=== block 1 ===
block_1/wires.png
Drawn at 2 px/um.
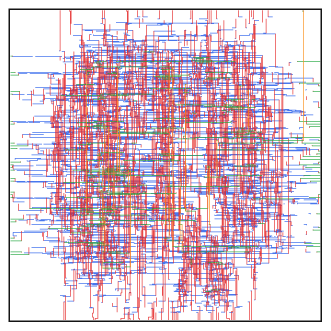

File: config.mk
export PLATFORM = sky130hd
export DESIGN_NAME = mips_alu_top
export DESIGN_NICKNAME = d
export VERILOG_FILES = /design/src/rtl/mips_alu_top.sv
export SDC_FILE = /design/constraint.sdc
export NUM_CORES = 1
export LEC_CHECK = 0
export CAP_MARGIN = 15
export CORE_MARGIN = 1.5
export CORE_UTILIZATION = 30
export DETAILED_ROUTE_END_ITERATION = 8
export GPL_TIMING_DRIVEN = 0
export PLACE_DENSITY_LB_ADDON = 0.1
export RECOVER_POWER = 100
export SKIP_CTS_REPAIR_TIMING = 1
export SYNTH_ARGS = -nofsm -noshare
export SYNTH_HDL_FRONTEND = slang
export SYNTH_SLANG_ARGS = --single-unit
File: constraint.sdc
create_clock -name clk -period 3.9 [get_ports clk]
set_clock_uncertainty 0.2 [all_clocks]
set_input_delay 0.78 -clock clk [delete_from_list [all_inputs] [get_ports clk]]
set_output_delay 0.78 -clock clk [all_outputs]
set_load 0.005 [all_outputs]
File: src/rtl/mips_alu_top.sv
// mips_alu_top: registered 32-bit MIPS-style ALU with built-in ALU-control
// decode. The opcode/funct fields select an operation on A/B. The result and
// the zero flag are registered together, so branch logic downstream always
// sees a consistent pair one cycle after the operands were presented.
module mips_alu_top #(
  parameter int WIDTH = 32
) (
  input  logic             clk,
  input  logic             reset,
  input  logic [5:0]       opcode,
  input  logic [5:0]       func_field,
  input  logic [WIDTH-1:0] A,
  input  logic [WIDTH-1:0] B,
  output logic [WIDTH-1:0] result,
  output logic             zero
);

  // Internal ALU operation produced by the control decode
  typedef enum logic [3:0] {
    OP_NOP,
    OP_ADD,
    OP_SUB,
    OP_AND,
    OP_OR,
    OP_XOR,
    OP_NOR,
    OP_SLT,
    OP_SLTU
  } alu_op_e;

  alu_op_e          alu_op;
  logic [WIDTH-1:0] next_result;
  logic             signed_lt;
  logic             unsigned_lt;

  // ALU control: map opcode (and funct for R-type) onto an ALU operation;
  // anything unrecognised becomes a NOP that yields zero
  always_comb begin
    alu_op = OP_NOP;
    unique case (opcode)
      6'h00: begin
        unique case (func_field)
          6'h20, 6'h21: alu_op = OP_ADD;
          6'h22, 6'h23: alu_op = OP_SUB;
          6'h24:        alu_op = OP_AND;
          6'h25:        alu_op = OP_OR;
          6'h26:        alu_op = OP_XOR;
          6'h27:        alu_op = OP_NOR;
          6'h2A:        alu_op = OP_SLT;
          6'h2B:        alu_op = OP_SLTU;
          default:      alu_op = OP_NOP;
        endcase
      end
      6'h23, 6'h2B, 6'h08, 6'h09: alu_op = OP_ADD;
      6'h04, 6'h05:               alu_op = OP_SUB;
      6'h0C:                      alu_op = OP_AND;
      6'h0D:                      alu_op = OP_OR;
      6'h0E:                      alu_op = OP_XOR;
      6'h0A:                      alu_op = OP_SLT;
      6'h0B:                      alu_op = OP_SLTU;
      default:                    alu_op = OP_NOP;
    endcase
  end

  // Datapath: compute the value that will be registered this cycle;
  // add/sub simply wrap, there is no overflow detection
  always_comb begin
    signed_lt   = $signed(A) < $signed(B);
    unsigned_lt = A < B;
    next_result = '0;
    unique case (alu_op)
      OP_ADD:  next_result = A + B;
      OP_SUB:  next_result = A - B;
      OP_AND:  next_result = A & B;
      OP_OR:   next_result = A | B;
      OP_XOR:  next_result = A ^ B;
      OP_NOR:  next_result = ~(A | B);
      OP_SLT:  next_result = {{(WIDTH-1){1'b0}}, signed_lt};
      OP_SLTU: next_result = {{(WIDTH-1){1'b0}}, unsigned_lt};
      default: next_result = '0;
    endcase
  end

  // Output register: zero is taken from the same value loaded into result
  // so the two can never disagree; reset overrides any operation
  always_ff @(posedge clk) begin
    if (reset) begin
      result <= '0;
      zero   <= 1'b1;
    end else begin
      result <= next_result;
      zero   <= (next_result == '0);
    end
  end

endmodule

=== block 2 ===
$ cat src/rtl/hall_conditioner.sv
// Hall sensor front end: sync + glitch filter, sector/direction decode, revolution pulse, fault and stall flags.
// Optional build macro HALL_INVERT_EN inverts the synchronised hall bits for active-low sensors.
module hall_conditioner #(
    parameter int FILTER_CYCLES = 50,
    parameter int POLE_PAIRS    = 4,
    parameter int STALL_CYCLES  = 25_000_000
) (
    input  logic       clk,
    input  logic       rst,
    input  logic       hall_a,
    input  logic       hall_b,
    input  logic       hall_c,
    output logic [2:0] hall_state,
    output logic       state_valid,
    output logic [2:0] sector,
    output logic       dir,
    output logic       rev_pulse,
    output logic       hall_fault,
    output logic [1:0] fault_code,
    output logic       stalled
);

    localparam int STEPS  = 6 * POLE_PAIRS;
    localparam int STEP_W = $clog2(STEPS);
    localparam logic [STEP_W-1:0] STEP_MAX  = STEP_W'(STEPS - 1);
    localparam logic [STEP_W-1:0] STEP_ZERO = '0;
    localparam logic [STEP_W-1:0] STEP_ONE  = STEP_W'(1);
    localparam logic [7:0]  FILT_N  = 8'(FILTER_CYCLES);
    localparam logic [25:0] STALL_N = 26'(STALL_CYCLES);

    localparam logic [1:0] S_WAIT  = 2'd0;
    localparam logic [1:0] S_TRACK = 2'd1;
    localparam logic [1:0] S_FAULT = 2'd2;

    localparam logic [1:0] FC_INVALID = 2'b01;
    localparam logic [1:0] FC_SKIP    = 2'b10;

    // {valid, sector} for a hall code in forward rotation order
    function automatic logic [3:0] decode(input logic [2:0] code);
        case (code)
            3'b101:  decode = 4'b1_000;
            3'b100:  decode = 4'b1_001;
            3'b110:  decode = 4'b1_010;
            3'b010:  decode = 4'b1_011;
            3'b011:  decode = 4'b1_100;
            3'b001:  decode = 4'b1_101;
            default: decode = 4'b0_000;
        endcase
    endfunction

    logic [2:0] sync1_q, sync2_q, code_s;
    logic [2:0] cand_q, hs_q;
    logic [7:0] cnt_q;
    logic       chg_q;

    always_ff @(posedge clk) begin
        if (rst) begin
            sync1_q <= 3'b000;
            sync2_q <= 3'b000;
        end else begin
            sync1_q <= {hall_a, hall_b, hall_c};
            sync2_q <= sync1_q;
        end
    end

`ifdef HALL_INVERT_EN
    assign code_s = ~sync2_q;
`else
    assign code_s = sync2_q;
`endif

    // chg_q marks the cycle after hall_state took a new code, so decode runs exactly once per change
    always_ff @(posedge clk) begin
        if (rst) begin
            cand_q <= 3'b000;
            cnt_q  <= 8'd0;
            hs_q   <= 3'b000;
            chg_q  <= 1'b0;
        end else begin
            chg_q <= 1'b0;
            if (code_s != cand_q) begin
                cand_q <= code_s;
                cnt_q  <= 8'd1;
            end else if (cnt_q != 8'hFF) begin
                cnt_q <= cnt_q + 8'd1;
            end
            if (cnt_q == FILT_N && cand_q != hs_q) begin
                hs_q  <= cand_q;
                chg_q <= 1'b1;
            end
        end
    end

    logic [1:0]        fsm_q, fsm_d;
    logic [2:0]        sector_q, sector_d;
    logic              dir_q, dir_d;
    logic              valid_q, valid_d;
    logic              rev_q, rev_d;
    logic              fault_q, fault_d;
    logic [1:0]        fcode_q, fcode_d;
    logic [STEP_W-1:0] step_q, step_d;
    logic [25:0]       timer_q, timer_d;

    logic       dec_ok, stepped, flt_req;
    logic [2:0] dec_sec, sec_fwd, sec_rev;
    logic [1:0] flt_code;

    assign sec_fwd = (sector_q == 3'd5) ? 3'd0 : sector_q + 3'd1;
    assign sec_rev = (sector_q == 3'd0) ? 3'd5 : sector_q - 3'd1;

    always_comb begin
        fsm_d    = fsm_q;
        sector_d = sector_q;
        dir_d    = dir_q;
        valid_d  = valid_q;
        rev_d    = 1'b0;
        fault_d  = fault_q;
        fcode_d  = fcode_q;
        step_d   = step_q;
        timer_d  = timer_q;
        stepped  = 1'b0;
        flt_req  = 1'b0;
        flt_code = FC_INVALID;
        {dec_ok, dec_sec} = decode(hs_q);

        if (chg_q) begin
            case (fsm_q)
                S_TRACK: begin
                    if (!dec_ok) begin
                        flt_req = 1'b1;
                        fsm_d   = S_FAULT;
                    end else if (dec_sec == sec_fwd) begin
                        sector_d = dec_sec;
                        dir_d    = 1'b1;
                        stepped  = 1'b1;
                        rev_d    = (step_q == STEP_MAX);
                        step_d   = (step_q == STEP_MAX) ? STEP_ZERO : step_q + STEP_ONE;
                    end else if (dec_sec == sec_rev) begin
                        sector_d = dec_sec;
                        dir_d    = 1'b0;
                        stepped  = 1'b1;
                        rev_d    = (step_q == STEP_ZERO);
                        step_d   = (step_q == STEP_ZERO) ? STEP_MAX : step_q - STEP_ONE;
                    end else begin
                        sector_d = dec_sec;
                        flt_req  = 1'b1;
                        flt_code = FC_SKIP;
                    end
                end
                S_WAIT, S_FAULT: begin
                    if (dec_ok) begin
                        sector_d = dec_sec;
                        valid_d  = 1'b1;
                        fsm_d    = S_TRACK;
                    end else begin
                        flt_req = 1'b1;
                        fsm_d   = S_FAULT;
                    end
                end
                default: fsm_d = S_WAIT;
            endcase
        end

        // only the first fault is kept until reset
        if (flt_req && !fault_q) begin
            fault_d = 1'b1;
            fcode_d = flt_code;
        end

        if (stepped) begin
            timer_d = 26'd0;
        end else if (valid_q && timer_q != STALL_N) begin
            timer_d = timer_q + 26'd1;
        end
    end

    always_ff @(posedge clk) begin
        if (rst) begin
            fsm_q    <= S_WAIT;
            sector_q <= 3'd0;
            dir_q    <= 1'b1;
            valid_q  <= 1'b0;
            rev_q    <= 1'b0;
            fault_q  <= 1'b0;
            fcode_q  <= 2'b00;
            step_q   <= STEP_ZERO;
            timer_q  <= 26'd0;
        end else begin
            fsm_q    <= fsm_d;
            sector_q <= sector_d;
            dir_q    <= dir_d;
            valid_q  <= valid_d;
            rev_q    <= rev_d;
            fault_q  <= fault_d;
            fcode_q  <= fcode_d;
            step_q   <= step_d;
            timer_q  <= timer_d;
        end
    end

    assign hall_state  = hs_q;
    assign state_valid = valid_q;
    assign sector      = sector_q;
    assign dir         = dir_q;
    assign rev_pulse   = rev_q;
    assign hall_fault  = fault_q;
    assign fault_code  = fcode_q;
    assign stalled     = (timer_q == STALL_N);

endmodule

$ cat config.mk
export PLATFORM = sky130hd
export DESIGN_NAME = hall_conditioner
export DESIGN_NICKNAME = d
export VERILOG_FILES = /design/src/rtl/hall_conditioner.sv
export SDC_FILE = /design/constraint.sdc
export NUM_CORES = 1
export LEC_CHECK = 0
export CORE_UTILIZATION = 25
export CTS_CLUSTER_DIAMETER = 120
export CTS_CLUSTER_SIZE = 30
export DETAILED_ROUTE_END_ITERATION = 7
export GPL_TIMING_DRIVEN = 0
export PLACE_DENSITY_LB_ADDON = 0.1
export SYNTH_ARGS = -nofsm -noshare
export SYNTH_HDL_FRONTEND = slang
export SYNTH_SLANG_ARGS = --single-unit
$ cat constraint.sdc
create_clock -name clk -period 1.97 [get_ports clk]
set_input_delay 0.591 -clock clk [delete_from_list [all_inputs] [get_ports clk]]
set_output_delay 0.591 -clock clk [all_outputs]
set_load 0.01 [all_outputs]

==> notes/layouts.md <==
Pictures saved along the way, in no particular order.

PDN straps and rails.
panel A
Drawn at 3 px/um. Pins as bars on the die edge. Tap cells in grey.
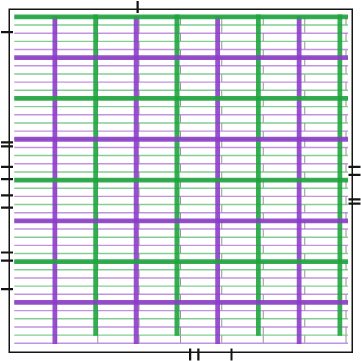
panel B
Drawn at 2 px/um. Pins as bars on the die edge. Tap cells in grey.
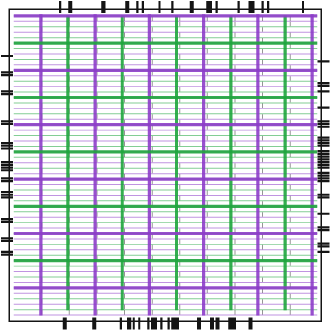
| from | picture |
|---|---|
| block 1 | panel B |
| block 2 | panel A |
- most pins: panel B
- largest die: panel B

Key to panel A:
VDD: marked green. VSS: marked purple.
8 straps on met5. 8 straps on met4. 41 met1 rails follow the rows. 18 signal pins sit on the boundary.

block_1/layer_met3.png
Drawn at 2 px/um.
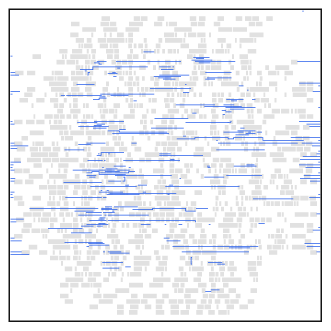
The longest straight run is 43.7 um. 177 nets have wire on it. The layer holds 6.3% of the routed length. The layer carries 1920 um of wire.

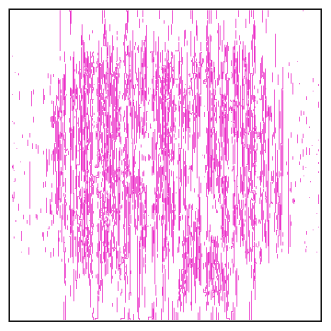
block_1/layer_met2.png
Drawn at 2 px/um.
The layer holds 46% of the routed length. The wires run mostly vertical. The longest straight run is 69.7 um. The layer carries 14000 um of wire.

## Picture notes: block_1/wires.png
metal 1: marked blue, wire length 13800 um. metal 4: marked orange, wire length 869 um. metal 3: marked green, wire length 1920 um. metal 2: marked red, wire length 14000 um.

==> impl_metrics.env, block 1 <==
# source this file to load flow results
export IMPL_ys_cells=991
export IMPL_routed_wl_um=30500
export IMPL_nets=1341
export IMPL_area_leaders="ha_1 17%, dfxtp_1 9.5%, a21oi_1 5.3%"
export IMPL_rsz0062_at_grt="true"
export IMPL_setup_slack_ns=-0.490
export IMPL_coreArea_sq_um=22700
export IMPL_top_logic_kind="AND-OR/OR-AND gates"
export IMPL_viasPerCell=5.80
export IMPL_status="finished with violations"
export IMPL_setup_viol=6
export IMPL_p_seq_w=0.000365
export IMPL_syn_to_final_growth_pct=47.2
export IMPL_worst_hold_slack_ns=1.02
export IMPL_required_ns=3.92
export IMPL_fillCellCount=2333
export IMPL_grt_use_met3_pct=2.48
export IMPL_cts_reportedPaths_clkPinSlew_ns=0.06
export IMPL_cts_tree="built"
export IMPL_timing_critical_path_to="zero"
export IMPL_simple_gate_area_share_pct=23.9
export IMPL_crit_type="in2reg"
export IMPL_violations="negative setup slack"
export IMPL_min_to="result[27]"
export IMPL_largest_area_cell="ha_1"
export IMPL_num_rows=55
export IMPL_largest_reg_flops=32
export IMPL_buffers=224
export IMPL_port_buffers=109
export IMPL_wl_met2_um=14000
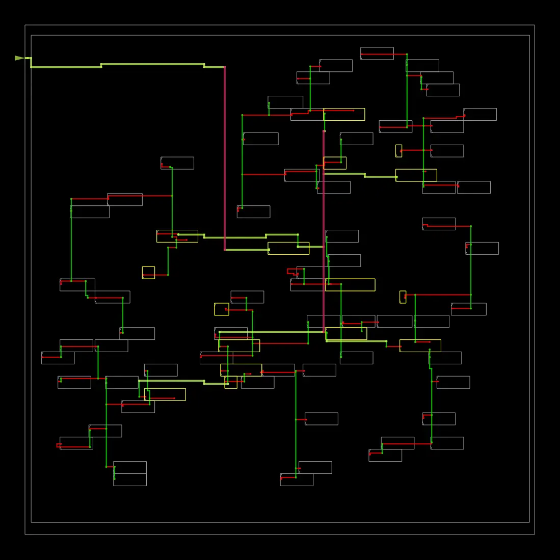
block_2/clocks.png
clock skew: 0.00732 ns
Clock group: 0.00160 W
Latency at later pin: 0.33 ns

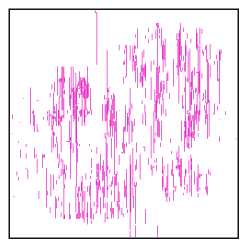
block_2/layer_met2.png
Drawn at 2 px/um.
The layer carries 3470 um of wire. The layer holds 44% of the routed length. The wires run mostly vertical.

==> impl_metrics.env, block 2 <==
# source this file to load flow results
export IMPL_status="finished with violations"
export IMPL_violations="negative setup slack"
export IMPL_combinationalPowerShare_pct=4.1
export IMPL_clk_path_buf_depth=2
export IMPL_die_area_sq_um=13000
export IMPL_pwr_share_clk_pct=52.8
export IMPL_cts_buffers=9
export IMPL_die_h_um=114
export IMPL_cts_hold_buf=0
export IMPL_p_seq_w=0.00131
export IMPL_net_switching_power_w=0.000667
export IMPL_largest_reg_flops=26
export IMPL_m1WireLength_um=4000
export IMPL_wl_met3_um=294
export IMPL_gp_congestion=0.727
export IMPL_nets=416
export IMPL_syn_avg_cell_area_sq_um=8.56
export IMPL_path_cells="nor4b_2, nand3_2, nor3_2, buf_2"
export IMPL_drt_iter0_markers=150
export IMPL_path_buffers=1
export IMPL_setup_viol=1
export IMPL_mux_area_share_pct=3.52
export IMPL_power_density_nw_per_um2=726
export IMPL_setup_slack_ns=-0.0587
export IMPL_port_buffers=17

=== block 3 ===
block_3/wires.png
Drawn at 4 px/um.
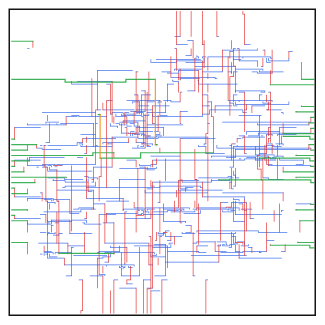

<file path="config.mk">
export PLATFORM = sky130hd
export DESIGN_NAME = alu_cmd_issuer
export DESIGN_NICKNAME = d
export VERILOG_FILES = /design/src/rtl/alu_cmd_issuer.sv
export SDC_FILE = /design/constraint.sdc
export NUM_CORES = 1
export LEC_CHECK = 0
export ABC_AREA = 1
export CORE_MARGIN = 3
export CORE_UTILIZATION = 30
export CTS_BUF_LIST = sky130_fd_sc_hd__clkbuf_4
export DETAILED_ROUTE_END_ITERATION = 10
export GPL_TIMING_DRIVEN = 0
export PLACE_DENSITY = 0.57
export SLEW_MARGIN = 20
export SYNTH_ARGS = -nofsm -noshare
export SYNTH_HDL_FRONTEND = slang
export SYNTH_SLANG_ARGS = --single-unit
</file>
<file path="constraint.sdc">
create_clock -name clk -period 2.5 [get_ports clk]
set_input_delay 0.5 -clock clk [delete_from_list [all_inputs] [get_ports clk]]
set_output_delay 0.5 -clock clk [all_outputs]
set_load 0.02 [all_outputs]
</file>
<file path="src/rtl/alu_cmd_issuer.sv">
// Command-side issuer for the 2-bit ALU datapath: registers a command into the datapath,
// waits SETTLE cycles, then returns the selected lane. Optional echo check: ISSUER_ECHO_CHECK_EN.
module alu_cmd_issuer #(
    parameter int SETTLE = 1,
    parameter int CNT_W  = 8
) (
    input  logic             clk,
    input  logic             rst_n,
    input  logic             cmd_valid,
    output logic             cmd_ready,
    input  logic [7:0]       cmd_instr,
    input  logic [1:0]       cmd_a,
    input  logic [1:0]       cmd_b,
    output logic [1:0]       dp_data0,
    output logic [1:0]       dp_data1,
    output logic [7:0]       dp_instr,
    input  logic [1:0]       dp_out0,
    input  logic [1:0]       dp_out1,
    input  logic [1:0]       dp_out2,
    input  logic [1:0]       dp_out3,
    input  logic             dp_ok,
    input  logic [1:0]       dp_overflag,
    input  logic [7:0]       dp_instr_echo,
    output logic             rsp_valid,
    input  logic             rsp_ready,
    output logic [1:0]       rsp_data,
    output logic             rsp_ok,
    output logic [1:0]       rsp_over,
    output logic             rsp_err,
    output logic [CNT_W-1:0] issued_cnt
);

    typedef enum logic [1:0] {IDLE = 2'd0, WAIT = 2'd1, RESP = 2'd2} state_t;

    state_t     state, state_nxt;
    logic [3:0] settle_cnt;
    logic       accept, capture;
    logic [1:0] lane_val;

    assign accept  = cmd_valid & cmd_ready;
    assign capture = (state == WAIT) && (settle_cnt == 4'd0);

    always_ff @(posedge clk or negedge rst_n) begin
        if (!rst_n) state <= IDLE;
        else        state <= state_nxt;
    end

    always_comb begin
        state_nxt = state;
        case (state)
            IDLE:    if (accept) state_nxt = WAIT;
            WAIT:    if (capture) state_nxt = RESP;
            RESP:    if (rsp_ready) state_nxt = IDLE;
            default: state_nxt = IDLE;
        endcase
    end

    always_comb begin
        cmd_ready = (state == IDLE);
        rsp_valid = (state == RESP);
    end

    // Datapath inputs only move on accept so the combinational datapath never sees a glitch.
    always_ff @(posedge clk or negedge rst_n) begin
        if (!rst_n) begin
            dp_data0   <= '0;
            dp_data1   <= '0;
            dp_instr   <= '0;
            issued_cnt <= '0;
        end else if (accept) begin
            dp_data0   <= cmd_a;
            dp_data1   <= cmd_b;
            dp_instr   <= cmd_instr;
            issued_cnt <= issued_cnt + 1'b1;
        end
    end

    always_ff @(posedge clk or negedge rst_n) begin
        if (!rst_n)                               settle_cnt <= '0;
        else if (accept)                          settle_cnt <= 4'(SETTLE - 1);
        else if (state == WAIT && !capture)       settle_cnt <= settle_cnt - 4'd1;
    end

    always_comb begin
        case (dp_instr[4:3])
            2'd1:    lane_val = dp_out1;
            2'd2:    lane_val = dp_out2;
            2'd3:    lane_val = dp_out3;
            default: lane_val = dp_out0;
        endcase
    end

    // Record is held after the handshake; only the next capture overwrites it.
    always_ff @(posedge clk or negedge rst_n) begin
        if (!rst_n) begin
            rsp_data <= '0;
            rsp_ok   <= 1'b0;
            rsp_over <= '0;
        end else if (capture) begin
            rsp_data <= lane_val;
            rsp_ok   <= dp_ok;
            rsp_over <= dp_overflag;
        end
    end

`ifdef ISSUER_ECHO_CHECK_EN
    always_ff @(posedge clk or negedge rst_n) begin
        if (!rst_n)       rsp_err <= 1'b0;
        else if (capture) rsp_err <= (dp_instr_echo != dp_instr);
    end
`else
    logic [7:0] unused_echo;
    assign unused_echo = dp_instr_echo;
    assign rsp_err     = 1'b0;
`endif

endmodule

</file>
=== block 4 ===
File: src/rtl/monitor_event_capture_pkg.sv
// Shared types for monitor_event_capture: event kind encoding, the queued event record and the
// saturating lost-event counter helper. Record fields are sized for the largest supported build.
package monitor_pkg;

    localparam int EVT_CH_MAX_W    = 8;
    localparam int EVT_DATA_MAX_W  = 32;
    localparam int EVT_STAMP_MAX_W = 32;
    localparam logic [7:0] OVF_MAX = 8'hFF;

    typedef enum logic {
        EVT_CHANGE = 1'b0,
        EVT_CROSS  = 1'b1
    } evt_kind_e;

    typedef struct packed {
        logic [EVT_CH_MAX_W-1:0]    ch;
        evt_kind_e                  kind;
        logic [EVT_DATA_MAX_W-1:0]  data;
        logic [EVT_STAMP_MAX_W-1:0] stamp;
    } mon_event_t;

    localparam int EVT_W = $bits(mon_event_t);

    // Adds inc to cnt, clamping at OVF_MAX instead of wrapping.
    function automatic logic [7:0] ovf_sat_add(input logic [7:0] cnt, input logic [7:0] inc);
        logic [8:0] sum;
        sum = {1'b0, cnt} + {1'b0, inc};
        if (sum > {1'b0, OVF_MAX}) begin
            return OVF_MAX;
        end else begin
            return sum[7:0];
        end
    endfunction

endpackage

File: src/rtl/monitor_event_capture_fifo.sv
// mon_event_fifo: show-ahead FIFO of packed mon_event_t records. The head entry is visible on
// dout whenever empty is low; a push while full is accepted only alongside a pop.
module mon_event_fifo
    import monitor_pkg::*;
#(
    parameter int DEPTH = 8
) (
    input  logic             clk,
    input  logic             rst,
    input  logic             push,
    input  logic [EVT_W-1:0] din,
    input  logic             pop,
    output logic [EVT_W-1:0] dout,
    output logic             full,
    output logic             empty
);

    localparam int AW = $clog2(DEPTH);

    logic [EVT_W-1:0] mem [DEPTH];
    logic [AW:0]      wr_ptr;
    logic [AW:0]      rd_ptr;
    logic             do_push;
    logic             do_pop;

    // Extra pointer bit distinguishes full from empty when the indices meet.
    assign empty   = (wr_ptr == rd_ptr);
    assign full    = (wr_ptr[AW-1:0] == rd_ptr[AW-1:0]) && (wr_ptr[AW] != rd_ptr[AW]);
    assign do_pop  = pop && !empty;
    assign do_push = push && (!full || do_pop);
    assign dout    = mem[rd_ptr[AW-1:0]];

    // Read/write pointer update.
    always_ff @(posedge clk) begin
        if (rst) begin
            wr_ptr <= '0;
            rd_ptr <= '0;
        end else begin
            if (do_push) begin
                wr_ptr <= wr_ptr + {{AW{1'b0}}, 1'b1};
            end
            if (do_pop) begin
                rd_ptr <= rd_ptr + {{AW{1'b0}}, 1'b1};
            end
        end
    end

    // Storage array; contents behind the pointers are don't-care, so no reset.
    always_ff @(posedge clk) begin
        if (do_push) begin
            mem[wr_ptr[AW-1:0]] <= din;
        end
    end

endmodule

File: src/rtl/monitor_event_capture.sv
// monitor_event_capture: passive multi-channel change / upward-threshold-crossing monitor with
// timestamped event queue. Define MONITOR_EVENT_DISPLAY_EN to print pushes and overflows.
module monitor_event_capture
    import monitor_pkg::*;
#(
    parameter  int NUM_CH     = 4,
    parameter  int DATA_W     = 8,
    parameter  int FIFO_DEPTH = 8,
    parameter  int STAMP_W    = 16,
    localparam int CH_W       = (NUM_CH > 1) ? $clog2(NUM_CH) : 1
) (
    input  logic                     clk_monitor,
    input  logic                     rst_monitor,
    input  logic [NUM_CH*DATA_W-1:0] data_in_monitor,
    input  logic [NUM_CH-1:0]        enable_monitor,
    input  logic [DATA_W-1:0]        threshold,
    output logic [NUM_CH*DATA_W-1:0] data_out_monitor,
    output logic                     evt_valid,
    input  logic                     evt_ready,
    output logic [CH_W-1:0]          evt_ch,
    output logic                     evt_kind,
    output logic [DATA_W-1:0]        evt_data,
    output logic [STAMP_W-1:0]       evt_stamp,
    output logic [7:0]               overflow_cnt
);

    logic                primed;
    logic [STAMP_W-1:0]  stamp;
    logic [DATA_W-1:0]   lane_in   [NUM_CH];
    logic [DATA_W-1:0]   lane_prev [NUM_CH];
    logic [NUM_CH-1:0]   det_vld;
    evt_kind_e           det_kind  [NUM_CH];
    logic [NUM_CH-1:0]   slot_vld;
    evt_kind_e           slot_kind  [NUM_CH];
    logic [DATA_W-1:0]   slot_data  [NUM_CH];
    logic [STAMP_W-1:0]  slot_stamp [NUM_CH];
    logic [CH_W-1:0]     rr_start;
    logic                grant_vld;
    logic [CH_W-1:0]     grant_ch;
    logic [NUM_CH-1:0]   grant_hit;
    logic [NUM_CH-1:0]   ovf_hit;
    logic [7:0]          ovf_inc;
    mon_event_t          push_evt;
    mon_event_t          head_evt;
    logic [EVT_W-1:0]    fifo_din;
    logic [EVT_W-1:0]    fifo_dout;
    logic                fifo_full;
    logic                fifo_empty;
    logic                fifo_pop;
    logic                unused_head_bits;

    // Channel index offset from base, wrapping at NUM_CH (NUM_CH need not be a power of 2).
    function automatic logic [CH_W-1:0] rr_idx(input logic [CH_W-1:0] base, input int off);
        int sum;
        sum = (int'(base) + off) % NUM_CH;
        return CH_W'(sum);
    endfunction

    // Split the flat buses into per-channel lanes.
    always_comb begin
        for (int c = 0; c < NUM_CH; c++) begin
            lane_in[c]   = data_in_monitor[c*DATA_W +: DATA_W];
            lane_prev[c] = data_out_monitor[c*DATA_W +: DATA_W];
        end
    end

    // Pass-through delay, priming flag and free-running timestamp.
    always_ff @(posedge clk_monitor) begin
        if (rst_monitor) begin
            data_out_monitor <= '0;
            primed           <= 1'b0;
            stamp            <= '0;
        end else begin
            data_out_monitor <= data_in_monitor;
            primed           <= 1'b1;
            stamp            <= stamp + STAMP_W'(1);
        end
    end

    // Per-channel detection; a crossing takes precedence over a plain change.
    always_comb begin
        det_vld = '0;
        for (int c = 0; c < NUM_CH; c++) begin
            det_kind[c] = EVT_CHANGE;
            if (primed && enable_monitor[c]) begin
                if ((lane_in[c] > threshold) && (lane_prev[c] <= threshold)) begin
                    det_vld[c]  = 1'b1;
                    det_kind[c] = EVT_CROSS;
                end else if (lane_in[c] != lane_prev[c]) begin
                    det_vld[c]  = 1'b1;
                end else begin
                    det_vld[c]  = 1'b0;
                end
            end else begin
                det_vld[c] = 1'b0;
            end
        end
    end

    // Round-robin pick of the first occupied slot at or after rr_start; none while the FIFO is full.
    always_comb begin
        grant_vld = 1'b0;
        grant_ch  = '0;
        for (int i = 0; i < NUM_CH; i++) begin
            if (!grant_vld && !fifo_full && slot_vld[rr_idx(rr_start, i)]) begin
                grant_vld = 1'b1;
                grant_ch  = rr_idx(rr_start, i);
            end else begin
                grant_vld = grant_vld;
            end
        end
    end

    // A write into an occupied, ungranted slot loses the older event.
    always_comb begin
        ovf_inc = 8'd0;
        for (int c = 0; c < NUM_CH; c++) begin
            grant_hit[c] = grant_vld && (grant_ch == CH_W'(c));
            ovf_hit[c]   = det_vld[c] && slot_vld[c] && !grant_hit[c];
            ovf_inc      = ovf_inc + 8'(ovf_hit[c]);
        end
    end

    // Pending slots: a new detection always wins over the grant clearing the slot.
    always_ff @(posedge clk_monitor) begin
        if (rst_monitor) begin
            slot_vld <= '0;
            for (int c = 0; c < NUM_CH; c++) begin
                slot_kind[c]  <= EVT_CHANGE;
                slot_data[c]  <= '0;
                slot_stamp[c] <= '0;
            end
        end else begin
            for (int c = 0; c < NUM_CH; c++) begin
                if (det_vld[c]) begin
                    slot_vld[c]   <= 1'b1;
                    slot_kind[c]  <= det_kind[c];
                    slot_data[c]  <= lane_in[c];
                    slot_stamp[c] <= stamp;
                end else if (grant_hit[c]) begin
                    slot_vld[c]   <= 1'b0;
                end
            end
        end
    end

    // Arbiter pointer and lost-event counter.
    always_ff @(posedge clk_monitor) begin
        if (rst_monitor) begin
            rr_start     <= '0;
            overflow_cnt <= 8'd0;
        end else begin
            if (grant_vld) begin
                rr_start <= rr_idx(grant_ch, 1);
            end
            overflow_cnt <= ovf_sat_add(overflow_cnt, ovf_inc);
        end
    end

    // Assemble the granted slot into a queue record.
    always_comb begin
        push_evt       = '0;
        push_evt.ch    = EVT_CH_MAX_W'(grant_ch);
        push_evt.kind  = slot_kind[grant_ch];
        push_evt.data  = EVT_DATA_MAX_W'(slot_data[grant_ch]);
        push_evt.stamp = EVT_STAMP_MAX_W'(slot_stamp[grant_ch]);
    end

    assign fifo_din = push_evt;
    assign fifo_pop = evt_valid && evt_ready;

    mon_event_fifo #(
        .DEPTH (FIFO_DEPTH)
    ) u_fifo (
        .clk   (clk_monitor),
        .rst   (rst_monitor),
        .push  (grant_vld),
        .din   (fifo_din),
        .pop   (fifo_pop),
        .dout  (fifo_dout),
        .full  (fifo_full),
        .empty (fifo_empty)
    );

    assign head_evt         = mon_event_t'(fifo_dout);
    assign unused_head_bits = ^{head_evt.ch, head_evt.data, head_evt.stamp};

    // Head fields are forced to zero while the queue is empty.
    always_comb begin
        evt_valid = !fifo_empty;
        if (fifo_empty) begin
            evt_ch    = '0;
            evt_kind  = 1'b0;
            evt_data  = '0;
            evt_stamp = '0;
        end else begin
            evt_ch    = head_evt.ch[CH_W-1:0];
            evt_kind  = head_evt.kind;
            evt_data  = head_evt.data[DATA_W-1:0];
            evt_stamp = head_evt.stamp[STAMP_W-1:0];
        end
    end

`ifdef MONITOR_EVENT_DISPLAY_EN
    mon_event_t trace_evt;

    // Trace of queue pushes and lost events; trace_evt holds the pushed record when $strobe fires.
    always_ff @(posedge clk_monitor) begin
        if (!rst_monitor && grant_vld) begin
            trace_evt <= push_evt;
            $strobe("monitor_event_capture: ch=%0d kind=%s data=%0d stamp=%0d", trace_evt.ch,
                    (trace_evt.kind == EVT_CROSS) ? "CROSS" : "CHANGE", trace_evt.data,
                    trace_evt.stamp);
        end
        if (!rst_monitor && (ovf_inc != 8'd0) && (overflow_cnt != OVF_MAX)) begin
            $display("monitor_event_capture: overflow_cnt %0d -> %0d", overflow_cnt,
                     ovf_sat_add(overflow_cnt, ovf_inc));
        end
    end
`endif

endmodule

File: config.mk
export PLATFORM = sky130hd
export DESIGN_NAME = monitor_event_capture
export DESIGN_NICKNAME = d
export VERILOG_FILES = /design/src/rtl/monitor_event_capture_pkg.sv /design/src/rtl/monitor_event_capture_fifo.sv /design/src/rtl/monitor_event_capture.sv
export SDC_FILE = /design/constraint.sdc
export NUM_CORES = 1
export LEC_CHECK = 0
export CORE_MARGIN = 4
export CORE_UTILIZATION = 53
export CTS_CLUSTER_SIZE = 8
export DETAILED_ROUTE_END_ITERATION = 10
export PLACE_DENSITY = 0.7
export SETUP_SLACK_MARGIN = 0.3
export SLEW_MARGIN = 20
export SYNTH_ARGS = -nofsm -noshare
export SYNTH_HDL_FRONTEND = slang
export SYNTH_SLANG_ARGS = --single-unit
File: constraint.sdc
create_clock -name clk_monitor -period 11 [get_ports clk_monitor]
set_clock_uncertainty 0.05 [all_clocks]
set_input_delay 2.2 -clock clk_monitor [delete_from_list [all_inputs] [get_ports clk_monitor]]
set_output_delay 2.2 -clock clk_monitor [all_outputs]
set_load 0.02 [all_outputs]

## Gallery

Metal 2.
picture 1
Drawn at 1.5 px/um.
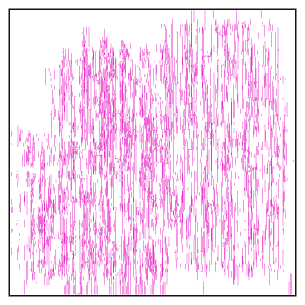
picture 2
Drawn at 4 px/um.
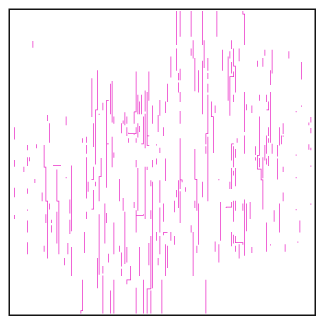
picture 2 -> block 3
picture 1 -> block 4
The one with the largest die is picture 1.

block_4/wires.png
Drawn at 2 px/um.
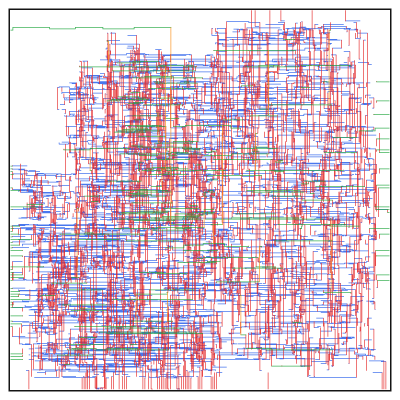
metal 2: marked red, wire length 19200 um. metal 3: marked green, wire length 3170 um. metal 1: marked blue, wire length 18600 um. metal 4: marked orange, wire length 493 um.
WL/cell: 22.3 um
GRT Total Usage: 23.0%
Vias: 11176

==> impl_metrics.env, block 4 <==
# source this file to load flow results
export IMPL_status="finished, final reports clean"
export IMPL_grt_pass1_vias=11211
export IMPL_maxPowerGroup="sequential cells"
export IMPL_lay_top_count="edfxtp_1"
export IMPL_crit_cells=15
export IMPL_clock_latency_ns=0.56
export IMPL_nets=1492
export IMPL_syn_avg_cell_area_sq_um=14.0
export IMPL_clk_path_buf_depth=3
export IMPL_net_switching_power_w=0.00128
export IMPL_routed_top_layer="met4"
export IMPL_warning_count=29
export IMPL_ctsHtreeMaxLevel=2
export IMPL_cts_tree="built"
export IMPL_area_leaders="edfxtp_1 54%, dfxtp_1 8.4%, mux4_2 6.9%"
export IMPL_critPathArrivalTime_ns=5.87
export IMPL_internal_power_w=0.00320
export IMPL_ys_area_sq_um=17500
export IMPL_vdd_drop_max_mv=0.160
export IMPL_crit_slowest_cell="fa_1"
export IMPL_yosys_cell_count_top_type="edfxtp_1"
export IMPL_fin_util_pct=63.5
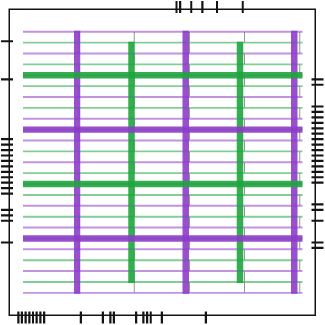
block_3/power_grid.png
Drawn at 4 px/um. Pins as bars on the die edge. Tap cells in grey.
VSS: marked purple. VDD: marked green.
25 met1 rails follow the rows. 63 signal pins sit on the boundary.

About block_3/wires.png:
metal 1: marked blue, wire length 1640 um. metal 4: marked orange, wire length 27.2 um. metal 3: marked green, wire length 289 um. metal 2: marked red, wire length 1220 um.

==> impl_metrics.env, block 3 <==
# source this file to load flow results
export IMPL_yosys_top_cells_count="78 x nand2_1, 31 x dfrtp_1, 13 x inv_1"
export IMPL_finalPower_w=0.00247
export IMPL_critPathArrivalTime_ns=1.55
export IMPL_timing_critical_path_to="cmd_ready"
export IMPL_drive_gt1_share_pct=9.87
export IMPL_maxCapViolCount=0
export IMPL_ys_cells=171
export IMPL_ys_area_sq_um=1480
export IMPL_ant_nets=0
export IMPL_worstHoldPathType="in2async"
export IMPL_global_route_usage_met1_pct=17.4
export IMPL_viasPerCell=4.17
export IMPL_r2r_cells=7
export IMPL_cts_hold_buf=0
export IMPL_sw_frac_of_total_pct=42.7
export IMPL_rsz0062_at_grt="false"
export IMPL_status="finished, final reports clean"
export IMPL_coreArea_sq_um=4560
export IMPL_clock_tree_root_cell="clkbuf_4"
export IMPL_grt_max_degree=22
export IMPL_combAreaFraction_pct=27.8

=== block 5 ===
block_5/layer_met3.png
Drawn at 2 px/um.
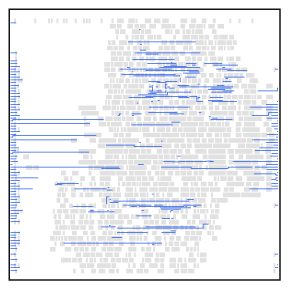

### config.mk
export PLATFORM = sky130hd
export DESIGN_NAME = c5315_reg_alu
export DESIGN_NICKNAME = d
export VERILOG_FILES = /design/src/rtl/c5315_pkg.sv /design/src/rtl/c5315_alu_slice.sv /design/src/rtl/c5315_reg_alu.sv
export SDC_FILE = /design/constraint.sdc
export NUM_CORES = 1
export LEC_CHECK = 0
export CAP_MARGIN = 0
export CORE_MARGIN = 1.5
export CORE_UTILIZATION = 33
export CTS_CLUSTER_SIZE = 10
export DETAILED_ROUTE_END_ITERATION = 8
export GPL_ROUTABILITY_DRIVEN = 1
export PLACE_DENSITY = 0.71
export SLEW_MARGIN = 20
export SYNTH_ARGS = -nofsm -noshare
export SYNTH_HDL_FRONTEND = slang
export SYNTH_SLANG_ARGS = --single-unit
export TNS_END_PERCENT = 30
### constraint.sdc
create_clock -name clk -period 1.3 [get_ports clk]
set_input_delay 0.26 -clock clk [delete_from_list [all_inputs] [get_ports clk]]
set_output_delay 0.26 -clock clk [all_outputs]
set_load 0.02 [all_outputs]
### src/rtl/c5315_pkg.sv
// Shared definitions for the c5315 registered dual ALU block:
// widths, op encoding, field offsets and the per-slice result record.
package c5315_pkg;

    localparam int DW    = 9;
    localparam int IN_W  = 178;
    localparam int OUT_W = 123;

    typedef enum logic [3:0] {
        OP_ADD   = 4'd0,
        OP_SUB   = 4'd1,
        OP_AND   = 4'd2,
        OP_OR    = 4'd3,
        OP_XOR   = 4'd4,
        OP_NOR   = 4'd5,
        OP_NAND  = 4'd6,
        OP_XNOR  = 4'd7,
        OP_PASSA = 4'd8,
        OP_PASSB = 4'd9,
        OP_NOTA  = 4'd10,
        OP_INC   = 4'd11,
        OP_DEC   = 4'd12,
        OP_SHL   = 4'd13,
        OP_SHR   = 4'd14,
        OP_ZERO  = 4'd15
    } op_e;

    // Input field LSB offsets
    localparam int A0_LSB    = 0;
    localparam int B0_LSB    = 9;
    localparam int A1_LSB    = 18;
    localparam int B1_LSB    = 27;
    localparam int OP0_LSB   = 36;
    localparam int OP1_LSB   = 40;
    localparam int CIN0_LSB  = 44;
    localparam int CIN1_LSB  = 45;
    localparam int RSVD_LSB  = 46;

    // Output field LSB offsets
    localparam int RES0_LSB  = 0;
    localparam int RES1_LSB  = 14;
    localparam int XOR_LSB   = 28;
    localparam int EQ_LSB    = 37;
    localparam int ZPAD_LSB  = 38;

    // Slice record, packed as {P,V,N,Z,C,R} with R in the LSBs (14 bits)
    typedef struct packed {
        logic          p;
        logic          v;
        logic          n;
        logic          z;
        logic          c;
        logic [DW-1:0] r;
    } slice_res_t;

    localparam int RES_W = $bits(slice_res_t);

endpackage

### src/rtl/c5315_alu_slice.sv
// One combinational 9-bit ALU slice: (A,B,OP,CIN) -> {P,V,N,Z,C,R}.
import c5315_pkg::*;

module c5315_alu_slice (
    input  logic [DW-1:0] a,
    input  logic [DW-1:0] b,
    input  op_e           op,
    input  logic          cin,
    output slice_res_t    res
);

    logic [DW-1:0] operand;
    logic          carry_in;
    logic          arith;
    logic [DW:0]   sum;
    logic [DW-1:0] r;
    logic          c;

    // Shared adder for ADD/SUB/INC/DEC; logic, pass and shift ops bypass it
    always_comb begin
        operand  = '0;
        carry_in = 1'b0;
        arith    = 1'b0;
        r        = '0;
        c        = 1'b0;
        case (op)
            OP_ADD:   begin operand = b;        carry_in = cin;  arith = 1'b1; end
            OP_SUB:   begin operand = ~b;       carry_in = cin;  arith = 1'b1; end
            OP_INC:   begin operand = 9'h001;   carry_in = 1'b0; arith = 1'b1; end
            OP_DEC:   begin operand = 9'h1FF;   carry_in = 1'b0; arith = 1'b1; end
            OP_AND:   r = a & b;
            OP_OR:    r = a | b;
            OP_XOR:   r = a ^ b;
            OP_NOR:   r = ~(a | b);
            OP_NAND:  r = ~(a & b);
            OP_XNOR:  r = ~(a ^ b);
            OP_PASSA: r = a;
            OP_PASSB: r = b;
            OP_NOTA:  r = ~a;
            OP_SHL:   begin r = {a[DW-2:0], 1'b0}; c = a[DW-1]; end
            OP_SHR:   begin r = {1'b0, a[DW-1:1]}; c = a[0];    end
            OP_ZERO:  r = '0;
            default:  r = '0;
        endcase
        sum = {1'b0, a} + {1'b0, operand} + {{DW{1'b0}}, carry_in};
        if (arith) begin
            r = sum[DW-1:0];
            c = sum[DW];
        end
    end

    // Flags derived from the selected result; overflow only meaningful for adder ops
    always_comb begin
        res.r = r;
        res.c = c;
        res.z = (r == '0);
        res.n = r[DW-1];
        res.p = ^r;
        res.v = arith && (a[DW-1] == operand[DW-1]) && (sum[DW-1] != a[DW-1]);
    end

endmodule

### src/rtl/c5315_reg_alu.sv
// Registered dual 9-bit ALU: unpacks the stimulus vector, runs two slices,
// forms the cross-slice XOR/compare field and registers the whole result.
import c5315_pkg::*;

module c5315_reg_alu (
    input  logic             clk,
    input  logic             rst,
    input  logic [IN_W-1:0]  in,
    output logic [OUT_W-1:0] out
);

    logic [DW-1:0] a0, b0, a1, b1;
    logic [3:0]    op0_raw, op1_raw;
    logic          cin0, cin1;
    slice_res_t    res0, res1;
    logic [DW-1:0] cross_xor;
    logic          cross_eq;
    logic [OUT_W-1:0] next_out;
    logic          unused_reserved;

    assign a0      = in[A0_LSB   +: DW];
    assign b0      = in[B0_LSB   +: DW];
    assign a1      = in[A1_LSB   +: DW];
    assign b1      = in[B1_LSB   +: DW];
    assign op0_raw = in[OP0_LSB  +: 4];
    assign op1_raw = in[OP1_LSB  +: 4];
    assign cin0    = in[CIN0_LSB];
    assign cin1    = in[CIN1_LSB];

    // Reserved stimulus bits are deliberately ignored
    assign unused_reserved = ^in[IN_W-1:RSVD_LSB];

    c5315_alu_slice u_slice0 (
        .a   (a0),
        .b   (b0),
        .op  (op_e'(op0_raw)),
        .cin (cin0),
        .res (res0)
    );

    c5315_alu_slice u_slice1 (
        .a   (a1),
        .b   (b1),
        .op  (op_e'(op1_raw)),
        .cin (cin1),
        .res (res1)
    );

    assign cross_xor = res0.r ^ res1.r;
    assign cross_eq  = (res0.r == res1.r);

    // Assemble the result vector; everything above the compare bit is zero
    always_comb begin
        next_out = '0;
        next_out[RES0_LSB +: RES_W] = res0;
        next_out[RES1_LSB +: RES_W] = res1;
        next_out[XOR_LSB  +: DW]    = cross_xor;
        next_out[EQ_LSB]            = cross_eq;
    end

    // Single output register; async reset clears it and drops any pending result
    always_ff @(posedge clk or posedge rst) begin
        if (rst) begin
            out <= '0;
        end else begin
            out <= next_out;
        end
    end

endmodule

=== block 6 ===
$ cat src/rtl/adc_pkg.sv
// adc_pkg
// Shared definitions for the PmodAD1 sampling front end: converter word
// width, conversion latency, sampler state encoding, and the helper that
// turns an offset-binary converter word into two's complement.
package adc_pkg;

  localparam int ADC_W   = 12;
  localparam int ADC_LAT = 128;

  typedef enum logic [1:0] {
    ST_IDLE,
    ST_RUN,
    ST_CAPTURE,
    ST_DRAIN
  } smp_state_t;

  // Offset binary to two's complement: mid-scale (0x800) maps to zero.
  function automatic logic [ADC_W-1:0] offset_to_signed(input logic [ADC_W-1:0] raw);
    return {~raw[ADC_W-1], raw[ADC_W-2:0]};
  endfunction

endpackage

$ cat src/rtl/adc_sample_timer.sv
// adc_sample_timer
// Sample-period counter. Holds a latched period (div clamped up to DIV_MIN)
// and produces the one-cycle ADC start pulse whenever the counter is at 0.
// Ports:
//   clk    - system clock
//   rst    - asynchronous active-low reset
//   active - counter runs while high, held at 0 while low
//   latch  - capture max(div, DIV_MIN) as the new period
//   div    - requested sample period in clk cycles
//   start  - high in every cycle where the running counter is 0
module adc_sample_timer
  import adc_pkg::*;
#(
  parameter int DIV_MIN = ADC_LAT + 3
) (
  input  logic        clk,
  input  logic        rst,
  input  logic        active,
  input  logic        latch,
  input  logic [15:0] div,
  output logic        start
);

  localparam logic [15:0] DIV_MIN_W = 16'(DIV_MIN);

  logic [15:0] period;
  logic [15:0] cnt;

  // Period latch and free-running counter. The wrap test uses >= so that a
  // shorter period latched at a frame boundary cannot leave the counter
  // stranded above its new terminal value.
  always_ff @(posedge clk or negedge rst) begin
    if (!rst) begin
      period <= DIV_MIN_W;
      cnt    <= '0;
    end else begin
      if (latch) begin
        period <= (div < DIV_MIN_W) ? DIV_MIN_W : div;
      end
      if (!active) begin
        cnt <= '0;
      end else if (cnt >= period - 16'd1) begin
        cnt <= '0;
      end else begin
        cnt <= cnt + 16'd1;
      end
    end
  end

  assign start = active && (cnt == 16'd0);

endmodule

$ cat src/rtl/adc_sampler.sv
// adc_sampler
// Sequencer for the dual-channel SPI ADC. Issues periodic start pulses,
// captures both channels once each conversion completes, converts them to
// two's complement and presents them on a valid/ready stream with a frame
// index and last-of-frame marker.
// Ports:
//   clk, rst        - clock, asynchronous active-low reset
//   en              - run enable
//   div             - sample period in clk cycles (clamped to DIV_MIN)
//   adc_start       - one-cycle trigger to the ADC interface
//   adc_d0, adc_d1  - converter words, offset binary
//   s_valid/s_ready - output stream handshake
//   s_ch0, s_ch1    - signed samples
//   s_idx, s_last   - position in frame, last-of-frame marker
//   overrun/ovr_clr - sticky lost-sample flag and its clear
module adc_sampler
  import adc_pkg::*;
#(
  parameter int FRAME_LEN = 1024,
  parameter int DIV_MIN   = ADC_LAT + 3
) (
  input  logic                         clk,
  input  logic                         rst,
  input  logic                         en,
  input  logic [15:0]                  div,
  output logic                         adc_start,
  input  logic [ADC_W-1:0]             adc_d0,
  input  logic [ADC_W-1:0]             adc_d1,
  output logic                         s_valid,
  input  logic                         s_ready,
  output logic [ADC_W-1:0]             s_ch0,
  output logic [ADC_W-1:0]             s_ch1,
  output logic [$clog2(FRAME_LEN)-1:0] s_idx,
  output logic                         s_last,
  output logic                         overrun,
  input  logic                         ovr_clr
);

  localparam int IDX_W  = $clog2(FRAME_LEN);
  localparam int CONV_W = $clog2(ADC_LAT + 2);
  localparam logic [CONV_W-1:0] CONV_PRE = CONV_W'(ADC_LAT);
  localparam logic [CONV_W-1:0] CONV_END = CONV_W'(ADC_LAT + 1);
  localparam logic [IDX_W-1:0]  IDX_LAST = IDX_W'(FRAME_LEN - 1);

  smp_state_t        state;
  logic [CONV_W-1:0] conv_cnt;
  logic [IDX_W-1:0]  frame_idx;
  logic              timer_active;
  logic              capture_now;
  logic              period_latch;

  // The conversion counter reads k in the k-th cycle after a start, so the
  // converter result is taken when it reads ADC_LAT+1. Capture is keyed off
  // the counter rather than the state so an in-flight conversion still
  // lands while draining.
  assign timer_active = (state == ST_RUN) || (state == ST_CAPTURE);
  assign capture_now  = (conv_cnt == CONV_END);
  assign period_latch = ((state == ST_IDLE) && en) ||
                        (capture_now && (frame_idx == IDX_LAST));

  adc_sample_timer #(
    .DIV_MIN(DIV_MIN)
  ) u_timer (
    .clk    (clk),
    .rst    (rst),
    .active (timer_active),
    .latch  (period_latch),
    .div    (div),
    .start  (adc_start)
  );

  // Sequencer state, conversion counter and frame index. CAPTURE is entered
  // one cycle ahead so that it coincides with the capture cycle; DRAIN
  // waits until no conversion is outstanding before returning to IDLE.
  always_ff @(posedge clk or negedge rst) begin
    if (!rst) begin
      state     <= ST_IDLE;
      conv_cnt  <= '0;
      frame_idx <= '0;
    end else begin
      case (state)
        ST_IDLE: begin
          if (en) begin
            state     <= ST_RUN;
            frame_idx <= '0;
          end
        end
        ST_RUN: begin
          if (!en) begin
            state <= ST_DRAIN;
          end else if (conv_cnt == CONV_PRE) begin
            state <= ST_CAPTURE;
          end
        end
        ST_CAPTURE: begin
          state <= ST_RUN;
        end
        ST_DRAIN: begin
          if (conv_cnt == '0) begin
            state <= ST_IDLE;
          end
        end
        default: begin
          state <= ST_IDLE;
        end
      endcase

      if (adc_start) begin
        conv_cnt <= CONV_W'(1);
      end else if (capture_now) begin
        conv_cnt <= '0;
      end else if (conv_cnt != '0) begin
        conv_cnt <= conv_cnt + CONV_W'(1);
      end

      if (capture_now) begin
        frame_idx <= frame_idx + IDX_W'(1);
      end
    end
  end

  // Output register and handshake. A capture always loads, even over an
  // unaccepted sample, so frame timing is preserved; the loss is recorded
  // in the sticky overrun flag, whose set beats a simultaneous clear.
  always_ff @(posedge clk or negedge rst) begin
    if (!rst) begin
      s_valid <= 1'b0;
      s_ch0   <= '0;
      s_ch1   <= '0;
      s_idx   <= '0;
      s_last  <= 1'b0;
      overrun <= 1'b0;
    end else begin
      if (capture_now) begin
        s_ch0   <= offset_to_signed(adc_d0);
        s_ch1   <= offset_to_signed(adc_d1);
        s_idx   <= frame_idx;
        s_last  <= (frame_idx == IDX_LAST);
        s_valid <= 1'b1;
      end else if (s_valid && s_ready) begin
        s_valid <= 1'b0;
      end

      if (capture_now && s_valid && !s_ready) begin
        overrun <= 1'b1;
      end else if (ovr_clr) begin
        overrun <= 1'b0;
      end
    end
  end

endmodule

$ cat config.mk
export PLATFORM = sky130hd
export DESIGN_NAME = adc_sampler
export DESIGN_NICKNAME = d
export VERILOG_FILES = /design/src/rtl/adc_pkg.sv /design/src/rtl/adc_sample_timer.sv /design/src/rtl/adc_sampler.sv
export SDC_FILE = /design/constraint.sdc
export NUM_CORES = 1
export LEC_CHECK = 0
export CORE_MARGIN = 2
export CORE_UTILIZATION = 40
export CTS_CLUSTER_DIAMETER = 100
export DETAILED_ROUTE_END_ITERATION = 10
export DONT_BUFFER_PORTS = 1
export GPL_TIMING_DRIVEN = 1
export PLACE_DENSITY = 0.64
export SYNTH_ARGS = -nofsm -noshare
export SYNTH_HDL_FRONTEND = slang
export SYNTH_SLANG_ARGS = --single-unit
$ cat constraint.sdc
create_clock -name clk -period 6.4 [get_ports clk]
set_clock_uncertainty 0.2 [all_clocks]
set_input_delay 1.28 -clock clk [delete_from_list [all_inputs] [get_ports clk]]
set_output_delay 1.28 -clock clk [all_outputs]
set_load 0.02 [all_outputs]

==> gallery <==
PDN straps and rails.
Drawn at 3 px/um. Pins as bars on the die edge. Tap cells in grey.
shot_01.png
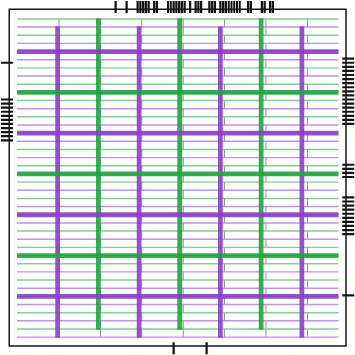
shot_02.png
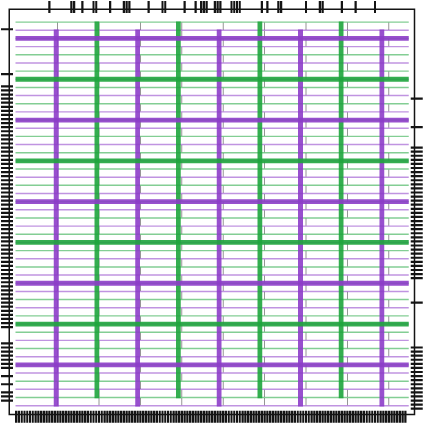
shot_01.png -> block 6
shot_02.png -> block 5
- most pins: shot_02.png
- largest die: shot_02.png

block_5/clocks.png
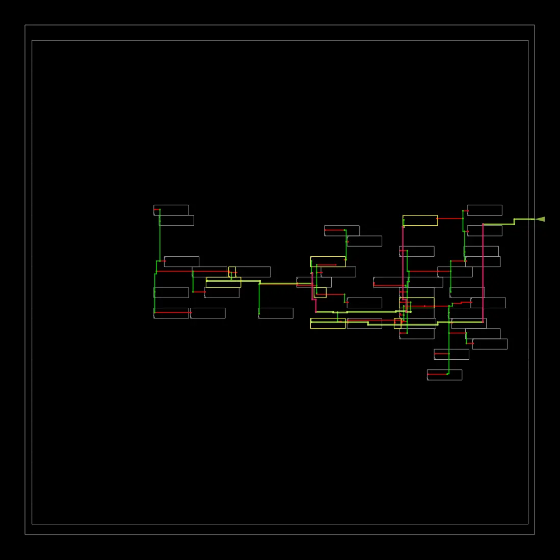
Clock group: 0.00116 W
flip-flops: 36
CTS Buf Count: 5
clk sinks: 36

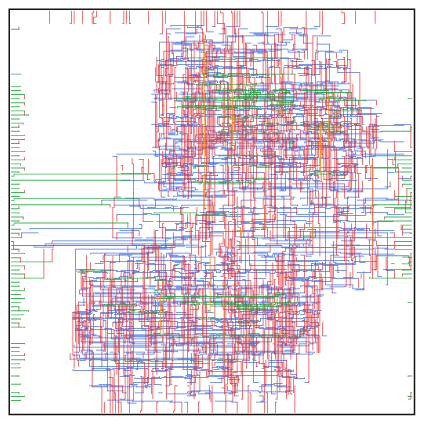
block_5/wires.png
Drawn at 3 px/um.
metal 1: marked blue, wire length 8480 um. metal 3: marked green, wire length 1810 um. metal 2: marked red, wire length 8960 um. metal 4: marked orange, wire length 430 um.
final wirelength: 19700 um
WL/cell: 15.9 um
GRT Total Usage: 21.3%

## Picture notes: block_5/layer_met3.png
The wires run mostly horizontal. The layer carries 1810 um of wire. The layer holds 9.2% of the routed length.

==> impl_metrics.env, block 5 <==
# source this file to load flow results
export IMPL_setup_slack_ns=-1.98
export IMPL_clock_tree_root_cell="clkbuf_16"
export IMPL_postSynthSeqShare_pct=15.8
export IMPL_placed_cells=1202
export IMPL_sw_frac_of_total_pct=40.6
export IMPL_combinationalPowerShare_pct=62.7
export IMPL_combAreaFraction_pct=51.4
export IMPL_dieWidth_um=135
export IMPL_syn_inst=725
export IMPL_num_rows=47
export IMPL_use_met2_pct=35.1
export IMPL_min_period_ns=3.28
export IMPL_busiest_layer="met2"
export IMPL_ys_ff=36
export IMPL_p_seq_w=0.00143
export IMPL_reg_top3="out: 36 flops"
export IMPL_setup_viol=36
export IMPL_maxPowerGroup="combinational logic"
export IMPL_violations="negative setup slack"
export IMPL_final_nonclk_buf_share_pct=30.9
export IMPL_internal_power_w=0.00411
export IMPL_worst_hold_slack_ns=0.332
export IMPL_timing_critical_path_to="out[27]"
export IMPL_cts_hold_buf=0
export IMPL_status="finished with violations"
export IMPL_mux_area_share_pct=2.67
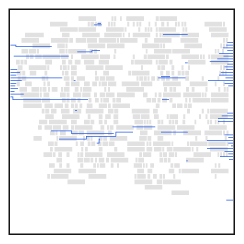
block_6/layer_met3.png
Drawn at 2 px/um.
The longest straight run is 37.5 um. 51 nets have wire on it.

==> impl_metrics.env, block 6 <==
# source this file to load flow results
export IMPL_fmax_mhz=268
export IMPL_cp_start_kind="flop"
export IMPL_comb_cells=358
export IMPL_die_h_um=112
export IMPL_timing_critical_path_to="u_timer.cnt[9]"
export IMPL_cts_tree="built"
export IMPL_gr_total_overflow=0
export IMPL_clock_tree_root_cell="clkbuf_16"
export IMPL_syn_inst=487
export IMPL_status="finished, final reports clean"
export IMPL_num_rows=39
export IMPL_warning_count=31
export IMPL_grt_use_met3_pct=4.08
export IMPL_tightest_slew_ns=1.30
export IMPL_combAreaFraction_pct=44.5
export IMPL_place_ws_ns=2.65
export IMPL_pwr_share_clk_pct=28.4

=== block 7 ===
block_7/clocks.png
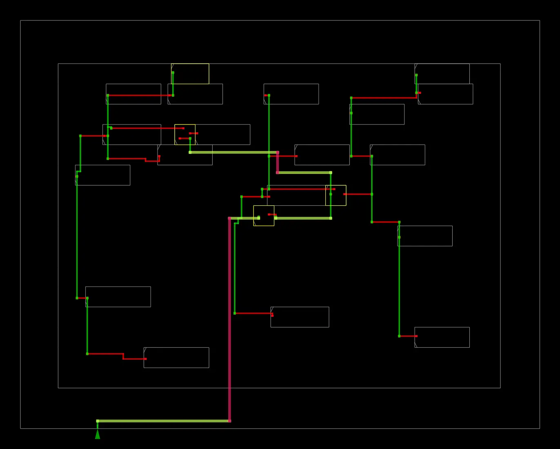

File: config.mk
export PLATFORM = sky130hd
export DESIGN_NAME = regfile_fifo_ctrl
export DESIGN_NICKNAME = d
export VERILOG_FILES = /design/src/rtl/regfile_fifo_pkg.sv /design/src/rtl/regfile_fifo_ptr.sv /design/src/rtl/regfile_fifo_ctrl.sv
export SDC_FILE = /design/constraint.sdc
export NUM_CORES = 1
export LEC_CHECK = 0
export CAP_MARGIN = 20
export CORE_ASPECT_RATIO = 0.75
export CORE_MARGIN = 5
export CORE_UTILIZATION = 37
export CTS_CLUSTER_DIAMETER = 100
export CTS_CLUSTER_SIZE = 40
export DETAILED_ROUTE_END_ITERATION = 8
export PLACE_DENSITY_LB_ADDON = 0.12
export SETUP_SLACK_MARGIN = 0.15
export SLEW_MARGIN = 25
export SYNTH_ARGS = -nofsm -noshare
export SYNTH_HDL_FRONTEND = slang
export SYNTH_SLANG_ARGS = --single-unit
File: constraint.sdc
create_clock -name UserCLK -period 2.6 [get_ports UserCLK]
set_input_delay 0.52 -clock UserCLK [delete_from_list [all_inputs] [get_ports UserCLK]]
set_output_delay 0.52 -clock UserCLK [all_outputs]
set_load 0.05 [all_outputs]
File: src/rtl/regfile_fifo_pkg.sv
`default_nettype none
// ============================================================================
//  Module   : regfile_fifo_pkg
//  Brief    : Shared widths and depth for the register-file FIFO controller.
//  Revision : 1.0 - initial release
// ============================================================================
package regfile_fifo_pkg;
   localparam int DATA_W          = 4;
   localparam int ADDR_W          = 5;
   localparam int DEPTH           = 2 ** ADDR_W;
   localparam int CNT_W           = ADDR_W + 1;
   localparam int AFULL_LEVEL_DEF = 28;
endpackage
`default_nettype wire

File: src/rtl/regfile_fifo_ptr.sv
`default_nettype none
// ============================================================================
//  Module   : regfile_fifo_ptr
//  Brief    : Wrapping pointer with increment enable and next-value output.
//  Revision : 1.0 - initial release
// ============================================================================
module regfile_fifo_ptr
   import regfile_fifo_pkg::*;
#(
   parameter int WIDTH = ADDR_W
) (
   input  logic             clk,
   input  logic             rst,
   input  logic             i_inc,
   output logic [WIDTH-1:0] o_ptr,
   output logic [WIDTH-1:0] o_ptr_next
);

   logic [WIDTH-1:0] r_ptr;

   // Natural modulo-2**WIDTH wrap gives the 31 -> 0 rollover.
   assign o_ptr_next = r_ptr + WIDTH'(i_inc);
   assign o_ptr      = r_ptr;

   always_ff @(posedge clk) begin
      if (rst) r_ptr <= '0;
      else     r_ptr <= o_ptr_next;
   end

endmodule
`default_nettype wire

File: src/rtl/regfile_fifo_ctrl.sv
`default_nettype none
// ============================================================================
//  Module   : regfile_fifo_ctrl
//  Brief    : Show-ahead FIFO controller around the 32x4 register-file BEL.
//             Define REGFILE_FIFO_REGISTERED_READ_EN for a registered port A.
//  Revision : 1.0 - initial release
// ============================================================================
module regfile_fifo_ctrl
   import regfile_fifo_pkg::*;
#(
   parameter int AFULL_LEVEL = AFULL_LEVEL_DEF
) (
   input  logic              UserCLK,
   input  logic              UserRST,
   input  logic              push,
   input  logic [DATA_W-1:0] push_data,
   output logic              full,
   output logic              almost_full,
   input  logic              pop,
   output logic [DATA_W-1:0] pop_data,
   output logic              pop_valid,
   output logic [CNT_W-1:0]  count,
   output logic              ovf_err,
   output logic              udf_err,
   output logic [ADDR_W-1:0] W_ADR,
   output logic              W_en,
   output logic [DATA_W-1:0] D,
   output logic [ADDR_W-1:0] A_ADR,
   input  logic [DATA_W-1:0] AD
);

   logic [CNT_W-1:0]  r_count;
   logic              r_ovf;
   logic              r_udf;
   logic              w_full;
   logic              w_pop_valid;
   logic              w_push_acc;
   logic              w_pop_acc;
   logic [ADDR_W-1:0] w_wr_ptr;
   logic [ADDR_W-1:0] w_wr_ptr_next;
   logic [ADDR_W-1:0] w_rd_ptr;
   logic [ADDR_W-1:0] w_rd_ptr_next;
   logic              w_unused;

   assign w_full     = (r_count == CNT_W'(DEPTH));
   assign w_push_acc = push && !w_full;
   assign w_pop_acc  = pop && w_pop_valid;

   regfile_fifo_ptr #(.WIDTH(ADDR_W)) u_wr_ptr (
      .clk        (UserCLK),
      .rst        (UserRST),
      .i_inc      (w_push_acc),
      .o_ptr      (w_wr_ptr),
      .o_ptr_next (w_wr_ptr_next)
   );

   regfile_fifo_ptr #(.WIDTH(ADDR_W)) u_rd_ptr (
      .clk        (UserCLK),
      .rst        (UserRST),
      .i_inc      (w_pop_acc),
      .o_ptr      (w_rd_ptr),
      .o_ptr_next (w_rd_ptr_next)
   );

`ifdef REGFILE_FIFO_REGISTERED_READ_EN
   logic r_stale;

   // Port A register sampled the old word when the head slot was written
   // in the same cycle; hold the head invalid until it is re-captured.
   always_ff @(posedge UserCLK) begin
      if (UserRST) r_stale <= 1'b0;
      else         r_stale <= W_en && (W_ADR == w_rd_ptr_next);
   end

   assign w_pop_valid = (r_count != '0) && !r_stale;
   assign A_ADR       = w_rd_ptr_next;
   assign w_unused    = ^w_wr_ptr_next;
`else
   assign w_pop_valid = (r_count != '0);
   assign A_ADR       = w_rd_ptr;
   assign w_unused    = ^{w_wr_ptr_next, w_rd_ptr_next};
`endif

   always_ff @(posedge UserCLK) begin
      if (UserRST) begin
         r_count <= '0;
         r_ovf   <= 1'b0;
         r_udf   <= 1'b0;
      end else begin
         r_count <= r_count + CNT_W'(w_push_acc) - CNT_W'(w_pop_acc);
         if (push && w_full)       r_ovf <= 1'b1;
         if (pop  && !w_pop_valid) r_udf <= 1'b1;
      end
   end

   assign W_en        = w_push_acc && !UserRST;
   assign W_ADR       = w_wr_ptr;
   assign D           = push_data;
   assign pop_data    = AD;
   assign pop_valid   = w_pop_valid;
   assign count       = r_count;
   assign full        = w_full;
   assign almost_full = (r_count >= CNT_W'(AFULL_LEVEL));
   assign ovf_err     = r_ovf;
   assign udf_err     = r_udf;

endmodule
`default_nettype wire

=== block 8 ===
[src/rtl/aes128_ctrl_fsm.sv]
// Moore control sequencer for the AES-128 core: runs the key schedule into B0..B10 and
// walks one block through ARK0, nine full rounds and the final round.
module aes128_ctrl_fsm (
  input  logic       clk,
  input  logic       reset,
  input  logic [3:0] keyInit,
  output logic       keyChange,
  output logic       sel1,
  output logic       sel2,
  output logic       sel3,
  output logic       sel4,
  output logic       selCypher,
  output logic       buffer1en,
  output logic       buffer2en,
  output logic       buffer3en,
  output logic       buffer4en,
  output logic       buffer5en,
  output logic       buffer7en,
  output logic       buffer8en,
  output logic       buffer9en,
  output logic       B0en,
  output logic       B1en,
  output logic       B2en,
  output logic       B3en,
  output logic       B4en,
  output logic       B5en,
  output logic       B6en,
  output logic       B7en,
  output logic       B8en,
  output logic       B9en,
  output logic       B10en
);

  typedef enum logic [3:0] {
    IDLE, KEY_LOAD, KEY_EXP, PT_LOAD, ARK0, SB, SR, MC, ARK, DONE
  } state_t;

  state_t      state, state_nxt;
  logic [3:0]  rnd, rnd_nxt;
  logic        key_valid, key_valid_nxt;
  logic [10:0] ben;

  always_ff @(posedge clk or posedge reset) begin
    if (reset) begin
      state     <= IDLE;
      rnd       <= 4'd0;
      key_valid <= 1'b0;
    end else begin
      state     <= state_nxt;
      rnd       <= rnd_nxt;
      key_valid <= key_valid_nxt;
    end
  end

  always_comb begin
    state_nxt     = state;
    rnd_nxt       = rnd;
    key_valid_nxt = key_valid;
    keyChange = 1'b0;
    sel1      = 1'b0;
    sel2      = 1'b0;
    sel3      = 1'b0;
    sel4      = 1'b0;
    selCypher = 1'b0;
    buffer1en = 1'b0;
    buffer2en = 1'b0;
    buffer3en = 1'b0;
    buffer4en = 1'b0;
    buffer5en = 1'b0;
    buffer7en = 1'b0;
    buffer8en = 1'b0;
    buffer9en = 1'b0;
    ben       = 11'd0;
    case (state)
      IDLE: begin
        rnd_nxt = 4'd0;
        // Key load has priority; a simultaneous start is dropped, not queued.
        if (keyInit[0]) begin
          state_nxt     = KEY_LOAD;
          key_valid_nxt = 1'b0;
        end else if (keyInit[1] && key_valid) begin
          state_nxt = PT_LOAD;
        end
      end
      KEY_LOAD: begin
        buffer7en = 1'b1;
        keyChange = 1'b1;
        ben       = 11'd1;
        state_nxt = KEY_EXP;
        rnd_nxt   = 4'd1;
      end
      KEY_EXP: begin
        buffer8en = 1'b1;
        keyChange = 1'b1;
        sel1      = 1'b1;
        ben       = 11'd1 << rnd;
        if (rnd == 4'd10) begin
          state_nxt     = IDLE;
          rnd_nxt       = 4'd0;
          key_valid_nxt = 1'b1;
        end else begin
          rnd_nxt = rnd + 4'd1;
        end
      end
      PT_LOAD: begin
        buffer1en = 1'b1;
        state_nxt = ARK0;
      end
      ARK0: begin
        buffer2en = 1'b1;
        state_nxt = SB;
        rnd_nxt   = 4'd1;
      end
      SB: begin
        buffer3en = 1'b1;
        selCypher = 1'b1;
        state_nxt = SR;
      end
      SR: begin
        buffer4en = 1'b1;
        selCypher = 1'b1;
        // The final round skips MixColumns.
        state_nxt = (rnd < 4'd10) ? MC : ARK;
      end
      MC: begin
        buffer5en = 1'b1;
        selCypher = 1'b1;
        state_nxt = ARK;
      end
      ARK: begin
        buffer2en = 1'b1;
        sel2      = 1'b1;
        selCypher = 1'b1;
        sel3      = (rnd == 4'd10);
        if (rnd < 4'd10) begin
          state_nxt = SB;
          rnd_nxt   = rnd + 4'd1;
        end else begin
          state_nxt = DONE;
        end
      end
      DONE: begin
        buffer9en = 1'b1;
        sel4      = 1'b1;
        state_nxt = IDLE;
        rnd_nxt   = 4'd0;
      end
      default: begin
        state_nxt = IDLE;
        rnd_nxt   = 4'd0;
      end
    endcase
  end

  assign B0en  = ben[0];
  assign B1en  = ben[1];
  assign B2en  = ben[2];
  assign B3en  = ben[3];
  assign B4en  = ben[4];
  assign B5en  = ben[5];
  assign B6en  = ben[6];
  assign B7en  = ben[7];
  assign B8en  = ben[8];
  assign B9en  = ben[9];
  assign B10en = ben[10];

endmodule

[config.mk]
export PLATFORM = sky130hd
export DESIGN_NAME = aes128_ctrl_fsm
export DESIGN_NICKNAME = d
export VERILOG_FILES = /design/src/rtl/aes128_ctrl_fsm.sv
export SDC_FILE = /design/constraint.sdc
export NUM_CORES = 1
export LEC_CHECK = 0
export CORE_ASPECT_RATIO = 1.1
export CORE_MARGIN = 2
export CORE_UTILIZATION = 41
export CTS_BUF_LIST = sky130_fd_sc_hd__clkbuf_8
export DETAILED_ROUTE_END_ITERATION = 10
export PLACE_DENSITY = 0.78
export SYNTH_ARGS = -nofsm -noshare
export SYNTH_HDL_FRONTEND = slang
export SYNTH_SLANG_ARGS = --single-unit
export TNS_END_PERCENT = 10
[constraint.sdc]
create_clock -name clk -period 1.6 [get_ports clk]
set_input_delay 0.32 -clock clk [delete_from_list [all_inputs] [get_ports clk]]
set_output_delay 0.32 -clock clk [all_outputs]
set_load 0.02 [all_outputs]
=== block 9 ===
==> src/rtl/dmem_win_ctrl_if.sv <==
// Bundle of CPU, SDRAM-arbiter and memory-side signals around the data-memory window controller.
// Pure wiring: no state and no latency.
// The master side drives CPU/arbiter inputs; the slave (controller) drives request, decode and stall.
interface dmem_win_ctrl_if #(
  parameter int AW      = 25,
  parameter int DMEM_AW = 16,
  parameter int MAW     = 8,
  parameter int NUM_MAT = 2
);
  logic               cpu_valid;
  logic [AW-1:0]      cpu_addr;
  logic               cpu_we;
  logic [15:0]        row_length;
  logic               granted;
  logic               busy;
  logic               request;
  logic               req_write;
  logic [AW-1:0]      start_addr;
  logic [AW-1:0]      length;
  logic [MAW-1:0]     matrix_addr;
  logic [NUM_MAT-1:0] matrix_wr_en;
  logic [DMEM_AW-1:0] dmc_addr;
  logic               stall;
  logic               d_sb;

  modport master (
    output cpu_valid, cpu_addr, cpu_we, row_length, granted, busy,
    input  request, req_write, start_addr, length, matrix_addr,
           matrix_wr_en, dmc_addr, stall, d_sb
  );

  modport slave (
    input  cpu_valid, cpu_addr, cpu_we, row_length, granted, busy,
    output request, req_write, start_addr, length, matrix_addr,
           matrix_wr_en, dmc_addr, stall, d_sb
  );
endinterface

==> src/rtl/dmem_win_ctrl.sv <==
// Keeps one SDRAM window resident in data memory, decodes matrix banks, and refills the window on a miss.
// Decode and stall are combinational; a miss costs optional writeback plus fill, request rises the cycle after.
// The CPU is stalled on a miss and for as long as the FSM is away from IDLE; request holds until granted.
module dmem_win_ctrl #(
  parameter int          AW        = 25,
  parameter int          DMEM_AW   = 16,
  parameter int          NUM_ROWS  = 4,
  parameter int unsigned MAT_BASE  = 'h800,
  parameter int          MAT_DEPTH = 256,
  parameter int          NUM_MAT   = 2
) (
  input  logic           ref_clk,
  input  logic           rst_n,
  dmem_win_ctrl_if.slave bus
);

  localparam int MAW = $clog2(MAT_DEPTH);
  localparam int BW  = (NUM_MAT > 1) ? $clog2(NUM_MAT) : 1;
  // Two spare bits so window end and fill-overflow compares never wrap.
  localparam int XW  = AW + 2;

  localparam logic [XW-1:0] MAT_LO = XW'(MAT_BASE);
  localparam logic [XW-1:0] MAT_HI = XW'(MAT_BASE + NUM_MAT * MAT_DEPTH);
  localparam logic [XW-1:0] TOP    = XW'(1) << AW;

  typedef enum logic [1:0] {IDLE, REQ, WAITB, XFER} state_t;

  state_t        state_q, state_d;
  logic          win_valid_q, win_valid_d;
  logic          dirty_q, dirty_d;
  logic [AW-1:0] win_base_q, win_base_d;
  logic [AW-1:0] win_len_q, win_len_d;
  logic [AW-1:0] fill_start_q, fill_start_d;
  logic [AW-1:0] fill_len_q, fill_len_d;
  logic          req_write_q, req_write_d;
  logic [AW-1:0] start_addr_q, start_addr_d;
  logic [AW-1:0] length_q, length_d;

  logic [XW-1:0]      addr_x;
  logic [XW-1:0]      base_x;
  logic [XW-1:0]      end_x;
  logic               mat_hit;
  logic [MAW+BW-1:0]  mat_off;
  logic               win_in;
  logic               win_hit;
  logic               miss;
  logic [AW-1:0]      fill_len_c;
  logic [XW-1:0]      fill_len_x;
  logic [XW-1:0]      rl_x;
  logic [XW-1:0]      s_lo;
  logic [XW-1:0]      s_fit;
  logic [AW-1:0]      fill_start_c;

  // Address decode: matrix region has priority over the resident window.
  assign addr_x  = XW'(bus.cpu_addr);
  assign base_x  = XW'(win_base_q);
  assign end_x   = base_x + XW'(win_len_q);
  assign mat_hit = (addr_x >= MAT_LO) && (addr_x < MAT_HI);
  assign mat_off = (MAW+BW)'(addr_x - MAT_LO);
  assign win_in  = win_valid_q && (addr_x >= base_x) && (addr_x < end_x);
  assign win_hit = !mat_hit && win_in;
  assign miss    = !mat_hit && !win_in;

  // Fill window: one row before the miss, clamped at 0 and at the top of SDRAM.
  assign fill_len_c   = AW'(NUM_ROWS * int'(bus.row_length));
  assign fill_len_x   = XW'(fill_len_c);
  assign rl_x         = XW'(bus.row_length);
  assign s_lo         = (addr_x >= rl_x) ? (addr_x - rl_x) : '0;
  assign s_fit        = ((s_lo + fill_len_x) > TOP) ? (TOP - fill_len_x) : s_lo;
  assign fill_start_c = AW'(s_fit);

  // Writes into matrix banks are suppressed while a refill holds the CPU.
  assign bus.matrix_addr  = mat_off[MAW-1:0];
  assign bus.matrix_wr_en = (mat_hit && bus.cpu_valid && bus.cpu_we && state_q == IDLE)
                            ? (NUM_MAT'(1) << mat_off[MAW +: BW]) : '0;
  assign bus.dmc_addr     = win_hit ? DMEM_AW'(addr_x - base_x) : '0;

  assign bus.request    = (state_q == REQ);
  assign bus.req_write  = req_write_q;
  assign bus.start_addr = start_addr_q;
  assign bus.length     = length_q;
  assign bus.stall      = (bus.cpu_valid && miss) || (state_q != IDLE);
  assign bus.d_sb       = bus.busy && (state_q == WAITB || state_q == XFER);

  // State register.
  always_ff @(posedge ref_clk or negedge rst_n) begin
    if (!rst_n) state_q <= IDLE;
    else        state_q <= state_d;
  end

  // Next-state and window/transfer bookkeeping.
  always_comb begin
    state_d      = state_q;
    win_valid_d  = win_valid_q;
    dirty_d      = dirty_q;
    win_base_d   = win_base_q;
    win_len_d    = win_len_q;
    fill_start_d = fill_start_q;
    fill_len_d   = fill_len_q;
    req_write_d  = req_write_q;
    start_addr_d = start_addr_q;
    length_d     = length_q;
    case (state_q)
      IDLE: begin
        if (bus.cpu_valid && miss) begin
          fill_start_d = fill_start_c;
          fill_len_d   = fill_len_c;
          req_write_d  = dirty_q;
          start_addr_d = dirty_q ? win_base_q : fill_start_c;
          length_d     = dirty_q ? win_len_q  : fill_len_c;
          state_d      = REQ;
        end else if (bus.cpu_valid && bus.cpu_we && win_hit) begin
          dirty_d = 1'b1;
        end
      end
      REQ: begin
        if (bus.granted) state_d = WAITB;
      end
      WAITB: begin
        if (bus.busy) state_d = XFER;
      end
      XFER: begin
        if (!bus.busy) begin
          if (req_write_q) begin
            // Writeback done: the old window is clean, now fetch the new one.
            dirty_d      = 1'b0;
            req_write_d  = 1'b0;
            start_addr_d = fill_start_q;
            length_d     = fill_len_q;
            state_d      = REQ;
          end else begin
            win_base_d  = fill_start_q;
            win_len_d   = fill_len_q;
            win_valid_d = 1'b1;
            state_d     = IDLE;
          end
        end
      end
      default: state_d = IDLE;
    endcase
  end

  // Datapath registers; reset drops the window and any dirty data.
  always_ff @(posedge ref_clk or negedge rst_n) begin
    if (!rst_n) begin
      win_valid_q  <= 1'b0;
      dirty_q      <= 1'b0;
      win_base_q   <= '0;
      win_len_q    <= '0;
      fill_start_q <= '0;
      fill_len_q   <= '0;
      req_write_q  <= 1'b0;
      start_addr_q <= '0;
      length_q     <= '0;
    end else begin
      win_valid_q  <= win_valid_d;
      dirty_q      <= dirty_d;
      win_base_q   <= win_base_d;
      win_len_q    <= win_len_d;
      fill_start_q <= fill_start_d;
      fill_len_q   <= fill_len_d;
      req_write_q  <= req_write_d;
      start_addr_q <= start_addr_d;
      length_q     <= length_d;
    end
  end

endmodule

==> src/flat_wrapper.sv <==
// flat-port wrapper written by rule: the top's interface ports become plain ports
module dmem_win_ctrl_flat 
#(
  parameter int          AW        = 25,
  parameter int          DMEM_AW   = 16,
  parameter int          NUM_ROWS  = 4,
  parameter int unsigned MAT_BASE  = 'h800,
  parameter int          MAT_DEPTH = 256,
  parameter int          NUM_MAT   = 2
)
  (ref_clk, rst_n, bus_cpu_valid, bus_cpu_addr, bus_cpu_we, bus_row_length, bus_granted, bus_busy, bus_request, bus_req_write, bus_start_addr, bus_length, bus_matrix_addr, bus_matrix_wr_en, bus_dmc_addr, bus_stall, bus_d_sb);
  dmem_win_ctrl_if #(.AW(AW), .DMEM_AW(DMEM_AW), .MAW(8), .NUM_MAT(NUM_MAT)) bus_i ();
  input  logic ref_clk;
  input  logic rst_n;
  input wire logic [$bits(bus_i.cpu_valid)-1:0] bus_cpu_valid;
  input wire logic [$bits(bus_i.cpu_addr)-1:0] bus_cpu_addr;
  input wire logic [$bits(bus_i.cpu_we)-1:0] bus_cpu_we;
  input wire logic [$bits(bus_i.row_length)-1:0] bus_row_length;
  input wire logic [$bits(bus_i.granted)-1:0] bus_granted;
  input wire logic [$bits(bus_i.busy)-1:0] bus_busy;
  output wire logic [$bits(bus_i.request)-1:0] bus_request;
  output wire logic [$bits(bus_i.req_write)-1:0] bus_req_write;
  output wire logic [$bits(bus_i.start_addr)-1:0] bus_start_addr;
  output wire logic [$bits(bus_i.length)-1:0] bus_length;
  output wire logic [$bits(bus_i.matrix_addr)-1:0] bus_matrix_addr;
  output wire logic [$bits(bus_i.matrix_wr_en)-1:0] bus_matrix_wr_en;
  output wire logic [$bits(bus_i.dmc_addr)-1:0] bus_dmc_addr;
  output wire logic [$bits(bus_i.stall)-1:0] bus_stall;
  output wire logic [$bits(bus_i.d_sb)-1:0] bus_d_sb;
  assign bus_i.cpu_valid = bus_cpu_valid;
  assign bus_i.cpu_addr = bus_cpu_addr;
  assign bus_i.cpu_we = bus_cpu_we;
  assign bus_i.row_length = bus_row_length;
  assign bus_i.granted = bus_granted;
  assign bus_i.busy = bus_busy;
  assign bus_request = bus_i.request;
  assign bus_req_write = bus_i.req_write;
  assign bus_start_addr = bus_i.start_addr;
  assign bus_length = bus_i.length;
  assign bus_matrix_addr = bus_i.matrix_addr;
  assign bus_matrix_wr_en = bus_i.matrix_wr_en;
  assign bus_dmc_addr = bus_i.dmc_addr;
  assign bus_stall = bus_i.stall;
  assign bus_d_sb = bus_i.d_sb;
  dmem_win_ctrl #(.AW(AW), .DMEM_AW(DMEM_AW), .NUM_ROWS(NUM_ROWS), .MAT_BASE(MAT_BASE), .MAT_DEPTH(MAT_DEPTH), .NUM_MAT(NUM_MAT)) u_core (.ref_clk(ref_clk), .rst_n(rst_n), .bus(bus_i));
endmodule
==> config.mk <==
export PLATFORM = sky130hd
export DESIGN_NAME = dmem_win_ctrl_flat
export DESIGN_NICKNAME = d
export VERILOG_FILES = /design/src/rtl/dmem_win_ctrl_if.sv /design/src/rtl/dmem_win_ctrl.sv /design/src/flat_wrapper.sv
export SDC_FILE = /design/constraint.sdc
export NUM_CORES = 1
export LEC_CHECK = 0
export CAP_MARGIN = 20
export CORE_MARGIN = 2
export CORE_UTILIZATION = 40
export DETAILED_ROUTE_END_ITERATION = 8
export GPL_ROUTABILITY_DRIVEN = 0
export PLACE_DENSITY = 0.67
export REMOVE_ABC_BUFFERS = 1
export SLEW_MARGIN = 25
export SYNTH_ARGS = -nofsm -noshare
export SYNTH_HDL_FRONTEND = slang
export SYNTH_SLANG_ARGS = --single-unit
==> constraint.sdc <==
create_clock -name ref_clk -period 6.9 [get_ports ref_clk]
set_clock_uncertainty 0.05 [all_clocks]
set_input_delay 1.725 -clock ref_clk [delete_from_list [all_inputs] [get_ports ref_clk]]
set_output_delay 1.725 -clock ref_clk [all_outputs]
set_load 0.1 [all_outputs]
block_9/layer_met3.png
Drawn at 1.5 px/um.
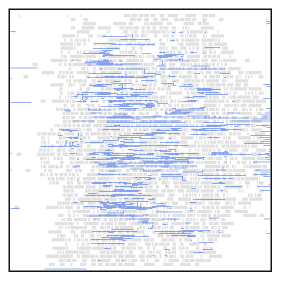
The layer holds 9.0% of the routed length. The wires run mostly horizontal. The layer carries 4080 um of wire.

==> impl_metrics.env, block 9 <==
# source this file to load flow results
export IMPL_status="finished with violations"
export IMPL_violations="negative setup slack"
export IMPL_setup_slack_ns=-0.0883
export IMPL_worst_hold_slack_ns=0.425
export IMPL_timing_critical_path_to="bus_dmc_addr[6]"
export IMPL_cts_tree="built"
export IMPL_yosys_cell_count_top_type="a21oi_1"
export IMPL_p_leak_nw=7.77
export IMPL_ys_sh_xor_pct=4.79
export IMPL_ff2ff_setup_slack_ns=0.53
export IMPL_clock_power_w=0.000981
export IMPL_edf_count=0
export IMPL_final_nonclk_buf_share_pct=22.8
export IMPL_antenna_found_initial=0
export IMPL_mux_area_share_pct=4.05
export IMPL_placed_cells=2122
export IMPL_crit_path_end_kind="primary output"
export IMPL_synth_compound_area_share_pct=27.4
export IMPL_tightest_slew_ns=1.02
export IMPL_port_buffers=117
export IMPL_hold_violations=0
export IMPL_worstHoldPathType="reg2reg"
export IMPL_grt_max_degree=88
export IMPL_power_density_nw_per_um2=467
export IMPL_cp_start_kind="flop"
export IMPL_setup_viol=17
export IMPL_place_ws_ns=-1.04
export IMPL_slew_viol_final=0
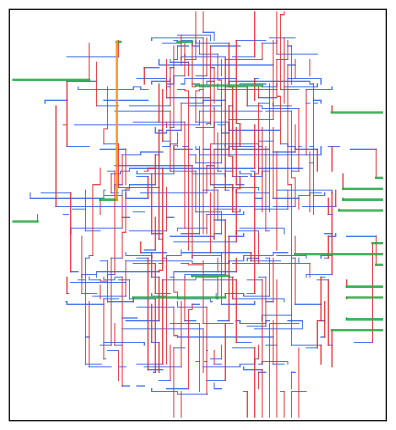
block_8/wires.png
Drawn at 8 px/um.
metal 4: marked orange, wire length 19.7 um. metal 2: marked red, wire length 1220 um. metal 3: marked green, wire length 94.8 um. metal 1: marked blue, wire length 960 um.
GRT Total Usage: 20.8%
final wirelength: 2290 um
Vias: 918
WL/cell: 12.8 um

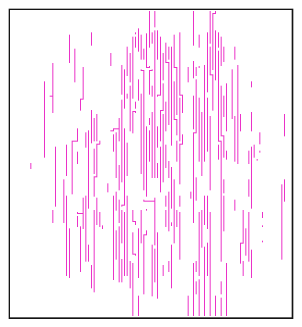
block_8/layer_met2.png
Drawn at 6 px/um.
The layer carries 1220 um of wire. The longest straight run is 24.5 um. The wires run mostly vertical.

==> impl_metrics.env, block 8 <==
# source this file to load flow results
export IMPL_status="finished with violations"
export IMPL_violations="negative setup slack"
export IMPL_largest_area_cell="dfrtp_1"
export IMPL_sh_seq_area_pct=16.5
export IMPL_top_logic_kind="simple AND/OR/NAND/NOR gates"
export IMPL_fin_util_pct=70.6
export IMPL_setup_slack_ns=-0.349
export IMPL_cts_sinks=9
export IMPL_maxPowerGroup="combinational logic"
export IMPL_setup_viol=26
export IMPL_path_max_fanout=4
export IMPL_clock_latency_ns=0.23
export IMPL_place_ws_ns=-0.607
export IMPL_design_area_sq_um=1380
export IMPL_comb_cells=81
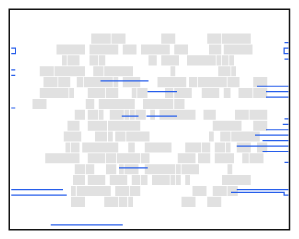
block_7/layer_met3.png
Drawn at 4 px/um.
The wires run mostly horizontal. The longest straight run is 17.7 um.

Notes on block_7/clocks.png above:
Latency at later pin: 0.30 ns
clk sinks: 18
CTS Buf Count: 3

==> impl_metrics.env, block 7 <==
# source this file to load flow results
export IMPL_ys_sh_xor_pct=7.09
export IMPL_ff2ff_setup_slack_ns=0.13
export IMPL_inverters=11
export IMPL_dominant_cell_class="multi-input combinational cells"
export IMPL_worst_hold_slack_ns=0.482
export IMPL_clock_buffers=4
export IMPL_syn_inst=108
export IMPL_grt_use_met3_pct=4.95
export IMPL_clock_tree_root_cell="clkbuf_4"
export IMPL_path_cells="inv_4, ha_4, nor3b_4, and2_4, nand2b_4, ha_4, inv_2, ha_4, inv_2, fa_2, nand2b_4, a21oi_4, o21a_1, nor3_2"
export IMPL_power_density_nw_per_um2=1250
export IMPL_sw_frac_of_total_pct=47.0
export IMPL_yosys_cell_count_top_type="dfxtp_1"
export IMPL_drt_wirelength_per_cell_um=12.6
export IMPL_hold_violations=0
export IMPL_status="finished, final reports clean"
export IMPL_fp_nets=136
export IMPL_placed_area_sq_um=1310
export IMPL_nets=164
export IMPL_crit_path_end_kind="flop"
export IMPL_clock_skew_ns=0.0116
export IMPL_ff_count=18
export IMPL_clock_power_w=0.000177
export IMPL_net_switching_power_w=0.000852
export IMPL_sh_seq_area_pct=25.7
export IMPL_ys_types=26
export IMPL_critPathTopFamily="adder cells"
export IMPL_cpPeakStageDelay_ns=0.36
export IMPL_grt_max_degree=22
export IMPL_crit_type="reg2reg"

==> notes/layouts.md <==
Pictures saved along the way, in no particular order.

PDN straps and rails.
(a)
Drawn at 8 px/um. Pins as bars on the die edge. Tap cells in grey.
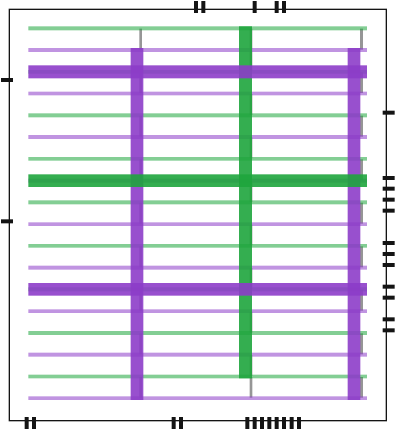
(b)
Drawn at 2 px/um. Pins as bars on the die edge. Tap cells in grey.
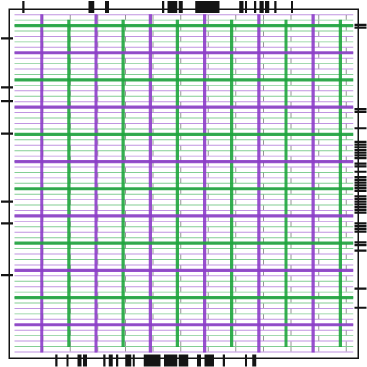
(c)
Drawn at 6 px/um. Pins as bars on the die edge. Tap cells in grey.
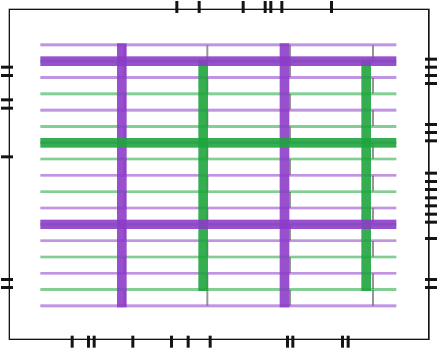
Of these, largest die: (b)
Of these, fewest pins: (a)
block 8: (a)
block 7: (c)
block 9: (b)

Key to (a):
VSS: marked purple. VDD: marked green.
28 tap cells. 3 straps on met5.


=== block 10 ===
block_10/clocks.png
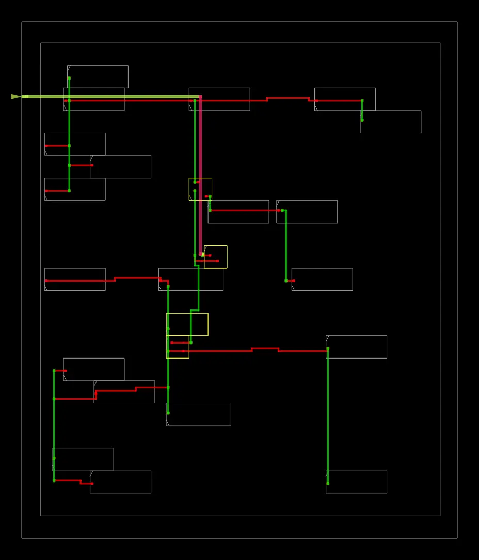

### src/rtl/rr_grant_pkg.sv
// Shared FSM encodings for the round-robin output-channel controller.
package rr_grant_pkg;

  typedef logic [1:0] state_t;

  localparam logic [1:0] S_IDLE    = 2'b00;
  localparam logic [1:0] S_GRANT   = 2'b01;
  localparam logic [1:0] S_REL     = 2'b10;
  localparam logic [1:0] S_ILLEGAL = 2'b11;

endpackage

### src/rtl/rr_grant_ctrl_if.sv
// Requester/consumer bundle for rr_grant_ctrl; master drives requests, slave is the controller.
interface rr_grant_ctrl_if #(
  parameter int N  = 4,
  parameter int DW = 8
);

  logic [N-1:0]    req;
  logic [N*DW-1:0] req_data;
  logic [N-1:0]    grant;
  logic            out_valid;
  logic [DW-1:0]   out_data;
  logic            out_ready;
  logic            busy;

  modport master (
    output req, req_data, out_ready,
    input  grant, out_valid, out_data, busy
  );

  modport slave (
    input  req, req_data, out_ready,
    output grant, out_valid, out_data, busy
  );

endinterface

### src/rtl/rr_pick.sv
// Combinational round-robin pick: first set req bit above `last`, wrapping to the lowest set bit.
module rr_pick #(
  parameter int N  = 4,
  parameter int PW = 2
) (
  input  logic [N-1:0]  req,
  input  logic [PW-1:0] last,
  output logic [PW-1:0] winner,
  output logic          any_req
);

  logic          hi_found;
  logic [PW-1:0] hi_idx;
  logic [PW-1:0] lo_idx;

  assign any_req = |req;

  // Descending scan: the final assignment in each class is its lowest index.
  always_comb begin
    hi_found = 1'b0;
    hi_idx   = '0;
    lo_idx   = '0;
    for (int i = N - 1; i >= 0; i--) begin
      if (req[i]) begin
        if (PW'(i) > last) begin
          hi_found = 1'b1;
          hi_idx   = PW'(i);
        end else begin
          lo_idx = PW'(i);
        end
      end
    end
    winner = hi_found ? hi_idx : lo_idx;
  end

endmodule

### src/rtl/rr_grant_ctrl.sv
// Round-robin owner of one registered output channel: arbitrate, capture, hold until accepted, release.
// state   | meaning
// S_IDLE  | channel free, arbitrating among req
// S_GRANT | winner's data held on out_data until out_ready
// S_REL   | one dead cycle for the winner to drop req
module rr_grant_ctrl
  import rr_grant_pkg::*;
#(
  parameter int N  = 4,
  parameter int DW = 8
) (
  input logic            clk,
  input logic            rst,
  rr_grant_ctrl_if.slave bus
);

  localparam int PW = (N > 1) ? $clog2(N) : 1;

  state_t        state;
  state_t        state_nxt;
  logic [PW-1:0] last;
  logic [PW-1:0] win_q;
  logic [PW-1:0] winner;
  logic          any_req;
  logic          load;
  logic          xfer;
  logic          clear;
  logic [N-1:0]  grant_q;
  logic [N-1:0]  win_oh;
  logic [DW-1:0] data_q;
  logic [DW-1:0] sel_data;
  logic          valid_q;
  logic          busy_q;

  rr_pick #(.N(N), .PW(PW)) u_pick (
    .req     (bus.req),
    .last    (last),
    .winner  (winner),
    .any_req (any_req)
  );

  always_comb begin
    sel_data = '0;
    win_oh   = '0;
    for (int i = 0; i < N; i++) begin
      if (winner == PW'(i)) begin
        sel_data  = bus.req_data[i*DW +: DW];
        win_oh[i] = 1'b1;
      end
    end
  end

  always_comb begin
    state_nxt = state;
    load      = 1'b0;
    xfer      = 1'b0;
    clear     = 1'b0;
    case (state)
      S_IDLE: begin
        if (any_req) begin
          state_nxt = S_GRANT;
          load      = 1'b1;
        end
      end
      S_GRANT: begin
        if (valid_q && bus.out_ready) begin
          state_nxt = S_REL;
          xfer      = 1'b1;
        end
      end
      S_REL: state_nxt = S_IDLE;
      default: begin
        state_nxt = S_IDLE;
        clear     = 1'b1;
      end
    endcase
  end

  // The pointer only advances on a completed transfer, so an abandoned grant never shifts priority.
  always_ff @(posedge clk) begin
    if (rst) begin
      state   <= S_IDLE;
      grant_q <= '0;
      valid_q <= 1'b0;
      data_q  <= '0;
      busy_q  <= 1'b0;
      last    <= PW'(N - 1);
      win_q   <= '0;
    end else begin
      state  <= state_nxt;
      busy_q <= (state_nxt != S_IDLE);
      if (load) begin
        grant_q <= win_oh;
        data_q  <= sel_data;
        valid_q <= 1'b1;
        win_q   <= winner;
      end else if (xfer) begin
        grant_q <= '0;
        valid_q <= 1'b0;
        last    <= win_q;
      end else if (clear) begin
        grant_q <= '0;
        valid_q <= 1'b0;
        data_q  <= '0;
      end
    end
  end

  assign bus.grant     = grant_q;
  assign bus.out_valid = valid_q;
  assign bus.out_data  = data_q;
  assign bus.busy      = busy_q;

endmodule

### src/flat_wrapper.sv
// flat-port wrapper written by rule: the top's interface ports become plain ports
module rr_grant_ctrl_flat import rr_grant_pkg::*;
#(
  parameter int N  = 4,
  parameter int DW = 8
)
  (clk, rst, bus_req, bus_req_data, bus_out_ready, bus_grant, bus_out_valid, bus_out_data, bus_busy);
  rr_grant_ctrl_if #(.N(N), .DW(DW)) bus_i ();
  input logic clk;
  input logic rst;
  input wire logic [$bits(bus_i.req)-1:0] bus_req;
  input wire logic [$bits(bus_i.req_data)-1:0] bus_req_data;
  input wire logic [$bits(bus_i.out_ready)-1:0] bus_out_ready;
  output wire logic [$bits(bus_i.grant)-1:0] bus_grant;
  output wire logic [$bits(bus_i.out_valid)-1:0] bus_out_valid;
  output wire logic [$bits(bus_i.out_data)-1:0] bus_out_data;
  output wire logic [$bits(bus_i.busy)-1:0] bus_busy;
  assign bus_i.req = bus_req;
  assign bus_i.req_data = bus_req_data;
  assign bus_i.out_ready = bus_out_ready;
  assign bus_grant = bus_i.grant;
  assign bus_out_valid = bus_i.out_valid;
  assign bus_out_data = bus_i.out_data;
  assign bus_busy = bus_i.busy;
  rr_grant_ctrl #(.N(N), .DW(DW)) u_core (.clk(clk), .rst(rst), .bus(bus_i));
endmodule
### config.mk
export PLATFORM = sky130hd
export DESIGN_NAME = rr_grant_ctrl_flat
export DESIGN_NICKNAME = d
export VERILOG_FILES = /design/src/rtl/rr_grant_pkg.sv /design/src/rtl/rr_grant_ctrl_if.sv /design/src/rtl/rr_pick.sv /design/src/rtl/rr_grant_ctrl.sv /design/src/flat_wrapper.sv
export SDC_FILE = /design/constraint.sdc
export NUM_CORES = 1
export LEC_CHECK = 0
export CAP_MARGIN = 20
export CORE_ASPECT_RATIO = 1.2
export CORE_MARGIN = 2
export CORE_UTILIZATION = 36
export CTS_BUF_LIST = sky130_fd_sc_hd__clkbuf_4 sky130_fd_sc_hd__clkbuf_8
export CTS_CLUSTER_SIZE = 16
export DETAILED_ROUTE_END_ITERATION = 10
export PLACE_DENSITY_LB_ADDON = 0.05
export SETUP_SLACK_MARGIN = 0.02
export SYNTH_ARGS = -nofsm -noshare
export SYNTH_HDL_FRONTEND = slang
export SYNTH_SLANG_ARGS = --single-unit
### constraint.sdc
create_clock -name clk -period 1.7 [get_ports clk]
set_input_delay 0.17 -clock clk [delete_from_list [all_inputs] [get_ports clk]]
set_output_delay 0.17 -clock clk [all_outputs]
set_load 0.01 [all_outputs]
=== block 11 ===
===== config.mk =====
export PLATFORM = sky130hd
export DESIGN_NAME = conv_encoder_flat
export DESIGN_NICKNAME = d
export VERILOG_FILES = /design/src/rtl/conv_encoder_pkg.sv /design/src/rtl/conv_encoder_if.sv /design/src/rtl/conv_encoder.sv /design/src/flat_wrapper.sv
export SDC_FILE = /design/constraint.sdc
export NUM_CORES = 1
export LEC_CHECK = 0
export CAP_MARGIN = 40
export CORE_AREA = 2 2 39 41
export DETAILED_ROUTE_END_ITERATION = 12
export DIE_AREA = 0 0 41 43
export PLACE_DENSITY = 0.46
export RECOVER_POWER = 50
export SLEW_MARGIN = 10
export SYNTH_ARGS = -nofsm -noshare
export SYNTH_HDL_FRONTEND = slang
export SYNTH_SLANG_ARGS = --single-unit

===== constraint.sdc =====
create_clock -name clk -period 1.5 [get_ports clk]
set_input_delay 0.3 -clock clk [delete_from_list [all_inputs] [get_ports clk]]
set_output_delay 0.3 -clock clk [all_outputs]
set_load 0.01 [all_outputs]

===== src/rtl/conv_encoder_pkg.sv =====
// conv_pkg: constants, FSM state type and parity helper shared by the
// rate-1/2 convolutional encoder and the matching viterbi_core benches.
// Generator words are octal, K bits wide, MSB tapping the current input bit.
package conv_pkg;

  localparam int K_DEF      = 4;
  localparam int G0_OCT_DEF = 'o17;
  localparam int G1_OCT_DEF = 'o13;

  // Widest legal constraint length; the parity helper works on this width.
  localparam int K_MAX = 8;

  typedef enum logic {
    ST_DATA = 1'b0,
    ST_TAIL = 1'b1
  } conv_state_e;

  // XOR reduction of the generator-selected window bits.
  function automatic logic conv_parity(input logic [K_MAX-1:0] window,
                                       input logic [K_MAX-1:0] gen);
    return ^(window & gen);
  endfunction

endpackage


===== src/rtl/conv_encoder_if.sv =====
// conv_encoder_if: bit-stream input handshake plus symbol-stream output
// handshake of conv_encoder.
//   master : bit source / symbol sink side (drives in_bit*, tx_sym_ready)
//   slave  : the encoder (drives in_bit_ready, tx_sym*)
interface conv_encoder_if;

  logic       in_bit_valid;
  logic       in_bit_ready;
  logic       in_bit;
  logic       in_last;
  logic       tx_sym_valid;
  logic       tx_sym_ready;
  logic [1:0] tx_sym;
  logic       tx_sym_last;

  modport master (
    output in_bit_valid, in_bit, in_last, tx_sym_ready,
    input  in_bit_ready, tx_sym_valid, tx_sym, tx_sym_last
  );

  modport slave (
    input  in_bit_valid, in_bit, in_last, tx_sym_ready,
    output in_bit_ready, tx_sym_valid, tx_sym, tx_sym_last
  );

endinterface


===== src/rtl/conv_encoder.sv =====
// conv_encoder: rate-1/2 feed-forward convolutional encoder.
// Each accepted bit u forms the window W = {u, s[K-2:0]} (s[K-2] newest),
// producing tx_sym = {^(W&G0), ^(W&G1)} in a single output register.
//
// Ports:
//   clk   : clock, rising edge
//   rst_n : asynchronous active-low reset
//   bus   : conv_encoder_if.slave -- in_bit_valid/ready, in_bit, in_last,
//           tx_sym_valid/ready, tx_sym[1:0] (1=G0, 0=G1), tx_sym_last
//
// Build option CONV_ENC_TAIL_EN:
//   defined   : after the last data bit, K-1 zero tail bits are encoded so
//               the frame ends in state 0; the last tail symbol is flagged.
//   undefined : no tail; tx_sym_last follows in_last of the accepted bit and
//               the memory is cleared as that bit is accepted.
module conv_encoder
  import conv_pkg::*;
#(
  parameter int K      = K_DEF,
  parameter int G0_OCT = G0_OCT_DEF,
  parameter int G1_OCT = G1_OCT_DEF
) (
  input  logic           clk,
  input  logic           rst_n,
  conv_encoder_if.slave  bus
);

  localparam int M = K - 1;
  localparam logic [K_MAX-1:0] G0_MASK = K_MAX'(G0_OCT & ((1 << K) - 1));
  localparam logic [K_MAX-1:0] G1_MASK = K_MAX'(G1_OCT & ((1 << K) - 1));

  logic [M-1:0] mem_q, mem_d;
  logic [1:0]   sym_q, sym_d;
  logic         vld_q, vld_d;
  logic         last_q, last_d;

  logic         load_en;
  logic         in_ready;
  logic         produce;    // a symbol is encoded and loaded this cycle
  logic         u;          // bit entering the window
  logic         sym_last;   // last flag for the symbol being loaded
  logic         clear_mem;  // restart from state 0 after this symbol

  logic [K-1:0]     win;
  logic [K_MAX-1:0] win_ext;
  logic             p0, p1;

  // The output slot can take a symbol when empty or being drained now.
  assign load_en = !vld_q || bus.tx_sym_ready;

`ifdef CONV_ENC_TAIL_EN
  localparam int TW = $clog2(K);

  conv_state_e   state_q, state_d;
  logic [TW-1:0] tail_cnt_q, tail_cnt_d;

  always_ff @(posedge clk or negedge rst_n) begin
    if (!rst_n) begin
      state_q    <= ST_DATA;
      tail_cnt_q <= '0;
    end else begin
      state_q    <= state_d;
      tail_cnt_q <= tail_cnt_d;
    end
  end

  always_comb begin
    state_d    = state_q;
    tail_cnt_d = tail_cnt_q;
    in_ready   = 1'b0;
    produce    = 1'b0;
    u          = 1'b0;
    sym_last   = 1'b0;
    clear_mem  = 1'b0;
    case (state_q)
      ST_DATA: begin
        in_ready = load_en;
        if (bus.in_bit_valid && load_en) begin
          produce = 1'b1;
          u       = bus.in_bit;
          if (bus.in_last) begin
            state_d    = ST_TAIL;
            tail_cnt_d = TW'(K - 1);
          end
        end
      end
      ST_TAIL: begin
        if (load_en) begin
          produce    = 1'b1;
          tail_cnt_d = tail_cnt_q - TW'(1);
          // Counter about to hit zero: this is the final tail symbol.
          if (tail_cnt_q == TW'(1)) begin
            sym_last = 1'b1;
            state_d  = ST_DATA;
          end
        end
      end
      default: state_d = ST_DATA;
    endcase
  end
`else
  always_comb begin
    in_ready  = load_en;
    produce   = bus.in_bit_valid && load_en;
    u         = bus.in_bit;
    sym_last  = bus.in_last;
    clear_mem = produce && bus.in_last;
  end
`endif

  always_comb begin
    win            = {u, mem_q};
    win_ext        = '0;
    win_ext[K-1:0] = win;
    p0             = conv_parity(win_ext, G0_MASK);
    p1             = conv_parity(win_ext, G1_MASK);
  end

  // Output register and memory advance only together, so a stalled symbol
  // holds both the output and the encoder state.
  always_comb begin
    mem_d  = mem_q;
    sym_d  = sym_q;
    vld_d  = vld_q;
    last_d = last_q;
    if (load_en) begin
      vld_d = produce;
      if (produce) begin
        sym_d  = {p0, p1};
        last_d = sym_last;
        mem_d  = clear_mem ? '0 : win[K-1:1];
      end
    end
  end

  always_ff @(posedge clk or negedge rst_n) begin
    if (!rst_n) begin
      mem_q  <= '0;
      sym_q  <= 2'b00;
      vld_q  <= 1'b0;
      last_q <= 1'b0;
    end else begin
      mem_q  <= mem_d;
      sym_q  <= sym_d;
      vld_q  <= vld_d;
      last_q <= last_d;
    end
  end

  assign bus.in_bit_ready = in_ready;
  assign bus.tx_sym_valid = vld_q;
  assign bus.tx_sym       = sym_q;
  assign bus.tx_sym_last  = last_q;

endmodule


===== src/flat_wrapper.sv =====
// flat-port wrapper written by rule: the top's interface ports become plain ports
module conv_encoder_flat import conv_pkg::*;
#(
  parameter int K      = K_DEF,
  parameter int G0_OCT = G0_OCT_DEF,
  parameter int G1_OCT = G1_OCT_DEF
)
  (clk, rst_n, bus_in_bit_valid, bus_in_bit, bus_in_last, bus_tx_sym_ready, bus_in_bit_ready, bus_tx_sym_valid, bus_tx_sym, bus_tx_sym_last);
  conv_encoder_if bus_i ();
  input  logic clk;
  input  logic rst_n;
  input wire logic [$bits(bus_i.in_bit_valid)-1:0] bus_in_bit_valid;
  input wire logic [$bits(bus_i.in_bit)-1:0] bus_in_bit;
  input wire logic [$bits(bus_i.in_last)-1:0] bus_in_last;
  input wire logic [$bits(bus_i.tx_sym_ready)-1:0] bus_tx_sym_ready;
  output wire logic [$bits(bus_i.in_bit_ready)-1:0] bus_in_bit_ready;
  output wire logic [$bits(bus_i.tx_sym_valid)-1:0] bus_tx_sym_valid;
  output wire logic [$bits(bus_i.tx_sym)-1:0] bus_tx_sym;
  output wire logic [$bits(bus_i.tx_sym_last)-1:0] bus_tx_sym_last;
  assign bus_i.in_bit_valid = bus_in_bit_valid;
  assign bus_i.in_bit = bus_in_bit;
  assign bus_i.in_last = bus_in_last;
  assign bus_i.tx_sym_ready = bus_tx_sym_ready;
  assign bus_in_bit_ready = bus_i.in_bit_ready;
  assign bus_tx_sym_valid = bus_i.tx_sym_valid;
  assign bus_tx_sym = bus_i.tx_sym;
  assign bus_tx_sym_last = bus_i.tx_sym_last;
  conv_encoder #(.K(K), .G0_OCT(G0_OCT), .G1_OCT(G1_OCT)) u_core (.clk(clk), .rst_n(rst_n), .bus(bus_i));
endmodule

=== block 12 ===
$ cat config.mk
export PLATFORM = sky130hd
export DESIGN_NAME = imem_loader_flat
export DESIGN_NICKNAME = d
export VERILOG_FILES = /design/src/rtl/hm_pkg.sv /design/src/rtl/imem_loader_if.sv /design/src/rtl/imem_loader.sv /design/src/flat_wrapper.sv
export SDC_FILE = /design/constraint.sdc
export NUM_CORES = 1
export LEC_CHECK = 0
export ABC_AREA = 0
export CORE_UTILIZATION = 33
export CTS_CLUSTER_DIAMETER = 50
export CTS_CLUSTER_SIZE = 20
export DETAILED_ROUTE_END_ITERATION = 7
export HOLD_SLACK_MARGIN = 0.1
export MAX_ROUTING_LAYER = met4
export PLACE_DENSITY_LB_ADDON = 0.1
export SETUP_SLACK_MARGIN = 0.02
export SKIP_CTS_REPAIR_TIMING = 1
export SYNTH_ARGS = -nofsm -noshare
export SYNTH_HDL_FRONTEND = slang
export SYNTH_SLANG_ARGS = --single-unit
$ cat constraint.sdc
create_clock -name CLK -period 2.35 [get_ports CLK]
set_input_delay 0.47 -clock CLK [delete_from_list [all_inputs] [get_ports CLK]]
set_output_delay 0.47 -clock CLK [all_outputs]
set_load 0.005 [all_outputs]
$ cat src/rtl/hm_pkg.sv
// hm_pkg: widths, byte lanes and loader states shared by imem, PC and the program loader.
package hm_pkg;
  localparam int IW = 22;
  localparam int AW = 8;
  localparam int DEPTH_DEF = 64;
  localparam int LANE_W = 8;
  // The third byte only carries the top IW-2*LANE_W bits; the rest is pad that must be zero.
  localparam int HI_W = IW - 2 * LANE_W;
  typedef enum logic [2:0] {IDLE, HDR, B0, B1, B2, WRITE, DONE, ERR} state_t;
endpackage

$ cat src/rtl/imem_loader_if.sv
// imem_loader_if: host byte stream in, instruction memory write port and status out.
interface imem_loader_if;
  logic                     start;
  logic [hm_pkg::LANE_W-1:0] byte_in;
  logic                     byte_valid;
  logic                     byte_ready;
  logic                     iwe;
  logic [hm_pkg::AW-1:0]    iwa;
  logic [hm_pkg::IW-1:0]    iwd;
  logic                     busy;
  logic                     done;
  logic                     err;
  modport master (output start, byte_in, byte_valid,
                  input byte_ready, iwe, iwa, iwd, busy, done, err);
  modport slave (input start, byte_in, byte_valid,
                 output byte_ready, iwe, iwa, iwd, busy, done, err);
endinterface

$ cat src/rtl/imem_loader.sv
// imem_loader: packs a counted byte stream into 22-bit words written to imem from address 0.
module imem_loader
  import hm_pkg::*;
#(
  parameter int DEPTH = DEPTH_DEF
) (
  input logic          CLK,
  input logic          RST_N,
  imem_loader_if.slave bus
);
  state_t              state_q, state_d;
  logic [AW-1:0]       n_q, n_d, addr_q, addr_d, iwa_q, iwa_d;
  logic [LANE_W-1:0]   lo_q, lo_d, mid_q, mid_d;
  logic [IW-1:0]       iwd_q, iwd_d;
  logic                acc, bad_cnt;
  assign acc     = bus.byte_valid && bus.byte_ready;
  assign bad_cnt = (bus.byte_in == '0) || ({1'b0, bus.byte_in} > 9'(DEPTH));
  always_comb begin
    state_d = state_q;
    n_d     = n_q;
    addr_d  = addr_q;
    lo_d    = lo_q;
    mid_d   = mid_q;
    iwa_d   = iwa_q;
    iwd_d   = iwd_q;
    case (state_q)
      IDLE, DONE, ERR: state_d = bus.start ? HDR : state_q;
      HDR: if (acc) begin
        state_d = bad_cnt ? ERR : B0;
        n_d     = bad_cnt ? n_q : AW'(bus.byte_in);
        addr_d  = '0;
      end
      B0: if (acc) begin
        lo_d    = bus.byte_in;
        state_d = B1;
      end
      B1: if (acc) begin
        mid_d   = bus.byte_in;
        state_d = B2;
      end
      // iwa/iwd only change here so they hold steady between write pulses.
      B2: if (acc) begin
        if (bus.byte_in[LANE_W-1:HI_W] != '0) state_d = ERR;
        else begin
          iwd_d   = {bus.byte_in[HI_W-1:0], mid_q, lo_q};
          iwa_d   = addr_q;
          state_d = WRITE;
        end
      end
      WRITE: begin
        state_d = (addr_q == n_q - 1'b1) ? DONE : B0;
        addr_d  = (addr_q == n_q - 1'b1) ? addr_q : addr_q + 1'b1;
      end
      default: state_d = IDLE;
    endcase
  end
  always_ff @(posedge CLK or negedge RST_N) begin
    if (!RST_N) begin
      state_q <= IDLE;
      n_q     <= '0;
      addr_q  <= '0;
      lo_q    <= '0;
      mid_q   <= '0;
      iwa_q   <= '0;
      iwd_q   <= '0;
    end else begin
      state_q <= state_d;
      n_q     <= n_d;
      addr_q  <= addr_d;
      lo_q    <= lo_d;
      mid_q   <= mid_d;
      iwa_q   <= iwa_d;
      iwd_q   <= iwd_d;
    end
  end
  assign bus.byte_ready = state_q inside {HDR, B0, B1, B2};
  assign bus.busy       = state_q inside {HDR, B0, B1, B2, WRITE};
  assign bus.iwe        = state_q == WRITE;
  assign bus.done       = state_q == DONE;
  assign bus.err        = state_q == ERR;
  assign bus.iwa        = iwa_q;
  assign bus.iwd        = iwd_q;
endmodule

$ cat src/flat_wrapper.sv
// flat-port wrapper written by rule: the top's interface ports become plain ports
module imem_loader_flat import hm_pkg::*;
#(
  parameter int DEPTH = DEPTH_DEF
)
  (CLK, RST_N, bus_start, bus_byte_in, bus_byte_valid, bus_byte_ready, bus_iwe, bus_iwa, bus_iwd, bus_busy, bus_done, bus_err);
  imem_loader_if bus_i ();
  input logic CLK;
  input logic RST_N;
  input wire logic [$bits(bus_i.start)-1:0] bus_start;
  input wire logic [$bits(bus_i.byte_in)-1:0] bus_byte_in;
  input wire logic [$bits(bus_i.byte_valid)-1:0] bus_byte_valid;
  output wire logic [$bits(bus_i.byte_ready)-1:0] bus_byte_ready;
  output wire logic [$bits(bus_i.iwe)-1:0] bus_iwe;
  output wire logic [$bits(bus_i.iwa)-1:0] bus_iwa;
  output wire logic [$bits(bus_i.iwd)-1:0] bus_iwd;
  output wire logic [$bits(bus_i.busy)-1:0] bus_busy;
  output wire logic [$bits(bus_i.done)-1:0] bus_done;
  output wire logic [$bits(bus_i.err)-1:0] bus_err;
  assign bus_i.start = bus_start;
  assign bus_i.byte_in = bus_byte_in;
  assign bus_i.byte_valid = bus_byte_valid;
  assign bus_byte_ready = bus_i.byte_ready;
  assign bus_iwe = bus_i.iwe;
  assign bus_iwa = bus_i.iwa;
  assign bus_iwd = bus_i.iwd;
  assign bus_busy = bus_i.busy;
  assign bus_done = bus_i.done;
  assign bus_err = bus_i.err;
  imem_loader #(.DEPTH(DEPTH)) u_core (.CLK(CLK), .RST_N(RST_N), .bus(bus_i));
endmodule
=== block 13 ===
===== src/rtl/queue_drain.sv =====
// queue_drain: read-side controller for the circular FIFO `queue`.
// Issues credit-limited pop requests, captures the one-cycle-late pop
// response into a 2-slot holding buffer and presents entries downstream
// over valid/ready without loss, duplication or reordering.
module queue_drain #(
    parameter int unsigned DATA_WIDTH = 32,
    parameter int unsigned CNT_WIDTH  = 16
) (
    input  logic                  clk,
    input  logic                  reset,
    input  logic                  drainEn_IN,
    input  logic                  emptyFlag_IN,
    input  logic [DATA_WIDTH-1:0] data_IN,
    input  logic                  popValid_IN,
    output logic                  popReq_OUT,
    output logic [DATA_WIDTH-1:0] data_OUT,
    output logic                  valid_OUT,
    input  logic                  ready_IN,
    output logic                  inFlight_OUT,
    output logic                  error_OUT,
    output logic [CNT_WIDTH-1:0]  delivered_OUT
);

    // Holding buffer and bookkeeping
    logic [DATA_WIDTH-1:0] r_slot [2];
    logic                  r_rdPtr;
    logic                  r_wrPtr;
    logic [1:0]            r_occ;
    logic                  r_inFlight;
    logic                  r_error;
    logic [CNT_WIDTH-1:0]  r_delivered;

    logic                  w_accept;
    logic                  w_capture;
    logic                  w_protoErr;
    logic [2:0]            w_committed;
    logic                  w_pop;

    // Handshake, capture and credit decode; ready_IN reaches popReq_OUT
    // combinationally so a freed slot can be refilled in the same cycle.
    always_comb begin
        w_accept    = (r_occ != 2'd0) && ready_IN;
        w_capture   = popValid_IN && r_inFlight;
        w_protoErr  = popValid_IN ^ r_inFlight;
        w_committed = {1'b0, r_occ} + {2'b00, r_inFlight} - {2'b00, w_accept};
        w_pop       = !reset && drainEn_IN && !emptyFlag_IN && (w_committed < 3'd2);
    end

    // Read/write pointers and occupancy; simultaneous capture and accept
    // advance both pointers and leave occupancy unchanged.
    always_ff @(posedge clk) begin
        if (reset) begin
            r_rdPtr <= 1'b0;
            r_wrPtr <= 1'b0;
            r_occ   <= '0;
        end else begin
            if (w_capture) begin
                r_wrPtr <= r_wrPtr + 1'b1;
            end
            if (w_accept) begin
                r_rdPtr <= r_rdPtr + 1'b1;
            end
            case ({w_capture, w_accept})
                2'b10:   r_occ <= r_occ + 2'd1;
                2'b01:   r_occ <= r_occ - 2'd1;
                default: r_occ <= r_occ;
            endcase
        end
    end

    // Slot storage: captured pop data is written at the write pointer
    always_ff @(posedge clk) begin
        if (reset) begin
            for (int unsigned i = 0; i < 2; i++) begin
                r_slot[i] <= '0;
            end
        end else if (w_capture) begin
            r_slot[r_wrPtr] <= data_IN;
        end
    end

    // In-flight marker: a pop issued this cycle expects a response next cycle
    always_ff @(posedge clk) begin
        if (reset) begin
            r_inFlight <= 1'b0;
        end else begin
            r_inFlight <= w_pop;
        end
    end

    // Sticky protocol error: unexpected response or missing response
    always_ff @(posedge clk) begin
        if (reset) begin
            r_error <= 1'b0;
        end else if (w_protoErr) begin
            r_error <= 1'b1;
        end
    end

    // Completed-transfer counter, wraps naturally
    always_ff @(posedge clk) begin
        if (reset) begin
            r_delivered <= '0;
        end else if (w_accept) begin
            r_delivered <= r_delivered + 1'b1;
        end
    end

    assign popReq_OUT    = w_pop;
    assign valid_OUT     = (r_occ != 2'd0);
    assign data_OUT      = r_slot[r_rdPtr];
    assign inFlight_OUT  = r_inFlight;
    assign error_OUT     = r_error;
    assign delivered_OUT = r_delivered;

endmodule


===== config.mk =====
export PLATFORM = sky130hd
export DESIGN_NAME = queue_drain
export DESIGN_NICKNAME = d
export VERILOG_FILES = /design/src/rtl/queue_drain.sv
export SDC_FILE = /design/constraint.sdc
export NUM_CORES = 1
export LEC_CHECK = 0
export ABC_AREA = 1
export CORE_UTILIZATION = 40
export CTS_BUF_LIST = sky130_fd_sc_hd__clkbuf_4
export DETAILED_ROUTE_END_ITERATION = 7
export PLACE_DENSITY = 0.64
export SLEW_MARGIN = 20
export SYNTH_ARGS = -nofsm -noshare
export SYNTH_HDL_FRONTEND = slang
export SYNTH_SLANG_ARGS = --single-unit

===== constraint.sdc =====
create_clock -name clk -period 6.35 [get_ports clk]
set_input_delay 1.27 -clock clk [delete_from_list [all_inputs] [get_ports clk]]
set_output_delay 1.27 -clock clk [all_outputs]
set_load 0.01 [all_outputs]

block_12/layer_met2.png
Drawn at 3 px/um.
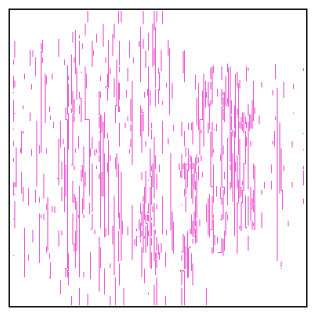
The longest straight run is 57.5 um. The layer holds 48% of the routed length.
final wirelength: 6890 um
GR Util met2: 24.3%
Vias: 2245

==> impl_metrics.env, block 12 <==
# source this file to load flow results
export IMPL_status="finished, final reports clean"
export IMPL_place_ws_ns=0.0191
export IMPL_global_route_usage_met1_pct=21.0
export IMPL_mostFrequentLayoutCells="65 x dfrtp_1, 45 x clkdlybuf4s50_1, 38 x mux2_2"
export IMPL_tightest_slew_ns=0.429
export IMPL_cts_sinks=65
export IMPL_hpwl_um=4830
export IMPL_design_area_sq_um=4030
export IMPL_ys_cells=263
export IMPL_inverters=6
export IMPL_ys_sh_adder_pct=0.811
export IMPL_top_logic_kind="multiplexers"
export IMPL_crit_type="reg2out"
export IMPL_ys_types=48
export IMPL_clock_tree_root_cell="clkbuf_8"
export IMPL_wl_met2_um=3300
export IMPL_die_area_sq_um=9740
export IMPL_dieWidth_um=98.7
export IMPL_internal_power_w=0.00316
export IMPL_setup_slack_ns=0.0909
export IMPL_yosys_warnings=0
export IMPL_timing_critical_path_to="bus_done"
export IMPL_p_leak_nw=1.77
export IMPL_nets=346
export IMPL_viasPerCell=5.04
export IMPL_routed_top_layer="met4"
export IMPL_port_buffers=46
export IMPL_synthFlopType="dfrtp_1"
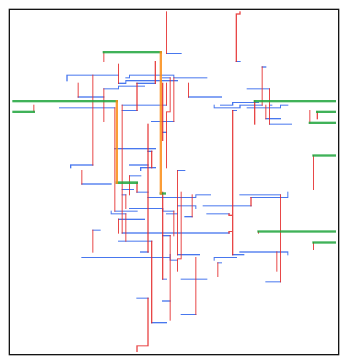
block_11/wires.png
Drawn at 8 px/um.
metal 3: marked green, wire length 55.5 um. metal 2: marked red, wire length 260 um. metal 1: marked blue, wire length 214 um. metal 4: marked orange, wire length 27.9 um.
WL/cell: 10.1 um
final wirelength: 556 um
GRT Total Usage: 8.59%
Vias: 223

==> impl_metrics.env, block 11 <==
# source this file to load flow results
export IMPL_status="finished, final reports clean"
export IMPL_combinationalPowerShare_pct=28.7
export IMPL_r2r_cells=4
export IMPL_regMostFlops="u_core.mem_q"
export IMPL_reg2reg_to="u_core.mem_q[0]"
export IMPL_slew_viol_final=0
export IMPL_tightest_slew_ns=0.341
export IMPL_wl_met3_um=55
export IMPL_p_seq_w=0.000246
export IMPL_gp_congestion=0.628
export IMPL_drt_iter0_markers=0
export IMPL_clock_buffers=4
export IMPL_io_pins=11
export IMPL_clock_power_w=0.000171
export IMPL_fin_crit_sh_pct=95.0
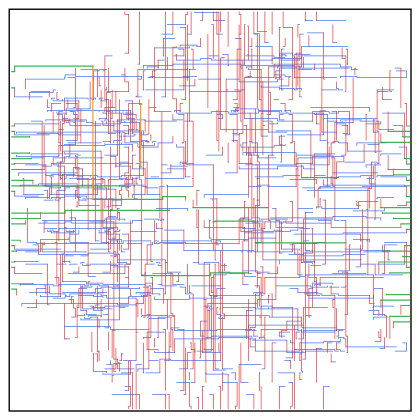
block_13/wires.png
Drawn at 4 px/um.
metal 2: marked red, wire length 3700 um. metal 3: marked green, wire length 351 um. metal 4: marked orange, wire length 49.0 um. metal 1: marked blue, wire length 3580 um.

==> impl_metrics.env, block 13 <==
# source this file to load flow results
export IMPL_nWellTaps=129
export IMPL_tns_ns=0
export IMPL_edf_count=64
export IMPL_path_cells="clkdlybuf4s50_1, inv_1, nor2_4, ha_1, inv_1, nand2_1, fa_1, nand2_1, nor4_1, clkdlybuf4s50_1"
export IMPL_routed_wl_um=7670
export IMPL_cpPeakStageDelay_ns=0.58
export IMPL_hpwl_um=5070
export IMPL_die_h_um=100
export IMPL_vdd_drop_max_mv=0.0951
export IMPL_fmax_mhz=195
export IMPL_ys_types=24
export IMPL_setup_viol=0
export IMPL_area_leaders="edfxtp_1 50%, dfxtp_1 12%, mux2_2 8.8%"
export IMPL_tightest_slew_ns=0.621
export IMPL_use_met2_pct=27.1
export IMPL_combAreaFraction_pct=24.5
export IMPL_reg2reg_to="inFlight_OUT"
export IMPL_cts_hold_buf=0
export IMPL_maxPowerGroup="sequential cells"
export IMPL_ff2ff_setup_slack_ns=4.31
export IMPL_simple_gate_area_share_pct=16.9
export IMPL_grt_pass1_vias=2753
export IMPL_setup_slack_ns=1.21
export IMPL_grt_use_met3_pct=3.90
export IMPL_drc=0
export IMPL_status="finished, final reports clean"
export IMPL_ctsHtreeMaxLevel=3
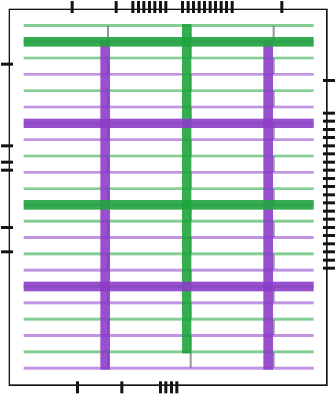
block_10/power_grid.png
Drawn at 6 px/um. Pins as bars on the die edge. Tap cells in grey.
VDD: marked green. VSS: marked purple.
22 met1 rails follow the rows. 4 straps on met5. 34 tap cells.

## Picture notes: block_10/clocks.png
Latency at later pin: 0.30 ns
Clock group: 0.000276 W
clock skew: 0.00314 ns
CTS Buf Count: 3

==> impl_metrics.env, block 10 <==
# source this file to load flow results
export IMPL_routed_top_layer="met4"
export IMPL_io_pins=53
export IMPL_crit_cells=7
export IMPL_clkCellAreaFrac_pct=2.02
export IMPL_dieWidth_um=52.7
export IMPL_ff2ff_setup_slack_ns=0.007
export IMPL_die_area_sq_um=3290
export IMPL_antenna_found_initial=0
export IMPL_worst_hold_slack_ns=0.457
export IMPL_ys_area_sq_um=1020
export IMPL_cpPeakStageDelay_ns=0.43
export IMPL_cts_sinks=20
export IMPL_m1WireLength_um=1280
export IMPL_grt_max_degree=13
export IMPL_sw_frac_of_total_pct=27.2
export IMPL_status="finished, final reports clean"
export IMPL_cp_start_kind="input pin"
export IMPL_tns_ns=0
export IMPL_ys_ff=20

==> notes/layouts.md <==
Pictures saved along the way, in no particular order.

Signal wires on met3.
image #1
Drawn at 3 px/um.
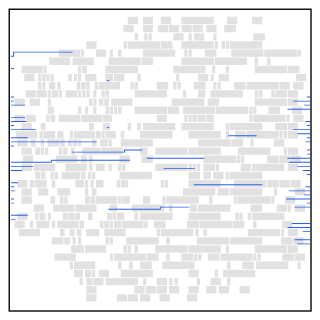
image #2
Drawn at 6 px/um.
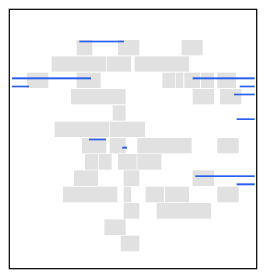
image #3
Drawn at 4 px/um.
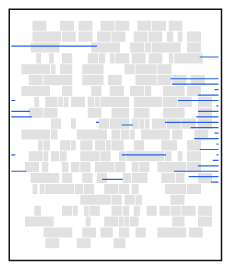
image #4
Drawn at 3 px/um.
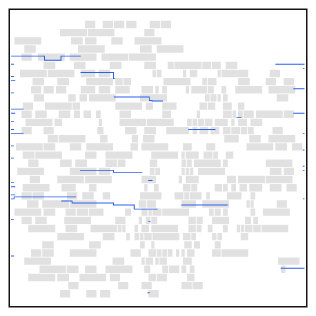
Block 10 is image #3.
Block 13 is image #1.
Block 11 is image #2.
Block 12 is image #4.

Key to image #2:
The longest straight run is 12.9 um. The wires run mostly horizontal.



==> gallery <==
Signal wires on met3.
Plate I
Drawn at 1.5 px/um.
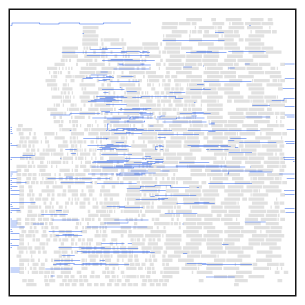
Plate II
Drawn at 6 px/um.
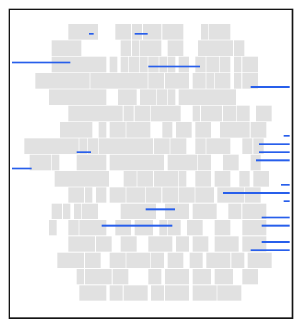
Plate III
Drawn at 2 px/um.
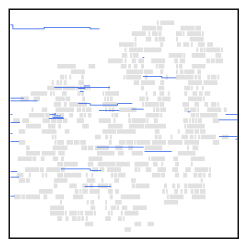
Plate IV
Drawn at 4 px/um.
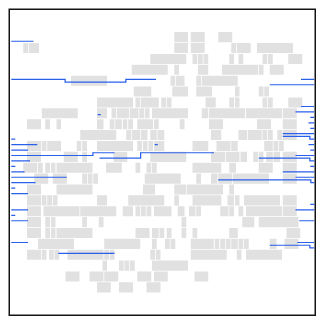
| from | picture |
|---|---|
| block 3 | Plate IV |
| block 8 | Plate II |
| block 2 | Plate III |
| block 4 | Plate I |


==> gallery <==
Clock nets.
image #1
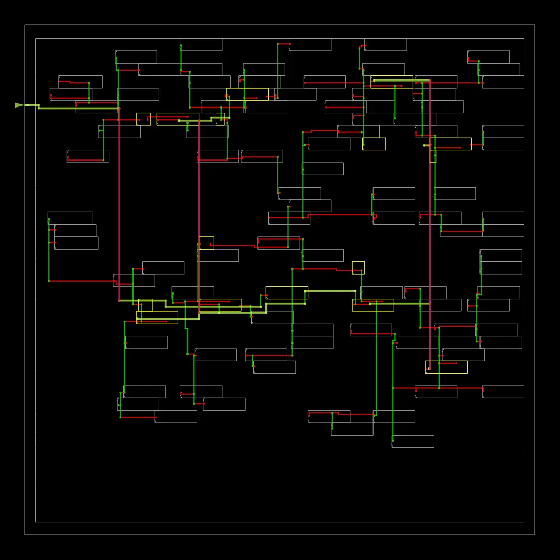
image #2
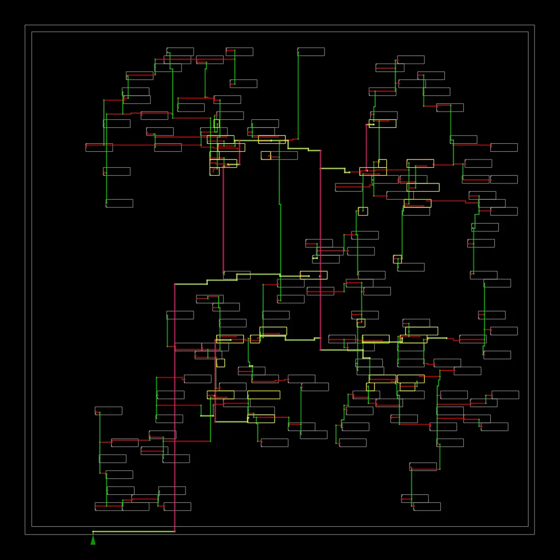
image #3
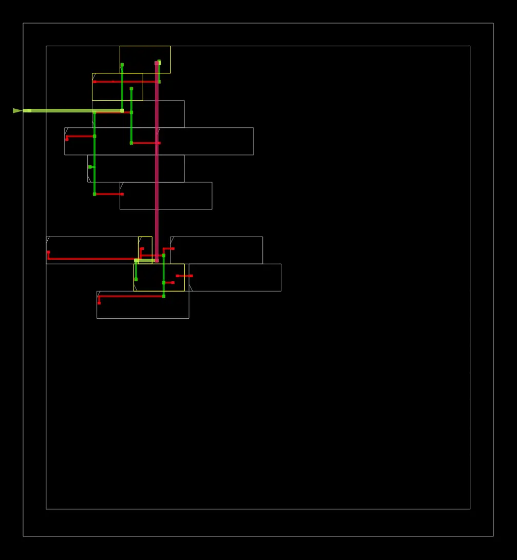
image #4
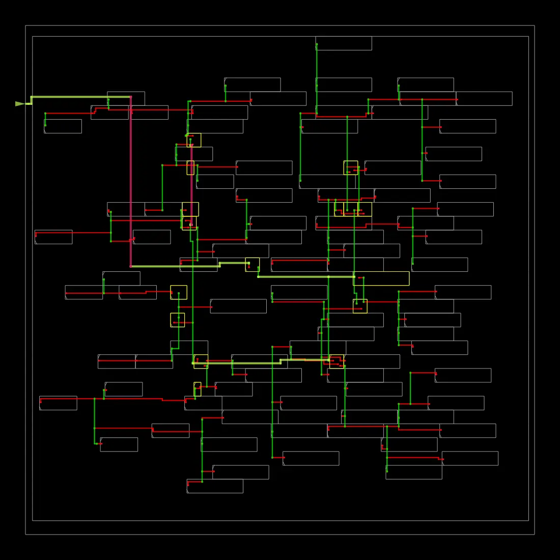
image #5
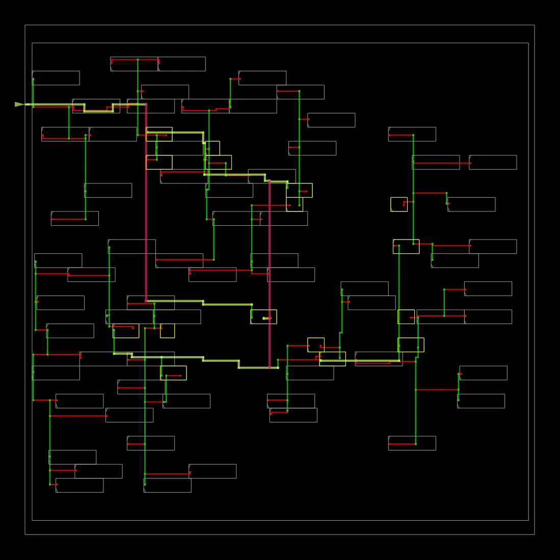
image #6
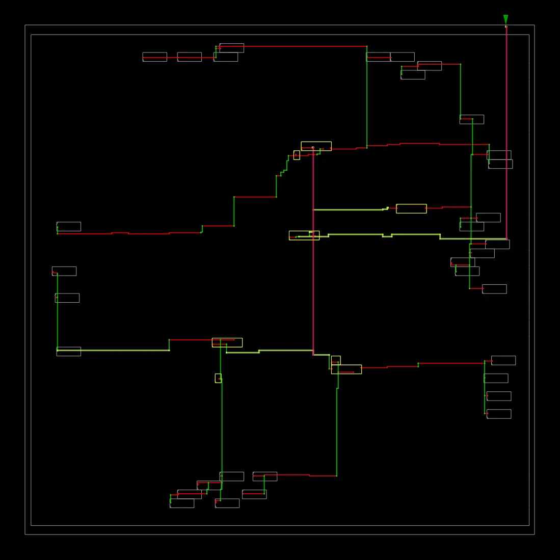
- most sequential cells: image #2
- fewest sequential cells: image #3
- block 1 = image #6
- block 8 = image #3
- block 13 = image #4
- block 9 = image #2
- block 12 = image #5
- block 6 = image #1

Power is estimated from default activity; no workload was simulated.
